=== seq_det_ctrl_flat ===
## src/rtl/seq_det_ctrl_if.sv

```systemverilog
// Configuration handshake bundle for seq_det_ctrl: pattern, length, mode and
// target offered by the control side under valid/ready.
interface seq_det_ctrl_if #(
  parameter int PW = 8,
  parameter int CW = 8
);
  logic          cfg_valid;
  logic          cfg_ready;
  logic [PW-1:0] cfg_pattern;
  logic [3:0]    cfg_len;
  logic          cfg_overlap;
  logic [CW-1:0] cfg_target;

  modport master (
    output cfg_valid, cfg_pattern, cfg_len, cfg_overlap, cfg_target,
    input  cfg_ready
  );

  modport slave (
    input  cfg_valid, cfg_pattern, cfg_len, cfg_overlap, cfg_target,
    output cfg_ready
  );
endinterface

```

## src/rtl/seq_det_ctrl.sv

```systemverilog
// Programmable serial pattern detector with match counting and target completion.
// Define SEQ_DET_OVERLAP_EN to honour cfg_overlap; otherwise detection is always non-overlapping.
module seq_det_ctrl #(
  parameter int PW = 8,
  parameter int CW = 8
) (
  input  logic          clk,
  input  logic          rst,
  seq_det_ctrl_if.slave cfg,
  input  logic          start,
  input  logic          abort,
  input  logic          din_valid,
  input  logic          din,
  output logic          match,
  output logic [CW-1:0] match_cnt,
  output logic          busy,
  output logic          done
);

  typedef enum logic [1:0] {IDLE, RUN, DONE} state_e;

  state_e        state_q, state_d;
  logic          loaded_q, loaded_d;
  logic [PW-1:0] pat_q, pat_d;
  logic [PW-1:0] hist_q, hist_d;
  logic [3:0]    len_q, len_d;
  logic [3:0]    cnt_q, cnt_d;
  logic [CW-1:0] tgt_q, tgt_d;
  logic [CW-1:0] mcnt_q, mcnt_d;
  logic          match_q, match_d;
`ifdef SEQ_DET_OVERLAP_EN
  logic          ovl_q, ovl_d;
`else
  logic          unused_overlap;
  assign unused_overlap = cfg.cfg_overlap;
`endif

  logic          hs;
  logic [3:0]    len_clamp;
  logic [PW-1:0] mask;
  logic [PW-1:0] hist_sh;
  logic [3:0]    cnt_inc;
  logic [CW-1:0] mcnt_inc;
  logic          hit;
  logic          clear_cnt;

  assign hs       = cfg.cfg_valid && (state_q != RUN);
  assign hist_sh  = {hist_q[PW-2:0], din};
  assign cnt_inc  = (cnt_q < len_q) ? cnt_q + 4'd1 : cnt_q;
  assign mcnt_inc = mcnt_q + CW'(1);
  assign hit      = (cnt_inc >= len_q) && ((hist_sh & mask) == (pat_q & mask));
`ifdef SEQ_DET_OVERLAP_EN
  assign clear_cnt = !ovl_q;
`else
  assign clear_cnt = 1'b1;
`endif

  always_comb begin
    len_clamp = cfg.cfg_len;
    if (cfg.cfg_len == 4'd0)
      len_clamp = 4'd1;
    else if (cfg.cfg_len > 4'(PW))
      len_clamp = 4'(PW);
  end

  always_comb begin
    mask = '0;
    for (int unsigned i = 0; i < PW; i++)
      mask[i] = (i < 32'(len_q));
  end

  always_comb begin
    state_d  = state_q;
    loaded_d = loaded_q;
    pat_d    = pat_q;
    len_d    = len_q;
    tgt_d    = tgt_q;
    hist_d   = hist_q;
    cnt_d    = cnt_q;
    mcnt_d   = mcnt_q;
    match_d  = 1'b0;
`ifdef SEQ_DET_OVERLAP_EN
    ovl_d    = ovl_q;
`endif
    if (abort) begin
      state_d = IDLE;
      hist_d  = '0;
      cnt_d   = '0;
    end else begin
      if (hs) begin
        loaded_d = 1'b1;
        pat_d    = cfg.cfg_pattern;
        len_d    = len_clamp;
        tgt_d    = cfg.cfg_target;
`ifdef SEQ_DET_OVERLAP_EN
        ovl_d    = cfg.cfg_overlap;
`endif
      end
      case (state_q)
        IDLE, DONE: begin
          // loaded_q is always set in DONE, so one condition covers both states
          if (start && loaded_q && !hs) begin
            state_d = RUN;
            hist_d  = '0;
            cnt_d   = '0;
            mcnt_d  = '0;
          end
        end
        RUN: begin
          if (din_valid) begin
            hist_d = hist_sh;
            cnt_d  = cnt_inc;
            if (hit) begin
              match_d = 1'b1;
              mcnt_d  = mcnt_inc;
              if (clear_cnt)
                cnt_d = '0;
              if ((tgt_q != '0) && (mcnt_inc == tgt_q))
                state_d = DONE;
            end
          end
        end
        default: state_d = IDLE;
      endcase
    end
  end

  always_ff @(posedge clk or negedge rst) begin
    if (!rst) begin
      state_q  <= IDLE;
      loaded_q <= 1'b0;
      pat_q    <= '0;
      len_q    <= 4'd1;
      tgt_q    <= '0;
      hist_q   <= '0;
      cnt_q    <= '0;
      mcnt_q   <= '0;
      match_q  <= 1'b0;
`ifdef SEQ_DET_OVERLAP_EN
      ovl_q    <= 1'b0;
`endif
    end else begin
      state_q  <= state_d;
      loaded_q <= loaded_d;
      pat_q    <= pat_d;
      len_q    <= len_d;
      tgt_q    <= tgt_d;
      hist_q   <= hist_d;
      cnt_q    <= cnt_d;
      mcnt_q   <= mcnt_d;
      match_q  <= match_d;
`ifdef SEQ_DET_OVERLAP_EN
      ovl_q    <= ovl_d;
`endif
    end
  end

  assign cfg.cfg_ready = (state_q != RUN);
  assign busy          = (state_q == RUN);
  assign done          = (state_q == DONE);
  assign match         = match_q;
  assign match_cnt     = mcnt_q;

endmodule

```

## src/flat_wrapper.sv

```systemverilog
// flat-port wrapper written by rule: the top's interface ports become plain ports
module seq_det_ctrl_flat 
#(
  parameter int PW = 8,
  parameter int CW = 8
)
  (clk, rst, start, abort, din_valid, din, match, match_cnt, busy, done, cfg_cfg_valid, cfg_cfg_pattern, cfg_cfg_len, cfg_cfg_overlap, cfg_cfg_target, cfg_cfg_ready);
  seq_det_ctrl_if #(.PW(PW), .CW(CW)) cfg_i ();
  input  logic clk;
  input  logic rst;
  input  logic start;
  input  logic abort;
  input  logic din_valid;
  input  logic din;
  output logic match;
  output logic [CW-1:0] match_cnt;
  output logic busy;
  output logic done;
  input wire logic [$bits(cfg_i.cfg_valid)-1:0] cfg_cfg_valid;
  input wire logic [$bits(cfg_i.cfg_pattern)-1:0] cfg_cfg_pattern;
  input wire logic [$bits(cfg_i.cfg_len)-1:0] cfg_cfg_len;
  input wire logic [$bits(cfg_i.cfg_overlap)-1:0] cfg_cfg_overlap;
  input wire logic [$bits(cfg_i.cfg_target)-1:0] cfg_cfg_target;
  output wire logic [$bits(cfg_i.cfg_ready)-1:0] cfg_cfg_ready;
  assign cfg_i.cfg_valid = cfg_cfg_valid;
  assign cfg_i.cfg_pattern = cfg_cfg_pattern;
  assign cfg_i.cfg_len = cfg_cfg_len;
  assign cfg_i.cfg_overlap = cfg_cfg_overlap;
  assign cfg_i.cfg_target = cfg_cfg_target;
  assign cfg_cfg_ready = cfg_i.cfg_ready;
  seq_det_ctrl #(.PW(PW), .CW(CW)) u_core (.clk(clk), .rst(rst), .cfg(cfg_i), .start(start), .abort(abort), .din_valid(din_valid), .din(din), .match(match), .match_cnt(match_cnt), .busy(busy), .done(done));
endmodule
```

## config.mk

```make
export PLATFORM = sky130hd
export DESIGN_NAME = seq_det_ctrl_flat
export DESIGN_NICKNAME = d
export VERILOG_FILES = /design/src/rtl/seq_det_ctrl_if.sv /design/src/rtl/seq_det_ctrl.sv /design/src/flat_wrapper.sv
export SDC_FILE = /design/constraint.sdc
export NUM_CORES = 1
export LEC_CHECK = 0
export CELL_PAD_IN_SITES_DETAIL_PLACEMENT = 2
export CELL_PAD_IN_SITES_GLOBAL_PLACEMENT = 2
export CORE_MARGIN = 2
export CORE_UTILIZATION = 39
export CTS_BUF_LIST = sky130_fd_sc_hd__clkbuf_2 sky130_fd_sc_hd__clkbuf_4 sky130_fd_sc_hd__clkbuf_8
export DETAILED_ROUTE_END_ITERATION = 8
export GPL_TIMING_DRIVEN = 0
export PLACE_DENSITY_LB_ADDON = 0.1
export SETUP_SLACK_MARGIN = 0.5
export SLEW_MARGIN = 20
export SYNTH_ARGS = -nofsm -noshare
export SYNTH_HDL_FRONTEND = slang
export SYNTH_SLANG_ARGS = --single-unit
```

## constraint.sdc

```tcl
create_clock -name clk -period 6 [get_ports clk]
set_clock_uncertainty 0.1 [all_clocks]
set_input_delay 1.2 -clock clk [delete_from_list [all_inputs] [get_ports clk]]
set_output_delay 1.2 -clock clk [all_outputs]
set_load 0.01 [all_outputs]
```

=== alaw_codec_pipe ===
[config.mk]
export PLATFORM = sky130hd
export DESIGN_NAME = alaw_codec_pipe
export DESIGN_NICKNAME = d
export VERILOG_FILES = /design/src/rtl/alaw_codec_pkg.sv /design/src/rtl/alaw_lod.sv /design/src/rtl/alaw_codec_pipe.sv
export SDC_FILE = /design/constraint.sdc
export NUM_CORES = 1
export LEC_CHECK = 0
export ABC_AREA = 1
export CELL_PAD_IN_SITES_DETAIL_PLACEMENT = 0
export CELL_PAD_IN_SITES_GLOBAL_PLACEMENT = 2
export CORE_MARGIN = 3
export CORE_UTILIZATION = 36
export CTS_BUF_LIST = sky130_fd_sc_hd__clkbuf_2 sky130_fd_sc_hd__clkbuf_4 sky130_fd_sc_hd__clkbuf_8
export CTS_CLUSTER_SIZE = 30
export DETAILED_ROUTE_END_ITERATION = 10
export PLACE_DENSITY_LB_ADDON = 0.1
export SLEW_MARGIN = 0
export SYNTH_ARGS = -nofsm -noshare
export SYNTH_HDL_FRONTEND = slang
export SYNTH_HIERARCHICAL = 1
export SYNTH_SLANG_ARGS = --single-unit
[constraint.sdc]
create_clock -name clk -period 7.3 [get_ports clk]
set_clock_uncertainty 0.1 [all_clocks]
set_input_delay 2.19 -clock clk [delete_from_list [all_inputs] [get_ports clk]]
set_output_delay 2.19 -clock clk [all_outputs]
set_load 0.02 [all_outputs]
[src/rtl/alaw_codec_pkg.sv]
// Shared constants, stage payload control fields and parameter derivations
// for the pipelined A-law-style codec.
package alaw_codec_pkg;

    localparam logic MODE_COMPRESS = 1'b0;
    localparam logic MODE_EXPAND   = 1'b1;

    // Width-independent part of the stage payload; the sized fields
    // (ch, exp, mant/mag) are wrapped around it inside the codec.
    typedef struct packed {
        logic mode;
        logic sign;
        logic sat;
    } stage_ctl_t;

    // Largest exponent that still lands inside the linear range.
    function automatic int calc_emax(input int in_w, input int m_w);
        return in_w - 1 - m_w;
    endfunction

    function automatic int calc_out_w(input int e_w, input int m_w);
        return 1 + e_w + m_w;
    endfunction

endpackage

[src/rtl/alaw_lod.sv]
// Combinational leading-one detector: index of the most significant set bit
// of vec, with zero flagging an all-zero input (idx is then 0).
module alaw_lod #(
    parameter int W  = 23,
    parameter int IW = (W > 1) ? $clog2(W) : 1
) (
    input  logic [W-1:0]  vec,
    output logic [IW-1:0] idx,
    output logic          zero
);

    always_comb begin
        idx  = '0;
        zero = 1'b1;
        for (int i = 0; i < W; i++) begin
            if (vec[i]) begin
                idx  = IW'(i);
                zero = 1'b0;
            end
        end
    end

endmodule

[src/rtl/alaw_codec_pipe.sv]
// Three-stage multi-channel A-law-style codec: compress (linear -> code) or
// expand (code -> linear) selected per transaction, tag passed through.
module alaw_codec_pipe
    import alaw_codec_pkg::*;
#(
    parameter int IN_W   = 24,
    parameter int M_W    = 10,
    parameter int E_W    = 4,
    parameter int NUM_CH = 4,
    localparam int CH_W  = (NUM_CH > 1) ? $clog2(NUM_CH) : 1
) (
    input  logic            clk,
    input  logic            rst_n,
    input  logic            in_valid,
    output logic            in_ready,
    input  logic            in_mode,
    input  logic [CH_W-1:0] in_ch,
    input  logic [IN_W-1:0] in_data,
    output logic            out_valid,
    input  logic            out_ready,
    output logic            out_mode,
    output logic [CH_W-1:0] out_ch,
    output logic [IN_W-1:0] out_data,
    output logic            out_sat
);

    localparam int EMAX  = calc_emax(IN_W, M_W);
    localparam int OUT_W = calc_out_w(E_W, M_W);
    localparam int MAG_W = IN_W - 1;
    localparam int LOD_W = $clog2(MAG_W);

    generate
        if (EMAX < 1 || EMAX > (1 << E_W) - 1 || OUT_W > IN_W) begin : g_bad_params
            $error("alaw_codec_pipe: EMAX=%0d outside 1..2^E_W-1 or code wider than IN_W", EMAX);
        end
    endgenerate

    typedef struct packed {
        stage_ctl_t      ctl;
        logic [CH_W-1:0] ch;
        logic [E_W-1:0]  exp;
        logic [MAG_W-1:0] mag;
    } stage_t;

    // Handshake: a transfer happens on a rising edge where valid && ready.
    // The whole pipe advances together on en; in_ready is en, so upstream is
    // stalled in the same cycle the output is blocked, and nothing is lost.
    logic             en;
    logic             v1, v2;
    stage_t           s1, s2, s1_d, s2_d;
    logic [LOD_W-1:0] lod_idx;
    logic             lod_zero;
    logic [E_W-1:0]   sh;
    logic [M_W-1:0]   mant3;
    logic [MAG_W-1:0] mag3;
    logic [IN_W-1:0]  lin3;
    logic [IN_W-1:0]  data3;

    assign en       = !out_valid || out_ready;
    assign in_ready = en;

    // S1: sign/magnitude for compress, field unpack for expand.
    always_comb begin
        s1_d          = '0;
        s1_d.ctl.mode = in_mode;
        s1_d.ch       = in_ch;
        if (in_mode == MODE_COMPRESS) begin
            s1_d.ctl.sign = in_data[IN_W-1];
            if (in_data == {1'b1, {MAG_W{1'b0}}}) begin
                s1_d.mag     = '1;
                s1_d.ctl.sat = 1'b1;
            end else if (in_data[IN_W-1]) begin
                s1_d.mag = ~in_data[MAG_W-1:0] + MAG_W'(1);
            end else begin
                s1_d.mag = in_data[MAG_W-1:0];
            end
        end else begin
            s1_d.ctl.sign = in_data[OUT_W-1];
            s1_d.exp      = in_data[OUT_W-2:M_W];
            s1_d.mag      = MAG_W'(in_data[M_W-1:0]);
        end
    end

    alaw_lod #(.W(MAG_W), .IW(LOD_W)) u_lod (
        .vec  (s1.mag),
        .idx  (lod_idx),
        .zero (lod_zero)
    );

    // S2: exponent from the leading one, or range check of the code exponent.
    always_comb begin
        s2_d = s1;
        if (s1.ctl.mode == MODE_COMPRESS) begin
            if (lod_zero || int'(lod_idx) < M_W)
                s2_d.exp = '0;
            else
                s2_d.exp = E_W'(int'(lod_idx) - M_W + 1);
        end else if (int'(s1.exp) > EMAX) begin
            s2_d.ctl.sat = 1'b1;
        end
    end

    // S3: mantissa extraction and pack, or mid-interval rebuild and negate.
    always_comb begin
        sh    = s2.exp - E_W'(1);
        mant3 = s2.mag[M_W-1:0];
        mag3  = s2.mag;
        lin3  = '0;
        data3 = '0;
        if (s2.ctl.mode == MODE_COMPRESS) begin
            if (s2.exp != '0)
                mant3 = M_W'(s2.mag >> sh);
            data3 = IN_W'({s2.ctl.sign, s2.exp, mant3});
        end else begin
            if (s2.ctl.sat)
                mag3 = '1;
            else if (s2.exp == E_W'(1))
                mag3 = MAG_W'({1'b1, s2.mag[M_W-1:0]});
            else if (s2.exp != '0)
                mag3 = (MAG_W'({1'b1, s2.mag[M_W-1:0]}) << sh)
                     | (MAG_W'(1) << (s2.exp - E_W'(2)));
            lin3  = {1'b0, mag3};
            data3 = s2.ctl.sign ? -lin3 : lin3;
        end
    end

    always_ff @(posedge clk or negedge rst_n) begin
        if (!rst_n) begin
            v1        <= 1'b0;
            v2        <= 1'b0;
            s1        <= '0;
            s2        <= '0;
            out_valid <= 1'b0;
            out_mode  <= 1'b0;
            out_ch    <= '0;
            out_data  <= '0;
            out_sat   <= 1'b0;
        end else if (en) begin
            v1        <= in_valid;
            s1        <= s1_d;
            v2        <= v1;
            s2        <= s2_d;
            out_valid <= v2;
            out_mode  <= s2.ctl.mode;
            out_ch    <= s2.ch;
            out_data  <= data3;
            out_sat   <= s2.ctl.sat;
        end
    end

endmodule

seq_det_ctrl_flat, the metal 2 layer:
Scale: 6 px per um. Cells faint in the background.
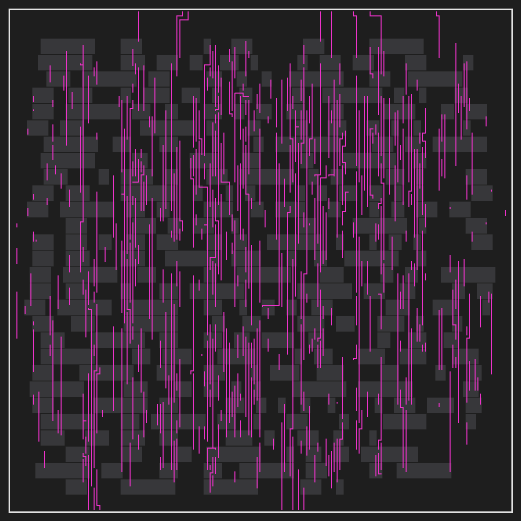
- share of all routed wire: 48%
- longest straight run: 32.6 um
- nets with wire on the layer: 292
- main direction: vertical
- wire length on this layer: 3330 um

==> impl_metrics.tcl, seq_det_ctrl_flat <==
# implementation run metrics
set metrics [dict create \
    cts_resized 0 \
    synth_cells 226 \
    compound_area_share_pct 20.7 \
    seq_share_pct 35.0 \
    hold_path_depth 1 \
    critPathRequiredTime_ns 6.11 \
    clk_share_pct 3.82 \
    cap_viol_max_count 0 \
    mux_share_pct 8.21 \
    dp_hpwl_mm 5.03 \
    logic_gates 163 \
    top_power_group "sequential cells" \
    reg2reg_from "u_core.len_q[1]" \
    setup_viol 0 \
    fill_cells 627 \
    hold_ws_ns 0.374 \
    antenna_found_initial 0 \
    startpoint "u_core.len_q[1]" \
    dieHeight_um 83.6 \
    syn_nets 263 \
    fp_util_pct 41.0 \
    fmax_ghz 0.260 \
    cts.clk_slew.worst_paths_ns 0.09 \
    fin_crit_sh_pct 64.0 \
    power_density_mw_per_mm2 258 \
    critPathArrivalTime_ns 3.95 \
    drc 0 \
    synth-xor-area-share_pct 6.38 \
    synth_cell_types 50 \
    synthSimpleGateAreaFrac_pct 12.9 \
    pg_seq_uw 355 \
    vias 1985 \
    rr_worst_depth 12 \
    common_cells "42 x dfrtp_1, 18 x mux2_2, 13 x a31oi_1" \
    pg_clk_uw 243 \
    grt_max_degree 30 \
    drive_gt1_share_pct 18.7 \
    p_comb_uw 195 \
    r2r_end "u_core.match_cnt[5]" \
    clockBufferDepth 2 \
    most_common_cell "dfrtp_1" \
    postSynthAreaPerCell_um2 10.9 \
    routedWlPerCell_um 20.0 \
    status "finished clean" \
    worst-path-stages 12 \
]
-- seq_det_ctrl_flat: stage by stage --
step / power (uW) / std cells / instance area (um^2)
final: 793 / 348 / 3080
after global routing: 842 / 348 / 3080
after CTS: 803 / 348 / 3080
after detailed placement: 555 / 340 / 2960
after global placement: 543 / 339 / 2940
after floorplan: 482 / 226 / 2470
-- seq_det_ctrl_flat: routing by layer --
layer	part of all wire, %	track usage (%)	vias to the layer above	wire [um]
met5	0	0	-	0
met4	0.56	4.84	0	39
met3	3.0	3.36	4	208
met2	48	35.1	39	3330
met1	49	29.8	1010	3380
li1	-	-	932	-
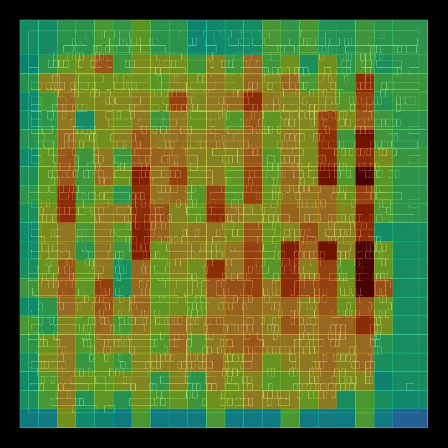
alaw_codec_pipe: routing congestion map
met1 global-route usage: 32.1%
GRT met2 Usage: 39.0%

==> impl_metrics.tcl, alaw_codec_pipe <==
# implementation run metrics
set metrics [dict create \
    reg2reg_from "s2[24]" \
    worst_slew_pin_slew_ns 1.36 \
    routed_wl_mm 26.2 \
    top_area_cell "dfrtp_1" \
    startpoint "out_ready" \
    tool_warnings 31 \
    synth_top_flop_cell "dfrtp_1" \
    switching_power_uw 2680 \
    crit_type "in -> out" \
    power_uw 4500 \
    grt_pass1_wl_mm 41.2 \
    grt_overflow 0 \
    vias_per_cell 5.16 \
    rsz0062_at_grt "false" \
    hold_path_depth 2 \
    synth-xor-area-share_pct 1.27 \
    slew_viol_final 0 \
    wl_met2_mm 12.5 \
    status "finished clean" \
    ctsHoldBuffers 0 \
    drc 0 \
    setup_viol 0 \
    cts_inserted_buffers 9 \
    fill_cells 2301 \
    pwr-share-seq_pct 20.4 \
    cts_tree "built" \
    drt_iter0_drc 547 \
    clockBufferDepth 2 \
    grt.busiest_layer "met2" \
    grtUsageTotal_pct 23.5 \
    ys_top_logic_family "simple AND/OR/NAND/NOR gates" \
    seq_share_pct 28.1 \
    grt_util_met3_pct 2.84 \
    endpoint_kind "output port" \
    timing.critical_path.buf_inv 3 \
    dp_slack_ns 1.57 \
    inverters 108 \
    dp_hpwl_mm 19.6 \
    hold_start "v2" \
    logic_gates 940 \
    synthSimpleGateAreaFrac_pct 40.5 \
    m1WireLength_mm 12.1 \
    cts_setup_buffers 0 \
    buffers_excl_clock 66 \
]
-- alaw_codec_pipe: stage by stage --
stage               cell area, um^2  cells  hold slack [ns]
floorplan                      7560   1199            0.320
global placement               8270   1479            0.330
detailed placement             8270   1479            0.335
CTS                            8470   1495            0.352
global route                   8470   1495            0.402
finish                         8470   1495            0.355
-- alaw_codec_pipe: power groups by stage --
stage	clock [uW]	combinational, uW	sequential, uW
floorplan	0	2270	912
global placement	0	3210	927
detailed placement	0	3200	927
CTS	377	3220	917
global route	398	3610	940
finish	364	3220	917

=== simmem_release_tracker_flat ===
simmem_release_tracker_flat, signal metal coverage by tile:
Scale: 2 px per um. 35 x 28 tiles, from dark blue (low) to red (high), scaled to the fullest tile. Values are wire area over tile area, all layers added.
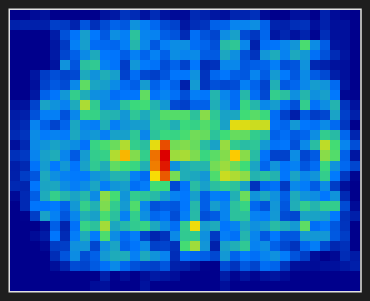

===== src/rtl/simmem_release_tracker_pkg.sv =====
// Shared types and constants for the simmem release tracker.
// IDWidth/DelayWidth are the same defaults used by simmem_linkedlist_bank.
// Optional feature macro: SIMMEM_RELEASE_TRACKER_STATS_EN (see top module).
package simmem_release_tracker_pkg;

  localparam int unsigned IDWidth    = 2;
  localparam int unsigned DelayWidth = 8;
  localparam int unsigned NumIds     = 2 ** IDWidth;

  // One tracked request: expired when valid and counter has reached zero.
  typedef struct packed {
    logic                  valid;
    logic [IDWidth-1:0]    id;
    logic [DelayWidth-1:0] counter;
  } slot_t;

  // One-hot release line for a given ID.
  function automatic logic [NumIds-1:0] id_onehot(input logic [IDWidth-1:0] id);
    logic [NumIds-1:0] oh;
    oh     = '0;
    oh[id] = 1'b1;
    return oh;
  endfunction

endpackage


===== src/rtl/simmem_release_tracker_if.sv =====
// Request / ack / release bundle between the upstream writer, the tracker and
// the linked-list bank. The slave modport is the tracker's view.
// Optional feature macro: SIMMEM_RELEASE_TRACKER_STATS_EN (stats are plain
// ports on the tracker, not part of this bundle).
interface simmem_release_tracker_if;
  import simmem_release_tracker_pkg::*;

  logic                  in_valid_i;
  logic                  in_ready_o;
  logic [IDWidth-1:0]    in_id_i;
  logic [DelayWidth-1:0] in_delay_i;
  logic                  ack_valid_i;
  logic [IDWidth-1:0]    ack_id_i;
  logic [NumIds-1:0]     release_en_o;
  logic                  ack_err_o;

  modport slave (
    input  in_valid_i,
    input  in_id_i,
    input  in_delay_i,
    input  ack_valid_i,
    input  ack_id_i,
    output in_ready_o,
    output release_en_o,
    output ack_err_o
  );

  modport master (
    output in_valid_i,
    output in_id_i,
    output in_delay_i,
    output ack_valid_i,
    output ack_id_i,
    input  in_ready_o,
    input  release_en_o,
    input  ack_err_o
  );

endinterface


===== src/rtl/simmem_release_tracker_prio_enc.sv =====
// Find-first-set: index of the lowest set request bit plus a found flag.
module simmem_prio_enc #(
  parameter  int unsigned Width    = 16,
  localparam int unsigned IdxWidth = (Width > 1) ? $clog2(Width) : 1
) (
  input  logic [Width-1:0]    req,
  output logic [IdxWidth-1:0] idx,
  output logic                found
);

  // Scan from the top down so the lowest set bit is the last one written.
  always_comb begin
    idx   = '0;
    found = 1'b0;
    for (int i = Width - 1; i >= 0; i--) begin
      if (req[i]) begin
        idx   = IdxWidth'(i);
        found = 1'b1;
      end
    end
  end

endmodule


===== src/rtl/simmem_release_tracker.sv =====
// Per-ID release enable generator for simmem_linkedlist_bank.
// Each accepted request occupies a slot that counts its delay down to zero;
// an expired slot raises release_en for its ID until the bank acks it.
// Optional feature macro: SIMMEM_RELEASE_TRACKER_STATS_EN adds occupancy_o
// and released_cnt_o.
module simmem_release_tracker
  import simmem_release_tracker_pkg::*;
#(
  parameter int unsigned NumSlots = 16
) (
  input  logic                            clk_i,
  input  logic                            rst_i,
  simmem_release_tracker_if.slave         bus
`ifdef SIMMEM_RELEASE_TRACKER_STATS_EN
  ,
  output logic [$clog2(NumSlots + 1)-1:0] occupancy_o,
  output logic [31:0]                     released_cnt_o
`endif
);

  localparam int unsigned SlotIdxWidth = (NumSlots > 1) ? $clog2(NumSlots) : 1;

  slot_t                   slot_reg  [NumSlots];
  slot_t                   slot_next [NumSlots];
  logic [NumSlots-1:0]     free_vec;
  logic [NumSlots-1:0]     expired_vec;
  logic [NumSlots-1:0]     ack_match_vec;
  logic [SlotIdxWidth-1:0] free_idx;
  logic [SlotIdxWidth-1:0] ack_idx;
  logic                    free_found;
  logic                    ack_found;
  logic                    accept;
  logic                    ack_ok;
  logic                    ack_err_reg;
  logic                    ack_err_next;
  logic [NumIds-1:0]       release_en;

  // Per-slot status vectors, all derived from registered state only.
  generate
    for (genvar gi = 0; gi < NumSlots; gi++) begin : g_slot_status
      assign free_vec[gi]      = ~slot_reg[gi].valid;
      assign expired_vec[gi]   = slot_reg[gi].valid && (slot_reg[gi].counter == '0);
      assign ack_match_vec[gi] = expired_vec[gi] && (slot_reg[gi].id == bus.ack_id_i);
    end
  endgenerate

  simmem_prio_enc #(.Width(NumSlots)) u_free_sel (
    .req   (free_vec),
    .idx   (free_idx),
    .found (free_found)
  );

  simmem_prio_enc #(.Width(NumSlots)) u_ack_sel (
    .req   (ack_match_vec),
    .idx   (ack_idx),
    .found (ack_found)
  );

  // A slot freed by an ack this edge only shows up as free next cycle, so the
  // accept target can never be the slot being acked.
  assign bus.in_ready_o = free_found;
  assign accept         = bus.in_valid_i && free_found;
  assign ack_ok         = bus.ack_valid_i && ack_found;
  assign ack_err_next   = bus.ack_valid_i && !ack_found;

  // OR together the one-hot ID of every expired slot.
  always_comb begin
    release_en = '0;
    for (int i = 0; i < NumSlots; i++) begin
      if (expired_vec[i]) begin
        release_en = release_en | id_onehot(slot_reg[i].id);
      end
    end
  end

  assign bus.release_en_o = release_en;
  assign bus.ack_err_o    = ack_err_reg;

  // Next slot state: countdown, then ack-free, then load of the chosen free slot.
  always_comb begin
    for (int i = 0; i < NumSlots; i++) begin
      slot_next[i] = slot_reg[i];
      if (slot_reg[i].valid && (slot_reg[i].counter != '0)) begin
        slot_next[i].counter = slot_reg[i].counter - DelayWidth'(1);
      end
      if (ack_ok && (ack_idx == SlotIdxWidth'(i))) begin
        slot_next[i].valid   = 1'b0;
        slot_next[i].counter = '0;
      end
      if (accept && (free_idx == SlotIdxWidth'(i))) begin
        slot_next[i].valid   = 1'b1;
        slot_next[i].id      = bus.in_id_i;
        slot_next[i].counter = bus.in_delay_i;
      end
    end
  end

  // Slot array and error pulse registers.
  always_ff @(posedge clk_i or posedge rst_i) begin
    if (rst_i) begin
      for (int i = 0; i < NumSlots; i++) begin
        slot_reg[i] <= '0;
      end
      ack_err_reg <= 1'b0;
    end else begin
      for (int i = 0; i < NumSlots; i++) begin
        slot_reg[i] <= slot_next[i];
      end
      ack_err_reg <= ack_err_next;
    end
  end

`ifdef SIMMEM_RELEASE_TRACKER_STATS_EN
  localparam int unsigned OccWidth = $clog2(NumSlots + 1);

  logic [OccWidth-1:0] occupancy_reg;
  logic [31:0]         released_cnt_reg;

  // Valid-slot count and successful-ack total, updated on the same edge.
  always_ff @(posedge clk_i or posedge rst_i) begin
    if (rst_i) begin
      occupancy_reg    <= '0;
      released_cnt_reg <= '0;
    end else begin
      occupancy_reg    <= occupancy_reg + OccWidth'(accept) - OccWidth'(ack_ok);
      released_cnt_reg <= released_cnt_reg + 32'(ack_ok);
    end
  end

  assign occupancy_o    = occupancy_reg;
  assign released_cnt_o = released_cnt_reg;
`endif

endmodule


===== src/flat_wrapper.sv =====
// flat-port wrapper written by rule: the top's interface ports become plain ports
module simmem_release_tracker_flat import simmem_release_tracker_pkg::*;
#(
  parameter int unsigned NumSlots = 16
)
  (clk_i, rst_i, bus_in_valid_i, bus_in_id_i, bus_in_delay_i, bus_ack_valid_i, bus_ack_id_i, bus_in_ready_o, bus_release_en_o, bus_ack_err_o);
  simmem_release_tracker_if bus_i ();
  input  logic clk_i;
  input  logic rst_i;
  input wire logic [$bits(bus_i.in_valid_i)-1:0] bus_in_valid_i;
  input wire logic [$bits(bus_i.in_id_i)-1:0] bus_in_id_i;
  input wire logic [$bits(bus_i.in_delay_i)-1:0] bus_in_delay_i;
  input wire logic [$bits(bus_i.ack_valid_i)-1:0] bus_ack_valid_i;
  input wire logic [$bits(bus_i.ack_id_i)-1:0] bus_ack_id_i;
  output wire logic [$bits(bus_i.in_ready_o)-1:0] bus_in_ready_o;
  output wire logic [$bits(bus_i.release_en_o)-1:0] bus_release_en_o;
  output wire logic [$bits(bus_i.ack_err_o)-1:0] bus_ack_err_o;
  assign bus_i.in_valid_i = bus_in_valid_i;
  assign bus_i.in_id_i = bus_in_id_i;
  assign bus_i.in_delay_i = bus_in_delay_i;
  assign bus_i.ack_valid_i = bus_ack_valid_i;
  assign bus_i.ack_id_i = bus_ack_id_i;
  assign bus_in_ready_o = bus_i.in_ready_o;
  assign bus_release_en_o = bus_i.release_en_o;
  assign bus_ack_err_o = bus_i.ack_err_o;
  simmem_release_tracker #(.NumSlots(NumSlots)) u_core (.clk_i(clk_i), .rst_i(rst_i), .bus(bus_i));
endmodule

===== config.mk =====
export PLATFORM = sky130hd
export DESIGN_NAME = simmem_release_tracker_flat
export DESIGN_NICKNAME = d
export VERILOG_FILES = /design/src/rtl/simmem_release_tracker_pkg.sv /design/src/rtl/simmem_release_tracker_if.sv /design/src/rtl/simmem_release_tracker_prio_enc.sv /design/src/rtl/simmem_release_tracker.sv /design/src/flat_wrapper.sv
export SDC_FILE = /design/constraint.sdc
export NUM_CORES = 1
export LEC_CHECK = 0
export CORE_ASPECT_RATIO = 0.8
export CORE_MARGIN = 1
export CORE_UTILIZATION = 45
export CTS_CLUSTER_SIZE = 8
export DETAILED_ROUTE_END_ITERATION = 16
export PLACE_DENSITY = 0.63
export SLEW_MARGIN = 20
export SYNTH_ARGS = -nofsm -noshare
export SYNTH_HDL_FRONTEND = slang
export SYNTH_SLANG_ARGS = --single-unit

===== constraint.sdc =====
create_clock -name clk_i -period 7.17 [get_ports clk_i]
set_input_delay 1.7925 -clock clk_i [delete_from_list [all_inputs] [get_ports clk_i]]
set_output_delay 1.7925 -clock clk_i [all_outputs]
set_load 0.1 [all_outputs]

=== mem_arbiter_flat ===
--- config.mk ---
export PLATFORM = sky130hd
export DESIGN_NAME = mem_arbiter_flat
export DESIGN_NICKNAME = d
export VERILOG_FILES = /design/src/rtl/mem_arbiter_if.sv /design/src/rtl/mem_arbiter.sv /design/src/flat_wrapper.sv
export SDC_FILE = /design/constraint.sdc
export NUM_CORES = 1
export LEC_CHECK = 0
export CAP_MARGIN = 20
export CORE_ASPECT_RATIO = 0.7
export CORE_MARGIN = 2
export CORE_UTILIZATION = 37
export DETAILED_ROUTE_END_ITERATION = 16
export PLACE_DENSITY = 0.93
export SLEW_MARGIN = 20
export SYNTH_ARGS = -nofsm -noshare
export SYNTH_HDL_FRONTEND = slang
export SYNTH_SLANG_ARGS = --single-unit
--- constraint.sdc ---
create_clock -name clk -period 3.68 [get_ports clk]
set_input_delay 0.368 -clock clk [delete_from_list [all_inputs] [get_ports clk]]
set_output_delay 0.368 -clock clk [all_outputs]
set_load 0.005 [all_outputs]
--- src/rtl/mem_arbiter_if.sv ---
// rtl/mem_arbiter_if.sv - requester A/B and memory-port signal bundle for mem_arbiter
interface mem_arbiter_if;
    logic        a_req;
    logic        a_wr;
    logic        a_wide;
    logic [15:0] a_addr;
    logic [15:0] a_din;
    logic        a_gnt;
    logic        a_rvalid;
    logic [15:0] a_rdata;

    logic        b_req;
    logic        b_lock;
    logic        b_wr;
    logic        b_wide;
    logic [15:0] b_addr;
    logic [15:0] b_din;
    logic        b_gnt;
    logic        b_rvalid;
    logic [15:0] b_rdata;

    logic        mem_en;
    logic        mem_wr;
    logic        mem_wide;
    logic [15:0] mem_addr;
    logic [15:0] mem_din;
    logic [15:0] mem_dout;

    modport slave (
        input  a_req, a_wr, a_wide, a_addr, a_din,
        output a_gnt, a_rvalid, a_rdata,
        input  b_req, b_lock, b_wr, b_wide, b_addr, b_din,
        output b_gnt, b_rvalid, b_rdata,
        output mem_en, mem_wr, mem_wide, mem_addr, mem_din,
        input  mem_dout
    );

    modport master (
        output a_req, a_wr, a_wide, a_addr, a_din,
        input  a_gnt, a_rvalid, a_rdata,
        output b_req, b_lock, b_wr, b_wide, b_addr, b_din,
        input  b_gnt, b_rvalid, b_rdata,
        input  mem_en, mem_wr, mem_wide, mem_addr, mem_din,
        output mem_dout
    );
endinterface

--- src/rtl/mem_arbiter.sv ---
// rtl/mem_arbiter.sv - two-requester memory port arbiter, A priority, B starvation guard and locked bursts
module mem_arbiter #(
    parameter int STARVE_MAX = 8,
    parameter int MAX_BURST  = 16
) (
    input  logic         clk,
    input  logic         reset,
    mem_arbiter_if.slave bus
);

    localparam int SW = (STARVE_MAX > 2) ? $clog2(STARVE_MAX) : 1;
    localparam int BW = (MAX_BURST > 2) ? $clog2(MAX_BURST) : 1;
    localparam logic [SW-1:0] STARVE_SAT  = SW'(STARVE_MAX - 1);
    localparam logic [SW-1:0] STARVE_TRIP = SW'(STARVE_MAX - 2);
    localparam logic [BW-1:0] BURST_LAST  = BW'(MAX_BURST - 1);

    typedef enum logic [1:0] {
        PRI_A   = 2'd0,
        PRI_B   = 2'd1,
        BURST_B = 2'd2
    } state_t;

    state_t          state;
    state_t          state_nx;
    logic [SW-1:0]   starve_cnt;
    logic [BW-1:0]   burst_cnt;
    logic            a_gnt;
    logic            b_gnt;
    logic            starve_hit;
    logic            a_rvalid;
    logic            b_rvalid;
    logic [15:0]     a_hold;
    logic [15:0]     b_hold;
    logic            mem_en;
    logic            mem_wr;
    logic            mem_wide;
    logic [15:0]     mem_addr;
    logic [15:0]     mem_din;

    always_ff @(posedge clk or posedge reset) begin
        if (reset) begin
            state <= PRI_A;
        end else begin
            state <= state_nx;
        end
    end

    // The counter holds completed waits; this cycle's wait makes STARVE_MAX-1,
    // so B owns the STARVE_MAX-th cycle.
    assign starve_hit = bus.b_req && !b_gnt && (starve_cnt == STARVE_TRIP);

    always_comb begin
        state_nx = state;
        if (b_gnt && bus.b_lock && (burst_cnt < BURST_LAST)) begin
            state_nx = BURST_B;
        end else if (state != PRI_A) begin
            if (b_gnt || !bus.b_req) begin
                state_nx = PRI_A;
            end
        end else if (starve_hit) begin
            state_nx = PRI_B;
        end
    end

    always_comb begin
        a_gnt    = 1'b0;
        b_gnt    = 1'b0;
        mem_en   = 1'b0;
        mem_wr   = 1'b0;
        mem_wide = 1'b0;
        mem_addr = 16'h0000;
        mem_din  = 16'h0000;
        if (!reset) begin
            if (state == PRI_A) begin
                a_gnt = bus.a_req;
                b_gnt = bus.b_req && !bus.a_req;
            end else begin
                b_gnt = bus.b_req;
                a_gnt = bus.a_req && !bus.b_req;
            end
        end
        if (a_gnt) begin
            mem_en   = 1'b1;
            mem_wr   = bus.a_wr;
            mem_wide = bus.a_wide;
            mem_addr = bus.a_addr;
            mem_din  = bus.a_din;
        end else if (b_gnt) begin
            mem_en   = 1'b1;
            mem_wr   = bus.b_wr;
            mem_wide = bus.b_wide;
            mem_addr = bus.b_addr;
            mem_din  = bus.b_din;
        end
    end

    // burst_cnt counts every grant of the current locked run, including the one that opens it
    always_ff @(posedge clk or posedge reset) begin
        if (reset) begin
            starve_cnt <= '0;
            burst_cnt  <= '0;
        end else begin
            if (!bus.b_req || b_gnt) begin
                starve_cnt <= '0;
            end else if (starve_cnt != STARVE_SAT) begin
                starve_cnt <= starve_cnt + 1'b1;
            end
            if (state_nx == PRI_A) begin
                burst_cnt <= '0;
            end else if (b_gnt) begin
                burst_cnt <= burst_cnt + 1'b1;
            end
        end
    end

    always_ff @(posedge clk or posedge reset) begin
        if (reset) begin
            a_rvalid <= 1'b0;
            b_rvalid <= 1'b0;
            a_hold   <= 16'h0000;
            b_hold   <= 16'h0000;
        end else begin
            a_rvalid <= a_gnt && !bus.a_wr;
            b_rvalid <= b_gnt && !bus.b_wr;
            if (a_rvalid) begin
                a_hold <= bus.mem_dout;
            end
            if (b_rvalid) begin
                b_hold <= bus.mem_dout;
            end
        end
    end

    assign bus.a_gnt    = a_gnt;
    assign bus.b_gnt    = b_gnt;
    assign bus.a_rvalid = a_rvalid;
    assign bus.b_rvalid = b_rvalid;
    assign bus.a_rdata  = a_rvalid ? bus.mem_dout : a_hold;
    assign bus.b_rdata  = b_rvalid ? bus.mem_dout : b_hold;
    assign bus.mem_en   = mem_en;
    assign bus.mem_wr   = mem_wr;
    assign bus.mem_wide = mem_wide;
    assign bus.mem_addr = mem_addr;
    assign bus.mem_din  = mem_din;

endmodule

--- src/flat_wrapper.sv ---
// flat-port wrapper written by rule: the top's interface ports become plain ports
module mem_arbiter_flat 
#(
    parameter int STARVE_MAX = 8,
    parameter int MAX_BURST  = 16
)
  (clk, reset, bus_a_req, bus_a_wr, bus_a_wide, bus_a_addr, bus_a_din, bus_a_gnt, bus_a_rvalid, bus_a_rdata, bus_b_req, bus_b_lock, bus_b_wr, bus_b_wide, bus_b_addr, bus_b_din, bus_b_gnt, bus_b_rvalid, bus_b_rdata, bus_mem_en, bus_mem_wr, bus_mem_wide, bus_mem_addr, bus_mem_din, bus_mem_dout);
  mem_arbiter_if bus_i ();
  input  logic clk;
  input  logic reset;
  input wire logic [$bits(bus_i.a_req)-1:0] bus_a_req;
  input wire logic [$bits(bus_i.a_wr)-1:0] bus_a_wr;
  input wire logic [$bits(bus_i.a_wide)-1:0] bus_a_wide;
  input wire logic [$bits(bus_i.a_addr)-1:0] bus_a_addr;
  input wire logic [$bits(bus_i.a_din)-1:0] bus_a_din;
  output wire logic [$bits(bus_i.a_gnt)-1:0] bus_a_gnt;
  output wire logic [$bits(bus_i.a_rvalid)-1:0] bus_a_rvalid;
  output wire logic [$bits(bus_i.a_rdata)-1:0] bus_a_rdata;
  input wire logic [$bits(bus_i.b_req)-1:0] bus_b_req;
  input wire logic [$bits(bus_i.b_lock)-1:0] bus_b_lock;
  input wire logic [$bits(bus_i.b_wr)-1:0] bus_b_wr;
  input wire logic [$bits(bus_i.b_wide)-1:0] bus_b_wide;
  input wire logic [$bits(bus_i.b_addr)-1:0] bus_b_addr;
  input wire logic [$bits(bus_i.b_din)-1:0] bus_b_din;
  output wire logic [$bits(bus_i.b_gnt)-1:0] bus_b_gnt;
  output wire logic [$bits(bus_i.b_rvalid)-1:0] bus_b_rvalid;
  output wire logic [$bits(bus_i.b_rdata)-1:0] bus_b_rdata;
  output wire logic [$bits(bus_i.mem_en)-1:0] bus_mem_en;
  output wire logic [$bits(bus_i.mem_wr)-1:0] bus_mem_wr;
  output wire logic [$bits(bus_i.mem_wide)-1:0] bus_mem_wide;
  output wire logic [$bits(bus_i.mem_addr)-1:0] bus_mem_addr;
  output wire logic [$bits(bus_i.mem_din)-1:0] bus_mem_din;
  input wire logic [$bits(bus_i.mem_dout)-1:0] bus_mem_dout;
  assign bus_i.a_req = bus_a_req;
  assign bus_i.a_wr = bus_a_wr;
  assign bus_i.a_wide = bus_a_wide;
  assign bus_i.a_addr = bus_a_addr;
  assign bus_i.a_din = bus_a_din;
  assign bus_a_gnt = bus_i.a_gnt;
  assign bus_a_rvalid = bus_i.a_rvalid;
  assign bus_a_rdata = bus_i.a_rdata;
  assign bus_i.b_req = bus_b_req;
  assign bus_i.b_lock = bus_b_lock;
  assign bus_i.b_wr = bus_b_wr;
  assign bus_i.b_wide = bus_b_wide;
  assign bus_i.b_addr = bus_b_addr;
  assign bus_i.b_din = bus_b_din;
  assign bus_b_gnt = bus_i.b_gnt;
  assign bus_b_rvalid = bus_i.b_rvalid;
  assign bus_b_rdata = bus_i.b_rdata;
  assign bus_mem_en = bus_i.mem_en;
  assign bus_mem_wr = bus_i.mem_wr;
  assign bus_mem_wide = bus_i.mem_wide;
  assign bus_mem_addr = bus_i.mem_addr;
  assign bus_mem_din = bus_i.mem_din;
  assign bus_i.mem_dout = bus_mem_dout;
  mem_arbiter #(.STARVE_MAX(STARVE_MAX), .MAX_BURST(MAX_BURST)) u_core (.clk(clk), .reset(reset), .bus(bus_i));
endmodule
=== display_scanner ===
**src/rtl/display_scanner_pkg.sv**
```systemverilog
// Shared types and helpers for the multiplexed 7-segment display scanner.
package display_scanner_pkg;

    typedef enum logic [1:0] {
        ST_IDLE,
        ST_GUARD,
        ST_SHOW
    } state_t;

    // Wide enough for the largest supported digit count; sliced by users.
    localparam logic [7:0] ANODE_OFF = 8'hFF;

    function automatic logic is_bcd(input logic [3:0] nibble);
        return nibble <= 4'd9;
    endfunction

endpackage

```
**src/rtl/display_scanner_scan_timer.sv**
```systemverilog
// Slot counter (cnt) and digit index (idx) pair for the display scanner.
module scan_timer #(
    parameter int DIGITS = 4,
    parameter int PRESCALE = 50000,
    parameter int GUARD = 500,
    localparam int CW = $clog2(PRESCALE),
    localparam int IW = (DIGITS > 1) ? $clog2(DIGITS) : 1
) (
    input  logic          clk,
    input  logic          rst,
    input  logic          run,
    input  logic          clear,
    output logic [IW-1:0] idx,
    output logic [IW-1:0] idx_next,
    output logic          slot_end,
    output logic          guard_end,
    output logic          frame_wrap
);

    localparam logic [CW-1:0] G_LAST = CW'(GUARD - 1);
    localparam logic [CW-1:0] S_LAST = CW'(PRESCALE - 1);
    localparam logic [IW-1:0] D_LAST = IW'(DIGITS - 1);

    logic [CW-1:0] cnt;

    assign guard_end  = run && (cnt == G_LAST);
    assign slot_end   = run && (cnt == S_LAST);
    assign frame_wrap = slot_end && (idx == D_LAST);

    always_comb begin
        idx_next = idx;
        if (clear)
            idx_next = '0;
        else if (slot_end)
            idx_next = frame_wrap ? '0 : idx + 1'b1;
    end

    always_ff @(posedge clk or posedge rst) begin
        if (rst) begin
            cnt <= '0;
            idx <= '0;
        end else begin
            idx <= idx_next;
            if (clear)
                cnt <= '0;
            else if (run)
                cnt <= slot_end ? '0 : cnt + 1'b1;
        end
    end

endmodule

```
**src/rtl/display_scanner.sv**
```systemverilog
// Time-multiplexed digit scanner with guard interval, leading-zero
// suppression and frame-aligned double buffering of the displayed value.
import display_scanner_pkg::*;

module display_scanner #(
    parameter int DIGITS = 4,
    parameter int PRESCALE = 50000,
    parameter int GUARD = 500,
    localparam int IW = (DIGITS > 1) ? $clog2(DIGITS) : 1
) (
    input  logic                  clk,
    input  logic                  rst,
    input  logic                  enable,
    input  logic [4*DIGITS-1:0]   value,
    input  logic                  load,
    input  logic                  lz_en,
    output logic [3:0]            bcdin,
    output logic                  blank,
    output logic [DIGITS-1:0]     an,
    output logic                  frame_done
);

    state_t state, state_nxt;

    logic [4*DIGITS-1:0] shadow, pending, shadow_nxt;
    logic                pend_valid, commit;
    logic                run, clear;
    logic [IW-1:0]       idx, idx_next;
    logic                slot_end, guard_end, frame_wrap;

    scan_timer #(
        .DIGITS  (DIGITS),
        .PRESCALE(PRESCALE),
        .GUARD   (GUARD)
    ) u_timer (
        .clk       (clk),
        .rst       (rst),
        .run       (run),
        .clear     (clear),
        .idx       (idx),
        .idx_next  (idx_next),
        .slot_end  (slot_end),
        .guard_end (guard_end),
        .frame_wrap(frame_wrap)
    );

    assign clear      = !enable || (state == ST_IDLE);
    assign run        = !clear;
    assign commit     = pend_valid && (frame_wrap || state == ST_IDLE);
    assign shadow_nxt = commit ? pending : shadow;

    // Digit 0 is never zero-suppressed, so a value of 0 still shows "0".
    function automatic logic sup(input logic [4*DIGITS-1:0] v,
                                 input logic [IW-1:0] i,
                                 input logic lz);
        logic upper_zero;
        upper_zero = 1'b1;
        for (int k = 0; k < DIGITS; k++)
            if (k >= int'(i) && v[4*k +: 4] != 4'd0)
                upper_zero = 1'b0;
        return !is_bcd(v[{i, 2'b00} +: 4]) || (lz && i != '0 && upper_zero);
    endfunction

    always_comb begin
        state_nxt = state;
        if (!enable)
            state_nxt = ST_IDLE;
        else begin
            unique case (state)
                ST_IDLE:  state_nxt = ST_GUARD;
                ST_GUARD: if (guard_end) state_nxt = ST_SHOW;
                ST_SHOW:  if (slot_end) state_nxt = ST_GUARD;
                default:  state_nxt = ST_IDLE;
            endcase
        end
    end

    always_ff @(posedge clk or posedge rst) begin
        if (rst) begin
            state      <= ST_IDLE;
            shadow     <= '0;
            pending    <= '0;
            pend_valid <= 1'b0;
            an         <= ANODE_OFF[DIGITS-1:0];
            blank      <= 1'b1;
            bcdin      <= '0;
            frame_done <= 1'b0;
        end else begin
            state      <= state_nxt;
            frame_done <= frame_wrap;
            if (load) begin
                pending    <= value;
                pend_valid <= 1'b1;
            end else if (commit) begin
                pend_valid <= 1'b0;
            end
            if (commit)
                shadow <= pending;
            // Outputs follow the state being entered, so they are registered.
            an    <= ANODE_OFF[DIGITS-1:0];
            blank <= 1'b1;
            bcdin <= '0;
            if (state_nxt != ST_IDLE)
                bcdin <= shadow_nxt[{idx_next, 2'b00} +: 4];
            if (state_nxt == ST_SHOW) begin
                an    <= ~(DIGITS'(1) << idx_next);
                blank <= sup(shadow_nxt, idx_next, lz_en);
            end
        end
    end

endmodule

```
**config.mk**
```make
export PLATFORM = sky130hd
export DESIGN_NAME = display_scanner
export DESIGN_NICKNAME = d
export VERILOG_FILES = /design/src/rtl/display_scanner_pkg.sv /design/src/rtl/display_scanner_scan_timer.sv /design/src/rtl/display_scanner.sv
export SDC_FILE = /design/constraint.sdc
export NUM_CORES = 1
export LEC_CHECK = 0
export CELL_PAD_IN_SITES_DETAIL_PLACEMENT = 1
export CELL_PAD_IN_SITES_GLOBAL_PLACEMENT = 1
export CORE_MARGIN = 2
export CORE_UTILIZATION = 29
export DETAILED_ROUTE_END_ITERATION = 7
export GPL_ROUTABILITY_DRIVEN = 0
export PLACE_DENSITY_LB_ADDON = 0.1
export RECOVER_POWER = 50
export SETUP_SLACK_MARGIN = 0.2
export SLEW_MARGIN = 20
export SYNTH_ARGS = -nofsm -noshare
export SYNTH_HDL_FRONTEND = slang
export SYNTH_SLANG_ARGS = --single-unit
```
**constraint.sdc**
```tcl
create_clock -name clk -period 3.3 [get_ports clk]
set_input_delay 0.495 -clock clk [delete_from_list [all_inputs] [get_ports clk]]
set_output_delay 0.495 -clock clk [all_outputs]
set_load 0.02 [all_outputs]
```
simmem_release_tracker_flat, routing congestion map:
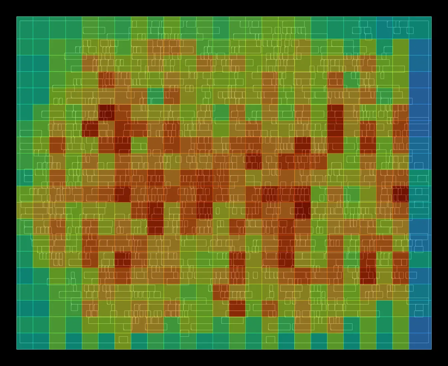
Routed WL per cell: 19.0 um
final core occ: 50.8%
GRT met2 Usage: 38.2%

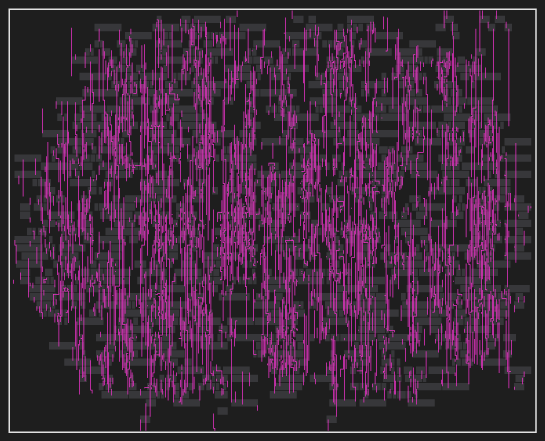
simmem_release_tracker_flat: the metal 2 layer
Scale: 3 px per um. Cells faint in the background.
- share of all routed wire: 43%
- longest straight run: 69.6 um

Notes on 'signal metal coverage by tile' of simmem_release_tracker_flat above:
- fullest tile: 0.82
- tiles over half the peak: 7.7%
- mean over tiles: 0.20
- nearly empty tiles: 13%
- densest ninth of the die: center

==> impl_metrics.tcl, simmem_release_tracker_flat <==
# implementation run metrics
set metrics [dict create \
    ys_top_logic_family "simple AND/OR/NAND/NOR gates" \
    logic_area_mm2 0.00596 \
    inverters 64 \
    cp-start-kind "register" \
    placed_area_mm2 0.0113 \
    ys_seq_share_pct 41.1 \
    yosys-stat-area_mm2 0.0108 \
    gp_congestion 0.953 \
    hold_path_depth 1 \
    synth-xor-area-share_pct 8.53 \
    status "finished clean" \
    min_period_ns 5.74 \
    dieHeight_um 140 \
    r2r_end "u_core.slot_reg[45]" \
    critPathArrivalTime_ns 3.95 \
]
-- simmem_release_tracker_flat: critical path, stage by stage (launching register included) --
cell and delay (ns):
dfrtp_1 0.42, or4_1 0.60, nor4b_1 0.58, nand2_1 0.15
o31ai_1 0.26, nor4_1 0.15, nand3_1 0.18, clkdlybuf4s50_1 1.16
-- simmem_release_tracker_flat: where the power goes --
part | switching (uW) | internal [uW]
Combinational | 1200 | 957
Clock | 454 | 479
Sequential | 600 | 1500
Total | 2260 | 2940
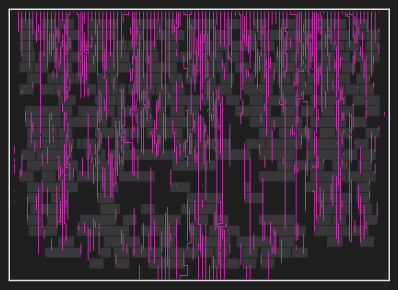
mem_arbiter_flat: the metal 2 layer
Scale: 4 px per um. Cells faint in the background.
- main direction: vertical
- wire length on this layer: 3360 um

==> impl_metrics.tcl, mem_arbiter_flat <==
# implementation run metrics
set metrics [dict create \
    status "finished clean" \
    top_regs "u_core.a_hold (16), u_core.b_hold (16), u_core.burst_cnt (4)" \
    setup_ws_ns 0.761 \
    cts_setup_buffers 0 \
    area_dominant_class "non-clock buffers" \
    grt_pass1_vias 1917 \
    worst_slew_pin_slew_ns 0.783 \
    comb_power_share_pct 36.8 \
    synth-xor-area-share_pct 0.412 \
    synth_top_flop_cell "dfrtp_1" \
    ir_drop_mv 0.258 \
    yosys-stat-area_mm2 0.00213 \
    slew_headroom_pct 47.8 \
    synth_cells 167 \
    fill_cells 449 \
    top_power_group "sequential cells" \
    syn_nets 260 \
]
-- mem_arbiter_flat: Yosys cell counts, types with 2 or more instances --
master	count	area (um^2)
dfrtp_1	43	1080
a22o_1	33	289
mux2_2	32	360
nor2_1	7	26.3
buf_2	5	25.0
inv_1	5	18.8
ha_1	4	50.1
buf_6	3	33.8
nand3_1	3	15.0
o21ai_1	3	15.0
a31oi_1	2	12.5
clkbuf_1	2	7.51
mux2i_1	2	20.0
nor2b_1	2	12.5
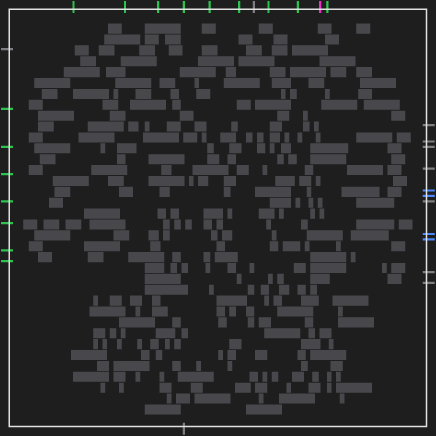
display_scanner: I/O pins on the die edge
Scale: 4 px per um. Pins as bars across the die edge, other pins in gray.
- blue: an (pins 4; direction output; edge right)
- green: value (pins 16; direction input; edge 9 top, 7 left)
- magenta: load (pins 1; direction input; edge top)
- all pins by edge: 11 right, 11 top, 8 left, 1 bottom

==> impl_metrics.tcl, display_scanner <==
# implementation run metrics
set metrics [dict create \
    core_mm2 0.00973 \
    comb-cell-share_pct 35.2 \
    slew_headroom_pct 9.86 \
    status "finished clean" \
    inverters 9 \
    worst-path-stages 8 \
    lay_top_cells "58 x dfrtp_1, 32 x nor2_1, 27 x clkdlybuf4s50_1" \
    grt_max_degree 26 \
    seqCellArea_mm2 0.00158 \
    crit_path_max_fanout 8 \
    postSynthAreaPerCell_um2 11.2 \
    ys_seq_share_pct 54.6 \
    common_cells "58 x dfrtp_1, 32 x nor2_1, 26 x mux2_2" \
    grt_pass1_vias 2139 \
    fill_cells 1112 \
    pg_clk_uw 628 \
    most_common_cell "dfrtp_1" \
    antenna_found_initial 0 \
    netlist_area_mm2 0.00290 \
    tool_warnings 26 \
    routed_wl_mm 6.92 \
]
==> display_scanner: metal layers <==
metal,up-vias,track usage [%],routed length [um]
met4,0,7.24,130
met5,-,0,0
met3,11,3.20,188
met2,30,18.8,2850
li1,998,-,-
met1,1033,21.3,3760
==> display_scanner: metrics by stage <==
step           total power (uW)  std cells  worst slack (ns)  cell area [um^2]
5_1_grt                    1810        432             0.245              3520
2_1_floorplan              1010        259             0.907              2900
3_5_place_dp               1090        417             0.448              3350
3_3_place_gp               1090        417             0.521              3350
6_report                   1700        432             0.557              3520
4_1_cts                    1740        432             0.535              3530

==> screenshots <==
Signal wires on met3.
(a)
Scale: 3 px per um. Cells faint in the background.
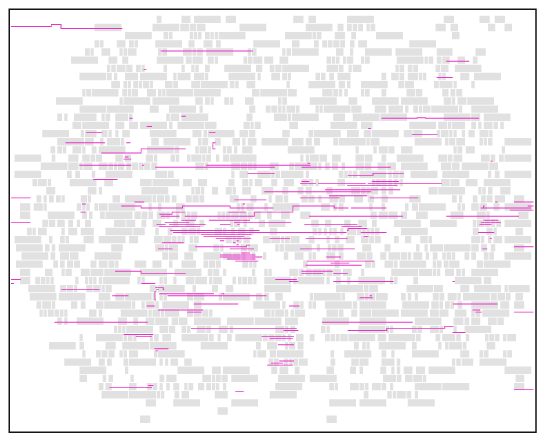
(b)
Scale: 4 px per um. Cells faint in the background.
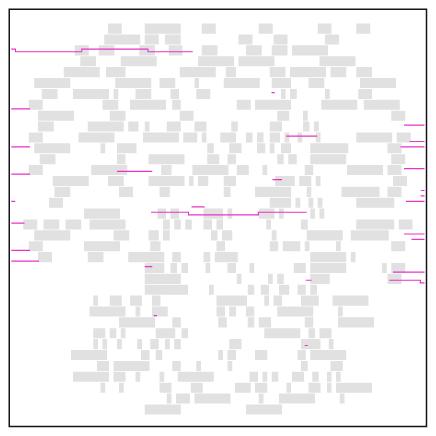
(c)
Scale: 4 px per um. Cells faint in the background.
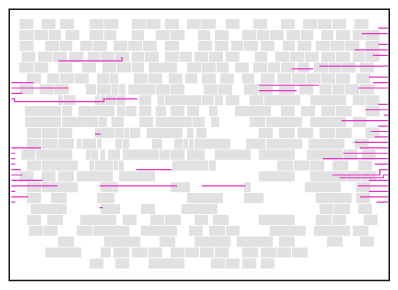
| from | picture |
|---|---|
| simmem_release_tracker_flat | (a) |
| display_scanner | (b) |
| mem_arbiter_flat | (c) |
- largest die: (a)
- smallest die: (c)


=== ps2_key_ctrl ===
ps2_key_ctrl, routing congestion map:
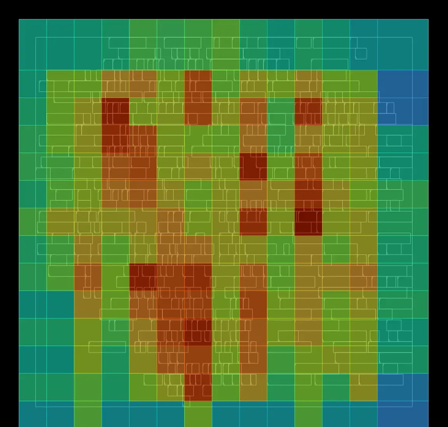

<file path="src/rtl/ps2_pkg.sv">
// Shared definitions for the PS/2 keyboard controller: frame FSM states,
// special scan codes and the set-2 scan code to ASCII translation.
package ps2_pkg;

    typedef enum logic [1:0] {
        ST_IDLE,
        ST_DATA,
        ST_PARITY,
        ST_STOP
    } frame_state_t;

    localparam logic [7:0] SC_BREAK  = 8'hF0;
    localparam logic [7:0] SC_EXT    = 8'hE0;
    localparam logic [7:0] SC_LSHIFT = 8'h12;
    localparam logic [7:0] SC_RSHIFT = 8'h59;

    // Returns 0x00 for codes with no printable/control mapping.
    // Letters are translated to lower case first; shift only affects letters.
    function automatic logic [7:0] scan_to_ascii(input logic [7:0] code, input logic shift);
        logic [7:0] lc;
        case (code)
            8'h1C: lc = 8'h61;  8'h32: lc = 8'h62;  8'h21: lc = 8'h63;
            8'h23: lc = 8'h64;  8'h24: lc = 8'h65;  8'h2B: lc = 8'h66;
            8'h34: lc = 8'h67;  8'h33: lc = 8'h68;  8'h43: lc = 8'h69;
            8'h3B: lc = 8'h6A;  8'h42: lc = 8'h6B;  8'h4B: lc = 8'h6C;
            8'h3A: lc = 8'h6D;  8'h31: lc = 8'h6E;  8'h44: lc = 8'h6F;
            8'h4D: lc = 8'h70;  8'h15: lc = 8'h71;  8'h2D: lc = 8'h72;
            8'h1B: lc = 8'h73;  8'h2C: lc = 8'h74;  8'h3C: lc = 8'h75;
            8'h2A: lc = 8'h76;  8'h1D: lc = 8'h77;  8'h22: lc = 8'h78;
            8'h35: lc = 8'h79;  8'h1A: lc = 8'h7A;
            8'h45: lc = 8'h30;  8'h16: lc = 8'h31;  8'h1E: lc = 8'h32;
            8'h26: lc = 8'h33;  8'h25: lc = 8'h34;  8'h2E: lc = 8'h35;
            8'h36: lc = 8'h36;  8'h3D: lc = 8'h37;  8'h3E: lc = 8'h38;
            8'h46: lc = 8'h39;
            8'h29: lc = 8'h20;  8'h41: lc = 8'h2C;  8'h49: lc = 8'h2E;
            8'h4A: lc = 8'h2F;  8'h5A: lc = 8'h0D;  8'h66: lc = 8'h08;
            default: lc = 8'h00;
        endcase
        if (shift && lc >= 8'h61 && lc <= 8'h7A)
            return lc - 8'h20;
        return lc;
    endfunction

endpackage

</file>
<file path="src/rtl/ps2_frame_rx.sv">
// PS/2 frame receiver: synchronizes the keyboard clock/data, detects falling
// edges of the keyboard clock and assembles 11-bit frames.
// Ports:
//   clk, rst_n          system clock, async active-low reset
//   ps2_clk, ps2_dat    raw keyboard lines (asynchronous)
//   byte_done           one-cycle pulse after the stop-bit edge
//   byte_ok             frame passed odd parity and stop-bit check (valid with byte_done)
//   byte_data           received byte (valid with byte_done)
//
// state     | meaning
// ST_IDLE   | waiting for a start bit (data low on a falling edge)
// ST_DATA   | shifting in 8 data bits, LSB first
// ST_PARITY | capturing the parity bit
// ST_STOP   | checking the stop bit, then back to idle
module ps2_frame_rx
    import ps2_pkg::*;
#(
    parameter int TIMEOUT_CYCLES = 50000
) (
    input  logic       clk,
    input  logic       rst_n,
    input  logic       ps2_clk,
    input  logic       ps2_dat,
    output logic       byte_done,
    output logic       byte_ok,
    output logic [7:0] byte_data
);

    localparam int TW = $clog2(TIMEOUT_CYCLES);
    localparam logic [TW-1:0] TMR_LOAD = TW'(TIMEOUT_CYCLES - 1);

    logic [2:0]    clk_sync;
    logic [1:0]    dat_sync;
    logic          fall;
    logic          din;
    frame_state_t  state;
    logic [2:0]    bit_cnt;
    logic [7:0]    shreg;
    logic          par;
    logic [TW-1:0] tmr;

    // Two flops synchronize; the third only remembers the previous level.
    always_ff @(posedge clk or negedge rst_n) begin
        if (!rst_n) begin
            clk_sync <= 3'b111;
            dat_sync <= 2'b11;
        end else begin
            clk_sync <= {clk_sync[1:0], ps2_clk};
            dat_sync <= {dat_sync[0], ps2_dat};
        end
    end

    assign fall = clk_sync[2] & ~clk_sync[1];
    assign din  = dat_sync[1];

    // The timeout is a down-counter reloaded on every keyboard edge; reaching
    // zero outside idle abandons the partial frame silently.
    always_ff @(posedge clk or negedge rst_n) begin
        if (!rst_n) begin
            state     <= ST_IDLE;
            bit_cnt   <= 3'd0;
            shreg     <= 8'h00;
            par       <= 1'b0;
            tmr       <= '0;
            byte_done <= 1'b0;
            byte_ok   <= 1'b0;
            byte_data <= 8'h00;
        end else begin
            byte_done <= 1'b0;
            if (fall) begin
                tmr <= TMR_LOAD;
                case (state)
                    ST_IDLE: begin
                        if (!din) begin
                            state   <= ST_DATA;
                            bit_cnt <= 3'd0;
                        end
                    end
                    ST_DATA: begin
                        shreg   <= {din, shreg[7:1]};
                        bit_cnt <= bit_cnt + 3'd1;
                        if (bit_cnt == 3'd7)
                            state <= ST_PARITY;
                    end
                    ST_PARITY: begin
                        par   <= din;
                        state <= ST_STOP;
                    end
                    ST_STOP: begin
                        byte_done <= 1'b1;
                        byte_ok   <= din & (^{shreg, par});
                        byte_data <= shreg;
                        state     <= ST_IDLE;
                    end
                    default: state <= ST_IDLE;
                endcase
            end else if (state != ST_IDLE) begin
                if (tmr == '0) begin
                    state   <= ST_IDLE;
                    bit_cnt <= 3'd0;
                end else begin
                    tmr <= tmr - TW'(1);
                end
            end
        end
    end

endmodule

</file>
<file path="src/rtl/ps2_key_ctrl.sv">
// PS/2 keyboard controller: receives frames, decodes set-2 scan codes
// (break/extended prefixes, shift tracking) and queues ASCII keys in a
// first-word fall-through FIFO with sticky error flags.
// Ports:
//   clk, rst_n          system clock, async active-low reset
//   PS2_CLK, PS2_DAT    raw keyboard lines (asynchronous)
//   rd_en               pop the FIFO head (ignored when empty)
//   clr_err             clear parity_err and overflow
//   key_valid           FIFO non-empty
//   key_data            ASCII at the FIFO head, 0x00 when empty
//   parity_err          sticky: a frame failed parity or stop-bit check
//   overflow            sticky: a key was dropped on a full FIFO
module ps2_key_ctrl
    import ps2_pkg::*;
#(
    parameter int FIFO_DEPTH     = 4,
    parameter int TIMEOUT_CYCLES = 50000
) (
    input  logic       clk,
    input  logic       rst_n,
    input  logic       PS2_CLK,
    input  logic       PS2_DAT,
    input  logic       rd_en,
    input  logic       clr_err,
    output logic       key_valid,
    output logic [7:0] key_data,
    output logic       parity_err,
    output logic       overflow
);

    localparam int PW = $clog2(FIFO_DEPTH);
    localparam int CW = PW + 1;

    logic          rx_done;
    logic          rx_ok;
    logic [7:0]    rx_data;
    logic          break_pending;
    logic          ext_pending;
    logic          shift;
    logic          is_prefix;
    logic          is_shift_code;
    logic [7:0]    ascii;
    logic          push;
    logic          pop;
    logic          full;
    logic          wr_ok;
    logic [7:0]    mem [FIFO_DEPTH];
    logic [PW-1:0] wr_ptr;
    logic [PW-1:0] rd_ptr;
    logic [CW-1:0] count;

    ps2_frame_rx #(.TIMEOUT_CYCLES(TIMEOUT_CYCLES)) u_rx (
        .clk       (clk),
        .rst_n     (rst_n),
        .ps2_clk   (PS2_CLK),
        .ps2_dat   (PS2_DAT),
        .byte_done (rx_done),
        .byte_ok   (rx_ok),
        .byte_data (rx_data)
    );

    assign is_prefix     = (rx_data == SC_BREAK) || (rx_data == SC_EXT);
    assign is_shift_code = (rx_data == SC_LSHIFT) || (rx_data == SC_RSHIFT);
    assign ascii         = scan_to_ascii(rx_data, shift);

    // Extended keys are not translated at all, so they never push or touch shift.
    assign push = rx_done && rx_ok && !is_prefix && !ext_pending && !break_pending
                  && !is_shift_code && (ascii != 8'h00);

    always_ff @(posedge clk or negedge rst_n) begin
        if (!rst_n) begin
            break_pending <= 1'b0;
            ext_pending   <= 1'b0;
            shift         <= 1'b0;
        end else if (rx_done && rx_ok) begin
            if (rx_data == SC_BREAK) begin
                break_pending <= 1'b1;
            end else if (rx_data == SC_EXT) begin
                ext_pending <= 1'b1;
            end else begin
                if (!ext_pending && is_shift_code)
                    shift <= !break_pending;
                break_pending <= 1'b0;
                ext_pending   <= 1'b0;
            end
        end
    end

    // A pop only ever removes an entry already present, so a write in the
    // same cycle is never consumed; a full FIFO accepts a push only alongside a pop.
    assign pop   = rd_en && (count != '0);
    assign full  = (count == CW'(FIFO_DEPTH));
    assign wr_ok = push && (!full || pop);

    always_ff @(posedge clk) begin
        if (wr_ok)
            mem[wr_ptr] <= ascii;
    end

    always_ff @(posedge clk or negedge rst_n) begin
        if (!rst_n) begin
            wr_ptr <= '0;
            rd_ptr <= '0;
            count  <= '0;
        end else begin
            if (wr_ok)
                wr_ptr <= wr_ptr + PW'(1);
            if (pop)
                rd_ptr <= rd_ptr + PW'(1);
            case ({wr_ok, pop})
                2'b10:   count <= count + CW'(1);
                2'b01:   count <= count - CW'(1);
                default: count <= count;
            endcase
        end
    end

    always_ff @(posedge clk or negedge rst_n) begin
        if (!rst_n) begin
            parity_err <= 1'b0;
            overflow   <= 1'b0;
        end else begin
            if (rx_done && !rx_ok)
                parity_err <= 1'b1;
            else if (clr_err)
                parity_err <= 1'b0;
            if (push && full && !pop)
                overflow <= 1'b1;
            else if (clr_err)
                overflow <= 1'b0;
        end
    end

    assign key_valid = (count != '0);
    assign key_data  = key_valid ? mem[rd_ptr] : 8'h00;

endmodule

</file>
<file path="config.mk">
export PLATFORM = sky130hd
export DESIGN_NAME = ps2_key_ctrl
export DESIGN_NICKNAME = d
export VERILOG_FILES = /design/src/rtl/ps2_pkg.sv /design/src/rtl/ps2_frame_rx.sv /design/src/rtl/ps2_key_ctrl.sv
export SDC_FILE = /design/constraint.sdc
export NUM_CORES = 1
export LEC_CHECK = 0
export CAP_MARGIN = 20
export CORE_MARGIN = 4
export CORE_UTILIZATION = 55
export DETAILED_ROUTE_END_ITERATION = 7
export HOLD_SLACK_MARGIN = 0.03
export PLACE_DENSITY = 0.8
export SYNTH_ARGS = -nofsm -noshare
export SYNTH_HDL_FRONTEND = slang
export SYNTH_SLANG_ARGS = --single-unit
</file>
<file path="constraint.sdc">
create_clock -name clk -period 7.3 [get_ports clk]
set_input_delay 0.73 -clock clk [delete_from_list [all_inputs] [get_ports clk]]
set_output_delay 0.73 -clock clk [all_outputs]
set_load 0.005 [all_outputs]
</file>
=== frame_field_tracker_flat ===
<file path="src/rtl/frame_field_tracker_if.sv">
// Bundle of the per-sample-point signals between the bit-level receiver and the frame field tracker.
// master drives the destuffed bit, the stuff mark and the error line; slave (the tracker) returns the decoded fields.
// Signals: RX/STUFF/ERR in; F_CRC_D/F_ACK_D/FIELD/ID/DLC/RTR/IDE/STUFF_EN/FRAME_DONE out of the tracker.
interface frame_field_tracker_if;
    logic        RX;
    logic        STUFF;
    logic        ERR;
    logic        F_CRC_D;
    logic        F_ACK_D;
    logic [4:0]  FIELD;
    logic [28:0] ID;
    logic [3:0]  DLC;
    logic        RTR;
    logic        IDE;
    logic        STUFF_EN;
    logic        FRAME_DONE;

    modport master (
        output RX, STUFF, ERR,
        input  F_CRC_D, F_ACK_D, FIELD, ID, DLC, RTR, IDE, STUFF_EN, FRAME_DONE
    );

    modport slave (
        input  RX, STUFF, ERR,
        output F_CRC_D, F_ACK_D, FIELD, ID, DLC, RTR, IDE, STUFF_EN, FRAME_DONE
    );
endinterface

</file>
<file path="src/rtl/frame_field_tracker.sv">
// Tracks which CAN frame field the next sampled bit belongs to and captures ID/DLC/RTR/IDE.
// Latency: one SP per bit; all outputs are state-decoded or registered, valid right after each rising SP.
// Backpressure: none; STUFF=1 freezes the tracker inside the stuffed region, ERR=0 aborts to the error wait.
// Ports: SP (clock), reset (sync, active-high), bus (slave side of frame_field_tracker_if).
module frame_field_tracker (
    input  logic                  SP,
    input  logic                  reset,
    frame_field_tracker_if.slave  bus
);

    typedef enum logic [4:0] {
        S_IDLE      = 5'd0,
        S_ID_A      = 5'd1,
        S_SRR_RTR   = 5'd2,
        S_IDE       = 5'd3,
        S_ID_B      = 5'd4,
        S_RTR_EXT   = 5'd5,
        S_R1        = 5'd6,
        S_R0        = 5'd7,
        S_DLC       = 5'd8,
        S_DATA      = 5'd9,
        S_CRC       = 5'd10,
        S_CRC_DELIM = 5'd11,
        S_ACK_SLOT  = 5'd12,
        S_ACK_DELIM = 5'd13,
        S_EOF       = 5'd14,
        S_IFS       = 5'd15,
        S_ERR_WAIT  = 5'd16
    } field_t;

    field_t      state, state_nxt;
    logic [6:0]  bit_cnt, cnt_nxt;
    logic [3:0]  ew_cnt, ew_nxt;
    logic        done_q, done_nxt;

    logic [28:0] id_q;
    logic [3:0]  dlc_q;
    logic        rtr_q;
    logic        ide_q;

    logic        in_stuffed;
    logic        abort;
    logic        hold;
    logic        last;
    logic [6:0]  field_len;
    logic [3:0]  dlc_shift;

    // DATA length in bits: remote frames carry none, DLC above 8 saturates at 8 bytes.
    function automatic logic [6:0] data_len(input logic [3:0] dlc, input logic rtr);
        if (rtr)
            return 7'd0;
        else if (dlc[3])
            return 7'd64;
        else
            return {1'b0, dlc[2:0], 3'b000};
    endfunction

    always_comb begin
        in_stuffed = (state >= S_ID_A) && (state <= S_CRC);
        abort      = !bus.ERR && (state != S_IDLE) && (state != S_ERR_WAIT);
        // ERR wins over STUFF, so a stuff sample only freezes when no abort is pending.
        hold       = !abort && bus.STUFF && in_stuffed;
        dlc_shift  = {dlc_q[2:0], bus.RX};

        case (state)
            S_ID_A:  field_len = 7'd11;
            S_ID_B:  field_len = 7'd18;
            S_DLC:   field_len = 7'd4;
            S_DATA:  field_len = data_len(dlc_q, rtr_q);
            S_CRC:   field_len = 7'd15;
            S_EOF:   field_len = 7'd7;
            S_IFS:   field_len = 7'd3;
            default: field_len = 7'd1;
        endcase
        last = (bit_cnt == field_len - 7'd1);
    end

    // State register
    always_ff @(posedge SP) begin
        if (reset) begin
            state   <= S_IDLE;
            bit_cnt <= '0;
            ew_cnt  <= '0;
            done_q  <= 1'b0;
        end else begin
            state   <= state_nxt;
            bit_cnt <= cnt_nxt;
            ew_cnt  <= ew_nxt;
            done_q  <= done_nxt;
        end
    end

    // Next-state logic
    always_comb begin
        state_nxt = state;
        cnt_nxt   = bit_cnt;
        ew_nxt    = ew_cnt;
        done_nxt  = 1'b0;

        if (abort) begin
            state_nxt = S_ERR_WAIT;
            cnt_nxt   = '0;
            ew_nxt    = '0;
        end else if (!hold) begin
            cnt_nxt = last ? 7'd0 : bit_cnt + 7'd1;
            case (state)
                S_IDLE: begin
                    if (!bus.RX)
                        state_nxt = S_ID_A;
                end
                S_ID_A:      if (last) state_nxt = S_SRR_RTR;
                S_SRR_RTR:   state_nxt = S_IDE;
                S_IDE:       state_nxt = bus.RX ? S_ID_B : S_R0;
                S_ID_B:      if (last) state_nxt = S_RTR_EXT;
                S_RTR_EXT:   state_nxt = S_R1;
                S_R1:        state_nxt = S_R0;
                S_R0:        state_nxt = S_DLC;
                S_DLC: begin
                    // Decide on the just-completed DLC, not the register that updates this edge.
                    if (last)
                        state_nxt = (data_len(dlc_shift, rtr_q) == 7'd0) ? S_CRC : S_DATA;
                end
                S_DATA:      if (last) state_nxt = S_CRC;
                S_CRC:       if (last) state_nxt = S_CRC_DELIM;
                S_CRC_DELIM: state_nxt = S_ACK_SLOT;
                S_ACK_SLOT:  state_nxt = S_ACK_DELIM;
                S_ACK_DELIM: state_nxt = S_EOF;
                S_EOF: begin
                    if (last) begin
                        state_nxt = S_IFS;
                        done_nxt  = 1'b1;
                    end
                end
                S_IFS: begin
                    // A dominant bit during intermission is the SOF of the next frame.
                    if (!bus.RX) begin
                        state_nxt = S_ID_A;
                        cnt_nxt   = '0;
                    end else if (last) begin
                        state_nxt = S_IDLE;
                    end
                end
                S_ERR_WAIT: begin
                    if (!bus.RX) begin
                        ew_nxt = '0;
                    end else if (ew_cnt == 4'd10) begin
                        state_nxt = S_IDLE;
                        ew_nxt    = '0;
                    end else begin
                        ew_nxt = ew_cnt + 4'd1;
                    end
                end
                default: begin
                    state_nxt = S_IDLE;
                    cnt_nxt   = '0;
                end
            endcase
        end
    end

    // Captured frame fields; frozen on stuff samples and left untouched on abort.
    always_ff @(posedge SP) begin
        if (reset) begin
            id_q  <= '0;
            dlc_q <= '0;
            rtr_q <= 1'b0;
            ide_q <= 1'b0;
        end else if (!abort && !hold) begin
            case (state)
                S_IDLE, S_IFS: begin
                    if (!bus.RX) begin
                        id_q  <= '0;
                        dlc_q <= '0;
                        rtr_q <= 1'b0;
                        ide_q <= 1'b0;
                    end
                end
                S_ID_A, S_ID_B: id_q  <= {id_q[27:0], bus.RX};
                // SRR_RTR always loads; an extended frame overwrites it in RTR_EXT.
                S_SRR_RTR:      rtr_q <= bus.RX;
                S_RTR_EXT:      rtr_q <= bus.RX;
                S_IDE:          ide_q <= bus.RX;
                S_DLC:          dlc_q <= dlc_shift;
                default: ;
            endcase
        end
    end

    // Outputs
    always_comb begin
        bus.FIELD      = state;
        bus.F_CRC_D    = (state != S_CRC_DELIM);
        bus.F_ACK_D    = (state != S_ACK_DELIM);
        bus.STUFF_EN   = in_stuffed;
        bus.ID         = id_q;
        bus.DLC        = dlc_q;
        bus.RTR        = rtr_q;
        bus.IDE        = ide_q;
        bus.FRAME_DONE = done_q;
    end

endmodule

</file>
<file path="src/flat_wrapper.sv">
// flat-port wrapper written by rule: the top's interface ports become plain ports
module frame_field_tracker_flat 
  (SP, reset, bus_RX, bus_STUFF, bus_ERR, bus_F_CRC_D, bus_F_ACK_D, bus_FIELD, bus_ID, bus_DLC, bus_RTR, bus_IDE, bus_STUFF_EN, bus_FRAME_DONE);
  frame_field_tracker_if bus_i ();
  input  logic SP;
  input  logic reset;
  input wire logic [$bits(bus_i.RX)-1:0] bus_RX;
  input wire logic [$bits(bus_i.STUFF)-1:0] bus_STUFF;
  input wire logic [$bits(bus_i.ERR)-1:0] bus_ERR;
  output wire logic [$bits(bus_i.F_CRC_D)-1:0] bus_F_CRC_D;
  output wire logic [$bits(bus_i.F_ACK_D)-1:0] bus_F_ACK_D;
  output wire logic [$bits(bus_i.FIELD)-1:0] bus_FIELD;
  output wire logic [$bits(bus_i.ID)-1:0] bus_ID;
  output wire logic [$bits(bus_i.DLC)-1:0] bus_DLC;
  output wire logic [$bits(bus_i.RTR)-1:0] bus_RTR;
  output wire logic [$bits(bus_i.IDE)-1:0] bus_IDE;
  output wire logic [$bits(bus_i.STUFF_EN)-1:0] bus_STUFF_EN;
  output wire logic [$bits(bus_i.FRAME_DONE)-1:0] bus_FRAME_DONE;
  assign bus_i.RX = bus_RX;
  assign bus_i.STUFF = bus_STUFF;
  assign bus_i.ERR = bus_ERR;
  assign bus_F_CRC_D = bus_i.F_CRC_D;
  assign bus_F_ACK_D = bus_i.F_ACK_D;
  assign bus_FIELD = bus_i.FIELD;
  assign bus_ID = bus_i.ID;
  assign bus_DLC = bus_i.DLC;
  assign bus_RTR = bus_i.RTR;
  assign bus_IDE = bus_i.IDE;
  assign bus_STUFF_EN = bus_i.STUFF_EN;
  assign bus_FRAME_DONE = bus_i.FRAME_DONE;
  frame_field_tracker u_core (.SP(SP), .reset(reset), .bus(bus_i));
endmodule
</file>
<file path="config.mk">
export PLATFORM = sky130hd
export DESIGN_NAME = frame_field_tracker_flat
export DESIGN_NICKNAME = d
export VERILOG_FILES = /design/src/rtl/frame_field_tracker_if.sv /design/src/rtl/frame_field_tracker.sv /design/src/flat_wrapper.sv
export SDC_FILE = /design/constraint.sdc
export NUM_CORES = 1
export LEC_CHECK = 0
export ABC_AREA = 1
export CAP_MARGIN = 20
export CORE_AREA = 5 5 101 103
export DETAILED_ROUTE_END_ITERATION = 6
export DIE_AREA = 0 0 106 108
export SLEW_MARGIN = 10
export SYNTH_ARGS = -nofsm -noshare
export SYNTH_HDL_FRONTEND = slang
export SYNTH_SLANG_ARGS = --single-unit
export TNS_END_PERCENT = 100
</file>
<file path="constraint.sdc">
create_clock -name SP -period 4.85 [get_ports SP]
set_input_delay 1.455 -clock SP [delete_from_list [all_inputs] [get_ports SP]]
set_output_delay 1.455 -clock SP [all_outputs]
set_load 0.01 [all_outputs]
</file>
=== cpu_state_dumper ===
**src/rtl/cpu_dump_pkg.sv**
```systemverilog
// Shared types and constants for the CPU state dumper.
package cpu_dump_pkg;

    typedef enum logic [2:0] {
        StIdle    = 3'd0,
        StQuiesce = 3'd1,
        StReg     = 3'd2,
        StMem     = 3'd3,
        StCsum    = 3'd4,
        StDrain   = 3'd5
    } dump_state_e;

    localparam logic       TAG_SPACE_REG = 1'b0;
    localparam logic       TAG_SPACE_MEM = 1'b1;
    localparam logic [7:0] TAG_CSUM      = 8'hFF;

    // Tag layout: [7] address space, [6:0] word index within that space.
    function automatic logic [7:0] make_tag(input logic space, input logic [6:0] idx);
        return {space, idx};
    endfunction

endpackage

```
**src/rtl/dump_out_stage.sv**
```systemverilog
// Single-entry valid/ready holding register for dump beats.
module dump_out_stage (
    input  logic        clk_i,
    input  logic        rst_i,
    input  logic        cap_i,
    input  logic [31:0] data_i,
    input  logic [7:0]  tag_i,
    input  logic        last_i,
    input  logic        ready_i,
    output logic        load_o,
    output logic        valid_o,
    output logic [31:0] data_o,
    output logic [7:0]  tag_o,
    output logic        last_o
);

    logic        r_valid;
    logic [31:0] r_data;
    logic [7:0]  r_tag;
    logic        r_last;

    // The slot can take a new beat when empty or when its beat leaves this cycle.
    assign load_o = !r_valid || ready_i;

    // Capture a new beat on load, otherwise hold everything stable.
    always_ff @(posedge clk_i) begin
        if (rst_i) begin
            r_valid <= 1'b0;
            r_data  <= '0;
            r_tag   <= '0;
            r_last  <= 1'b0;
        end else if (load_o) begin
            r_valid <= cap_i;
            r_last  <= cap_i & last_i;
            if (cap_i) begin
                r_data <= data_i;
                r_tag  <= tag_i;
            end
        end
    end

    assign valid_o = r_valid;
    assign data_o  = r_data;
    assign tag_o   = r_tag;
    assign last_o  = r_last;

endmodule

```
**src/rtl/cpu_state_dumper.sv**
```systemverilog
// Stalls the CPU and streams every register-file entry, then every data-memory word.
// Optional checksum beat: define DUMP_CHECKSUM_EN.
module cpu_state_dumper
    import cpu_dump_pkg::*;
#(
    parameter int unsigned NUM_REGS = 32,
    parameter int unsigned DM_WORDS = 32,
    parameter int unsigned DM_AW    = 5
) (
    input  logic             clk_i,
    input  logic             rst_i,
    input  logic             dump_req_i,
    output logic             cpu_stall_o,
    output logic             busy_o,
    output logic [4:0]       rf_addr_o,
    input  logic [31:0]      rf_data_i,
    output logic [DM_AW-1:0] dm_addr_o,
    input  logic [31:0]      dm_data_i,
    output logic             dump_valid_o,
    input  logic             dump_ready_i,
    output logic [31:0]      dump_data_o,
    output logic [7:0]       dump_tag_o,
    output logic             dump_last_o
);

    localparam logic [6:0] RegLast = 7'(NUM_REGS - 1);
    localparam logic [6:0] MemLast = 7'(DM_WORDS - 1);

    dump_state_e r_state;
    logic [6:0]  r_idx;
    logic        r_busy;
`ifdef DUMP_CHECKSUM_EN
    logic [31:0] r_sum;
`endif

    logic        w_load;
    logic        w_cap;
    logic [31:0] w_cap_data;
    logic [7:0]  w_cap_tag;
    logic        w_cap_last;

    // Select the beat the current state would emit.
    always_comb begin
        w_cap      = 1'b0;
        w_cap_data = '0;
        w_cap_tag  = '0;
        w_cap_last = 1'b0;
        case (r_state)
            StReg: begin
                w_cap      = 1'b1;
                w_cap_data = rf_data_i;
                w_cap_tag  = make_tag(TAG_SPACE_REG, r_idx);
            end
            StMem: begin
                w_cap      = 1'b1;
                w_cap_data = dm_data_i;
                w_cap_tag  = make_tag(TAG_SPACE_MEM, r_idx);
`ifndef DUMP_CHECKSUM_EN
                w_cap_last = (r_idx == MemLast);
`endif
            end
`ifdef DUMP_CHECKSUM_EN
            StCsum: begin
                w_cap      = 1'b1;
                w_cap_data = r_sum;
                w_cap_tag  = TAG_CSUM;
                w_cap_last = 1'b1;
            end
`endif
            default: ;
        endcase
    end

    // Sequencer: index walk through both spaces; state advances on the last index.
    always_ff @(posedge clk_i) begin
        if (rst_i) begin
            r_state <= StIdle;
            r_idx   <= '0;
            r_busy  <= 1'b0;
`ifdef DUMP_CHECKSUM_EN
            r_sum   <= '0;
`endif
        end else begin
            case (r_state)
                StIdle: begin
                    if (dump_req_i) begin
                        r_state <= StQuiesce;
                        r_busy  <= 1'b1;
                        r_idx   <= '0;
`ifdef DUMP_CHECKSUM_EN
                        r_sum   <= '0;
`endif
                    end
                end
                // One idle cycle lets an in-flight CPU write retire before reading.
                StQuiesce: r_state <= StReg;
                StReg: begin
                    if (w_load) begin
`ifdef DUMP_CHECKSUM_EN
                        r_sum <= r_sum + w_cap_data;
`endif
                        if (r_idx == RegLast) begin
                            r_idx   <= '0;
                            r_state <= StMem;
                        end else begin
                            r_idx <= r_idx + 7'd1;
                        end
                    end
                end
                StMem: begin
                    if (w_load) begin
`ifdef DUMP_CHECKSUM_EN
                        r_sum <= r_sum + w_cap_data;
`endif
                        if (r_idx == MemLast) begin
`ifdef DUMP_CHECKSUM_EN
                            r_state <= StCsum;
`else
                            r_state <= StDrain;
`endif
                        end else begin
                            r_idx <= r_idx + 7'd1;
                        end
                    end
                end
                StCsum: begin
                    if (w_load) r_state <= StDrain;
                end
                StDrain: begin
                    if (dump_valid_o && dump_ready_i) begin
                        r_state <= StIdle;
                        r_busy  <= 1'b0;
                    end
                end
                default: begin
                    r_state <= StIdle;
                    r_busy  <= 1'b0;
                end
            endcase
        end
    end

    dump_out_stage u_out (
        .clk_i   (clk_i),
        .rst_i   (rst_i),
        .cap_i   (w_cap),
        .data_i  (w_cap_data),
        .tag_i   (w_cap_tag),
        .last_i  (w_cap_last),
        .ready_i (dump_ready_i),
        .load_o  (w_load),
        .valid_o (dump_valid_o),
        .data_o  (dump_data_o),
        .tag_o   (dump_tag_o),
        .last_o  (dump_last_o)
    );

    assign busy_o      = r_busy;
    assign cpu_stall_o = r_busy;
    assign rf_addr_o   = r_idx[4:0];
    assign dm_addr_o   = r_idx[DM_AW-1:0];

endmodule

```
**config.mk**
```make
export PLATFORM = sky130hd
export DESIGN_NAME = cpu_state_dumper
export DESIGN_NICKNAME = d
export VERILOG_FILES = /design/src/rtl/cpu_dump_pkg.sv /design/src/rtl/dump_out_stage.sv /design/src/rtl/cpu_state_dumper.sv
export SDC_FILE = /design/constraint.sdc
export NUM_CORES = 1
export LEC_CHECK = 0
export ABC_AREA = 1
export CAP_MARGIN = 25
export CORE_MARGIN = 5
export CORE_UTILIZATION = 40
export DETAILED_ROUTE_END_ITERATION = 6
export PLACE_DENSITY_LB_ADDON = 0.25
export SETUP_SLACK_MARGIN = 0.3
export SYNTH_ARGS = -nofsm -noshare
export SYNTH_HDL_FRONTEND = slang
export SYNTH_HIERARCHICAL = 1
export SYNTH_SLANG_ARGS = --single-unit
export TNS_END_PERCENT = 5
```
**constraint.sdc**
```tcl
create_clock -name clk_i -period 1.7 [get_ports clk_i]
set_clock_uncertainty 0.1 [all_clocks]
set_input_delay 0.255 -clock clk_i [delete_from_list [all_inputs] [get_ports clk_i]]
set_output_delay 0.255 -clock clk_i [all_outputs]
set_load 0.1 [all_outputs]
```
=== uart_tx_frame ===
**src/rtl/uart_tx_frame.sv**
```systemverilog
// UART transmitter: start bit, LSB-first data, optional parity, 1-2 stop bits.
// A valid/ready handshake allows back-to-back frames with no idle gap.
module uart_tx_frame #(
  parameter int unsigned DATA_BITS    = 8,
  parameter int unsigned PARITY       = 0,
  parameter int unsigned STOP_BITS    = 1,
  parameter int unsigned CLKS_PER_BIT = 1
) (
  input  logic                 baud_clk,
  input  logic                 rst,
  input  logic [DATA_BITS-1:0] data_in,
  input  logic                 data_valid,
  output logic                 o_ready,
  output logic                 o_busy,
  output logic                 o_bit
);

  localparam int unsigned CntW = (CLKS_PER_BIT > 1) ? $clog2(CLKS_PER_BIT) : 1;
  localparam int unsigned IdxW = $clog2(DATA_BITS);
  localparam logic [CntW-1:0] CntLast  = CntW'(CLKS_PER_BIT - 1);
  localparam logic [IdxW-1:0] IdxLast  = IdxW'(DATA_BITS - 1);
  localparam logic            StopLast = 1'(STOP_BITS - 1);

  typedef enum logic [2:0] {StIdle, StStart, StData, StParity, StStop} state_e;

  state_e               state_q, state_d;
  logic [CntW-1:0]      bit_cnt_q, bit_cnt_d;
  logic [IdxW-1:0]      idx_q, idx_d;
  logic                 stop_cnt_q, stop_cnt_d;
  logic [DATA_BITS-1:0] shreg_q, shreg_d;
  logic                 parity_q, parity_d;
  logic                 bit_q, bit_d;
  logic                 ready_q, ready_d;
  logic                 busy_q, busy_d;
  logic                 bit_end, accept, load;

  always_comb begin
    state_d    = state_q;
    bit_end    = (bit_cnt_q == CntLast);
    bit_cnt_d  = bit_end ? '0 : bit_cnt_q + CntW'(1);
    idx_d      = idx_q;
    stop_cnt_d = stop_cnt_q;
    shreg_d    = shreg_q;
    parity_d   = parity_q;
    accept     = data_valid && ready_q;
    load       = 1'b0;

    unique case (state_q)
      StIdle: begin
        bit_cnt_d = '0;
        load      = accept;
      end
      StStart: begin
        if (bit_end) begin
          state_d = StData;
          idx_d   = '0;
        end
      end
      StData: begin
        if (bit_end) begin
          if (idx_q == IdxLast) begin
            state_d    = (PARITY != 0) ? StParity : StStop;
            stop_cnt_d = 1'b0;
          end else begin
            idx_d   = idx_q + IdxW'(1);
            shreg_d = {1'b0, shreg_q[DATA_BITS-1:1]};
          end
        end
      end
      StParity: begin
        if (bit_end) begin
          state_d    = StStop;
          stop_cnt_d = 1'b0;
        end
      end
      StStop: begin
        if (bit_end) begin
          if (stop_cnt_q == StopLast) begin
            // ready_q is high exactly here, so accept means a seamless next frame
            state_d = StIdle;
            load    = accept;
          end else begin
            stop_cnt_d = stop_cnt_q + 1'b1;
          end
        end
      end
      default: state_d = StIdle;
    endcase

    if (load) begin
      state_d   = StStart;
      bit_cnt_d = '0;
      shreg_d   = data_in;
      parity_d  = (PARITY == 1) ? ~^data_in : ((PARITY == 2) ? ^data_in : 1'b0);
    end

    // Outputs are registered from next-state values so they align with the state.
    bit_d = 1'b1;
    unique case (state_d)
      StStart:  bit_d = 1'b0;
      StData:   bit_d = shreg_d[0];
      StParity: bit_d = parity_d;
      default:  bit_d = 1'b1;
    endcase
    busy_d  = (state_d != StIdle);
    ready_d = (state_d == StIdle) ||
              ((state_d == StStop) && (stop_cnt_d == StopLast) && (bit_cnt_d == CntLast));
  end

  always_ff @(posedge baud_clk) begin
    if (rst) begin
      state_q    <= StIdle;
      bit_cnt_q  <= '0;
      idx_q      <= '0;
      stop_cnt_q <= 1'b0;
      shreg_q    <= '0;
      parity_q   <= 1'b0;
      bit_q      <= 1'b1;
      ready_q    <= 1'b1;
      busy_q     <= 1'b0;
    end else begin
      state_q    <= state_d;
      bit_cnt_q  <= bit_cnt_d;
      idx_q      <= idx_d;
      stop_cnt_q <= stop_cnt_d;
      shreg_q    <= shreg_d;
      parity_q   <= parity_d;
      bit_q      <= bit_d;
      ready_q    <= ready_d;
      busy_q     <= busy_d;
    end
  end

  assign o_bit   = bit_q;
  assign o_ready = ready_q;
  assign o_busy  = busy_q;

endmodule

```
**config.mk**
```make
export PLATFORM = sky130hd
export DESIGN_NAME = uart_tx_frame
export DESIGN_NICKNAME = d
export VERILOG_FILES = /design/src/rtl/uart_tx_frame.sv
export SDC_FILE = /design/constraint.sdc
export NUM_CORES = 1
export LEC_CHECK = 0
export CORE_AREA = 2 2 42 44
export CTS_BUF_LIST = sky130_fd_sc_hd__clkbuf_8
export CTS_CLUSTER_SIZE = 30
export DETAILED_ROUTE_END_ITERATION = 10
export DIE_AREA = 0 0 44 46
export GPL_TIMING_DRIVEN = 0
export PLACE_DENSITY_LB_ADDON = 0.3
export SETUP_SLACK_MARGIN = 0.5
export SLEW_MARGIN = 25
export SYNTH_ARGS = -nofsm -noshare
export SYNTH_HDL_FRONTEND = slang
export SYNTH_SLANG_ARGS = --single-unit
```
**constraint.sdc**
```tcl
create_clock -name baud_clk -period 2.25 [get_ports baud_clk]
set_clock_uncertainty 0.2 [all_clocks]
set_input_delay 0.45 -clock baud_clk [delete_from_list [all_inputs] [get_ports baud_clk]]
set_output_delay 0.45 -clock baud_clk [all_outputs]
set_load 0.02 [all_outputs]
```
frame_field_tracker_flat, signal metal coverage by tile:
Scale: 3 px per um. 21 x 22 tiles, from dark blue (low) to red (high), scaled to the fullest tile. Values are wire area over tile area, all layers added.
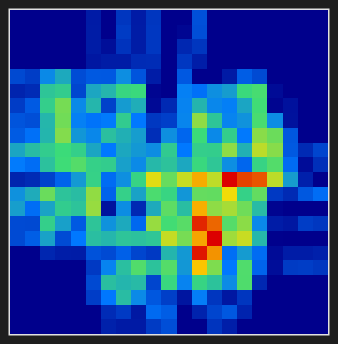
- mean over tiles: 0.11
- emptiest ninth of the die: upper right
- densest ninth of the die: center
- fullest tile: 0.48
- tiles over half the peak: 13%
- nearly empty tiles: 31%

==> impl_metrics.tcl, frame_field_tracker_flat <==
# implementation run metrics
set metrics [dict create \
    status "finished clean" \
    routed_wl_mm 7.65 \
    fin_crit_sh_pct 74.6 \
    cts_tree "built" \
    io_pins 49 \
    min_period_ns 3.62 \
    synth_cells 425 \
    fmax_ghz 0.276 \
    route.met3.wl_um 405 \
    ys.flops 52 \
    fill_cells 999 \
    tool_warnings 27 \
    ys_seq_share_pct 35.3 \
    hold_start "u_core.bus.ID[28]" \
    port-buffer-count 48 \
    edf_count 0 \
    placed_area_mm2 0.00347 \
    clk_share_pct 2.70 \
    drive_gt1_share_pct 9.85 \
    report.final.hold_viol_count 0 \
    die_w_um 106 \
    path_cells "inv_1, nor2_2, nand3_2, nand2_1, nand2_1, inv_1, clkdlybuf4s50_1" \
    wl_met2_mm 3.57 \
    routedWlPerCell_um 13.2 \
    area_leaders "dfxtp_1 35%, nand2_1 11%, nand3_1 9.2%" \
    cp-endpoint "bus_STUFF_EN" \
    area_dominant_class "multi-input combinational cells" \
    cap_viol_max_count 0 \
    yosys-stat-area_mm2 0.00295 \
    dp_cells 570 \
    hold_ws_ns 0.470 \
    clockBufferDepth 2 \
    seq_share_pct 29.2 \
    fp-row-count 35 \
    comb-cell-share_pct 45.6 \
    cts.clk_slew.worst_paths_ns 0.10 \
    cts_setup_buffers 0 \
    synth_cell_types 37 \
    diodes 0 \
    slew_headroom_pct 34.1 \
    rsz0062_at_grt "false" \
    ys_top_logic_family "simple AND/OR/NAND/NOR gates" \
]
==> frame_field_tracker_flat: state kept, by name (all words and copies together), names as in the netlist <==
signal,cells
u_core.ew_cnt,4
u_core.bus.FRAME_DONE,1
u_core.bit_cnt,7
u_core.bus.FIELD,5
u_core.bus.ID,29
u_core.bus.DLC,4
u_core.bus.IDE,1
u_core.bus.RTR,1
==> frame_field_tracker_flat: power breakdown <==
group / switching, uW / internal, uW
clock: 158 / 106
combinational: 611 / 289
sequential: 60.7 / 460
total: 830 / 855
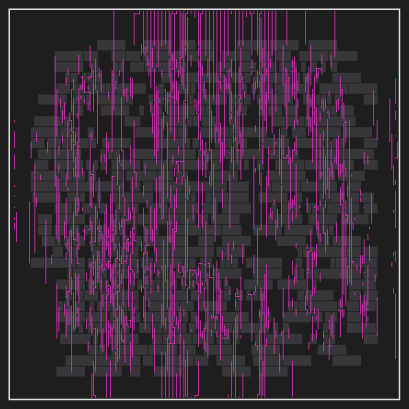
cpu_state_dumper: the metal 2 layer
Scale: 4 px per um. Cells faint in the background.
- longest straight run: 40.5 um
- share of all routed wire: 50%

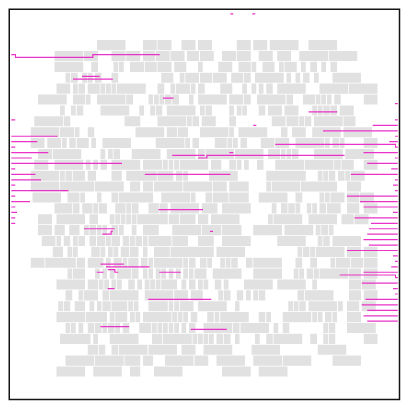
cpu_state_dumper: signal wires on met3
Scale: 4 px per um. Cells faint in the background.
- longest straight run: 34.3 um
- main direction: horizontal
- share of all routed wire: 6.1%

==> impl_metrics.tcl, cpu_state_dumper <==
# implementation run metrics
set metrics [dict create \
    status "finished clean" \
    power_density_mw_per_mm2 1930 \
    io_pins 122 \
    grt_pass1_vias 3020 \
    timing.critical_path.buf_inv 5 \
    core_mm2 0.00733 \
    top_power_group "combinational cells" \
    vias 3271 \
    cts.sinks 53 \
    routedWlPerCell_um 13.7 \
    die-area_mm2 0.00944 \
    clk_share_pct 2.24 \
    dp_hpwl_mm 6.25 \
    nWellTaps 99 \
    critPathRequiredTime_ns 1.83 \
    p_clk_share_pct 8.8 \
    logic_area_mm2 0.00151 \
    top_area_cell "dfxtp_1" \
    m1WireLength_mm 3.86 \
    cts_tree "built" \
    hold_path_depth 4 \
    p_comb_uw 7050 \
    endpoint_kind "register" \
    buffers_excl_clock 153 \
    rr_worst_depth 10 \
    pg_seq_uw 2090 \
    diodes 0 \
    seq_share_pct 20.7 \
    ys_cells 444 \
    grt_overflow 0 \
    fp-row-count 31 \
    edf_count 0 \
    most_common_cell "nand2_1" \
    final-nonclk-buf-share_pct 41.0 \
    ctsHoldBuffers 0 \
    synthSimpleGateAreaFrac_pct 29.5 \
    dp_slack_ns -0.165 \
    gp_congestion 0.851 \
    area_dominant_class "non-clock buffers" \
    drt_iter0_drc 135 \
    syn_nets 513 \
    clkLatencyLatePin_ns 0.30 \
    fin_crit_sh_pct 92.1 \
    lay_top_cells "70 x nand2_1, 66 x clkdlybuf4s50_1, 60 x nor2_1, 60 x buf_12, 57 x inv_1" \
    clkbuf_count 7 \
]
==> cpu_state_dumper: metrics by stage <==
step | power (uW) | util, % | hold WS, ns | std cells | instance area [um^2]
after floorplan | 6520 | - | 0.214 | 444 | 3050
after global placement | 8780 | 66.1 | 0.422 | 644 | 4840
after detailed placement | 8860 | 66.1 | 0.429 | 644 | 4840
after CTS | 10000 | 70.2 | 0.442 | 664 | 5150
after global routing | 10500 | 70.9 | 0.219 | 665 | 5200
final | 10000 | 70.9 | 0.198 | 665 | 5200
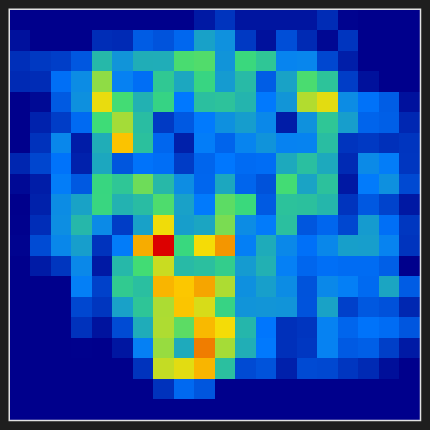
ps2_key_ctrl: signal metal coverage by tile
Scale: 4 px per um. 20 x 20 tiles, from dark blue (low) to red (high), scaled to the fullest tile. Values are wire area over tile area, all layers added.
- mean over tiles: 0.15
- densest ninth of the die: center
- fullest tile: 0.63
- emptiest ninth of the die: lower left
- tiles over half the peak: 10%

Notes on 'routing congestion map' of ps2_key_ctrl above:
global route hottest layer: met2
final core occ: 60.6%
Routed WL per cell: 16.7 um

==> impl_metrics.tcl, ps2_key_ctrl <==
# implementation run metrics
set metrics [dict create \
    crit_type "reg -> reg" \
    dr.pass1.iters 4 \
    routed.top_layer "met4" \
    cts.sinks 89 \
    htreeDepth 3 \
    fp-row-count 34 \
    hp-class "reg -> reg" \
    cts_tree "built" \
    lay_top_cells "53 x nand2_1, 52 x dfrtp_1, 37 x nor2_1" \
    critPathArrivalTime_ns 4.45 \
    ir_drop_mv 0.250 \
    grt_pass1_vias 3412 \
    ys.warnings.count 0 \
    dp_hpwl_mm 6.85 \
    met2_usage_pct 33.4 \
    synth.top_cell.area_share_pct 26.5 \
    core_mm2 0.00872 \
    dieHeight_um 102 \
    area_growth_pct 7.70 \
    routed_wl_mm 9.80 \
    tool_warnings 37 \
    finish.instance_area_mm2 0.00528 \
    seq_share_pct 45.3 \
    startpoint "u_rx.byte_data[2]" \
    die_w_um 102 \
    slowest_delay_ns 0.99 \
    grt_overflow 0 \
    status "finished clean" \
    clkLatencyLatePin_ns 0.36 \
    switching_share_pct 39.3 \
    route.met3.wl_um 366 \
    holdPathEnd "u_rx.dat_sync[1]" \
    ys.flops 89 \
    final-nonclk-buf-share_pct 3.08 \
]
-- ps2_key_ctrl: synthesized netlist by cell type (9+ instances only) --
cell type and instances:
xnor2_1 18, inv_1 20, clkbuf_1 11, mux2_2 12, a21oi_1 18, nand2b_1 13, dfrtp_1 52, nand3_1 11
and2_1 16, nor2_1 37, nor3_1 9, edfxtp_1 32, nand2_1 53, o21ai_0 21, ha_1 19
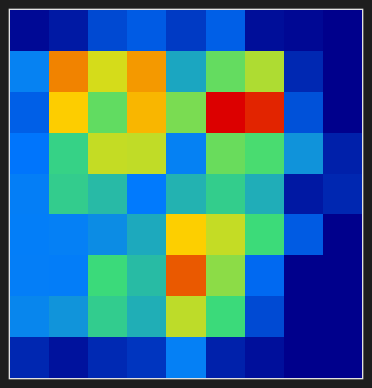
uart_tx_frame: signal metal coverage by tile
Scale: 8 px per um. 9 x 9 tiles, from dark blue (low) to red (high), scaled to the fullest tile. Values are wire area over tile area, all layers added.
- mean over tiles: 0.11
- fullest tile: 0.35
- tiles over half the peak: 25%
- emptiest ninth of the die: lower right
- nearly empty tiles: 15%

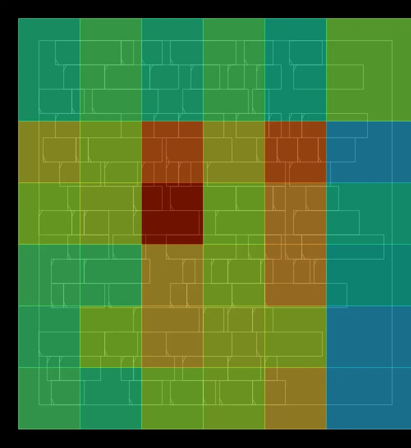
uart_tx_frame: routing congestion map
GRT met2 Usage: 29.4%
M3 GR Usage: 4.76%
Routed WL per cell: 13.3 um
final core occ: 66.1%
met1 global-route usage: 21.2%

==> impl_metrics.tcl, uart_tx_frame <==
# implementation run metrics
set metrics [dict create \
    nets 109 \
    cts_setup_buffers 1 \
    slew_headroom_pct 61.4 \
    drt_iter0_drc 8 \
    logic_gates 55 \
    die_w_um 44 \
    status "finished clean" \
    gp_congestion 0.708 \
    slowest_delay_ns 0.34 \
    reg2reg_from "idx_q[1]" \
    worst_slew_pin_slew_ns 0.579 \
    ir_drop_mv 0.514 \
    postSynthAreaPerCell_um2 10.4 \
    dp_slack_ns 0.329 \
    r2r_end "shreg_q[0]" \
    p_int_uw 588 \
    crit_type "reg -> reg" \
    ys_top_logic_family "simple AND/OR/NAND/NOR gates" \
    rsz0062_at_grt "true" \
    cts.clk_slew.worst_paths_ns 0.07 \
    clkbuf_count 4 \
    logic_area_um2 473 \
    cp-endpoint "shreg_q[0]" \
    hp-class "reg -> reg" \
    fill_cells 136 \
    power_uw 802 \
    vias_per_cell 5.36 \
    grt_pass1_vias 599 \
    critPathArrivalTime_ns 1.70 \
    grt_overflow 0 \
    inverters 0 \
    compound_area_share_pct 16.6 \
    drtAntennaViolNets 0 \
    pg_seq_uw 371 \
    vias 600 \
    async_flop_share_pct 0 \
    io_pins 14 \
    dieHeight_um 46 \
    routed_wl_mm 1.49 \
    m1WireLength_um 664 \
    fmax_ghz 0.563 \
    clkLatencyLatePin_ns 0.26 \
    switching_power_uw 214 \
    flops 18 \
]
[uart_tx_frame: cells in the mapped netlist, types with 2 or more instances]
cell type,number,area share (%)
a211oi_2,6,9.4
a21oi_1,5,3.1
clkbuf_1,2,0.94
dfxtp_1,18,45
ha_1,2,3.1
mux2i_1,9,11
nand2_1,5,2.3
nand2b_1,2,1.6
nand3_1,3,1.9
nor2_1,11,5.2
nor2b_1,3,2.3
o21bai_1,2,1.9


==> screenshots <==
Routing congestion map.
panel A
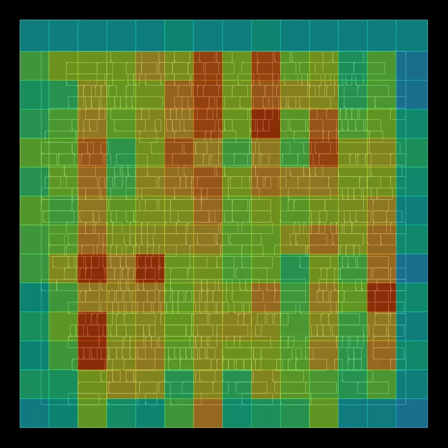
panel B
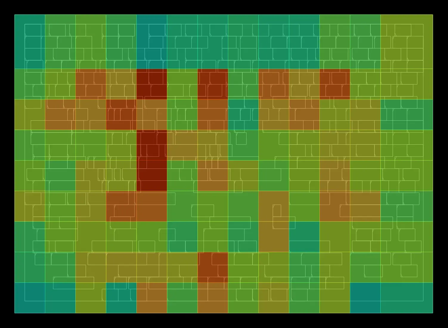
panel C
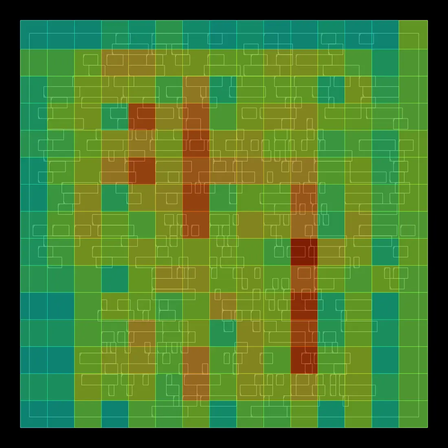
panel D
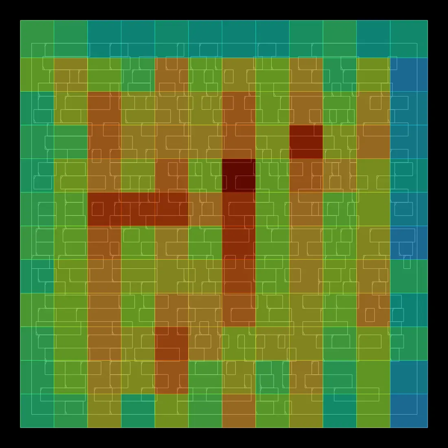
panel E
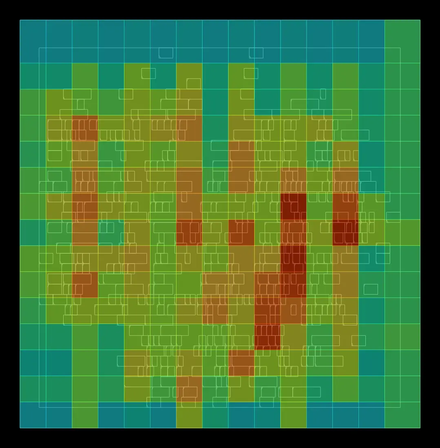
The one with the most wire per cell is panel D.
cpu_state_dumper: panel A
seq_det_ctrl_flat: panel D
mem_arbiter_flat: panel B
frame_field_tracker_flat: panel E
display_scanner: panel C


==> layout pictures side by side <==
The metal 2 layer.
Plate I
Scale: 4 px per um. Cells faint in the background.
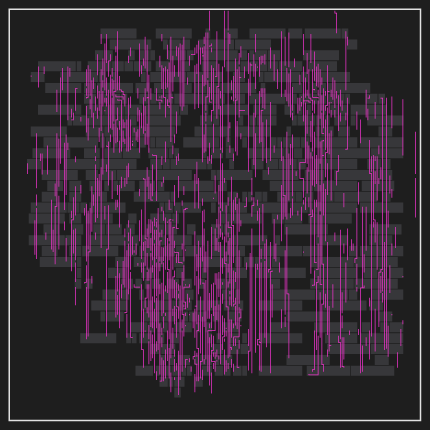
Plate II
Scale: 10 px per um. Cells faint in the background.
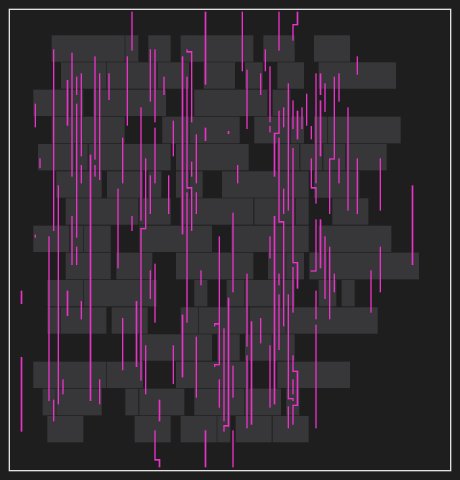
Plate III
Scale: 3 px per um. Cells faint in the background.
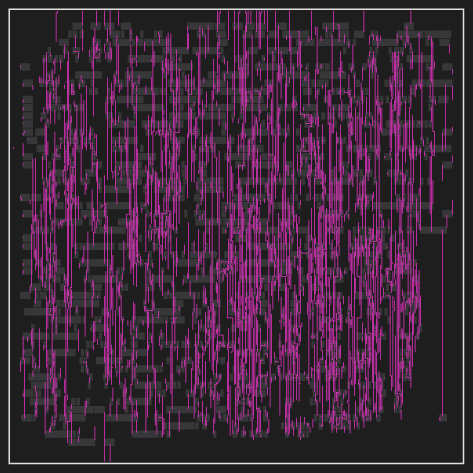
Plate IV
Scale: 4 px per um. Cells faint in the background.
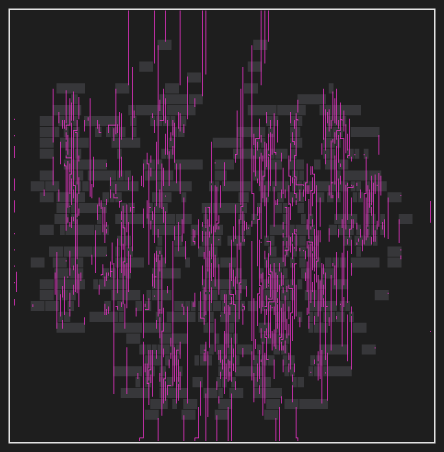
Plate V
Scale: 4 px per um. Cells faint in the background.
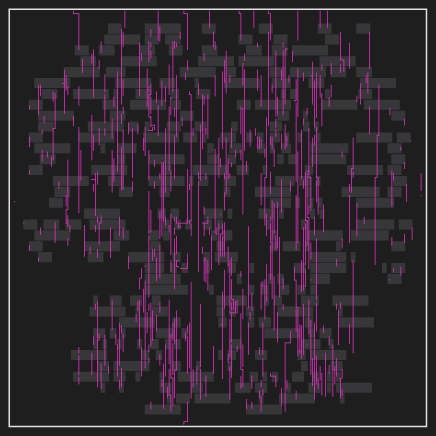
uart_tx_frame: Plate II
display_scanner: Plate V
frame_field_tracker_flat: Plate IV
ps2_key_ctrl: Plate I
alaw_codec_pipe: Plate III
- smallest die: Plate II
- largest die: Plate III

Power is estimated from default activity; no workload was simulated.
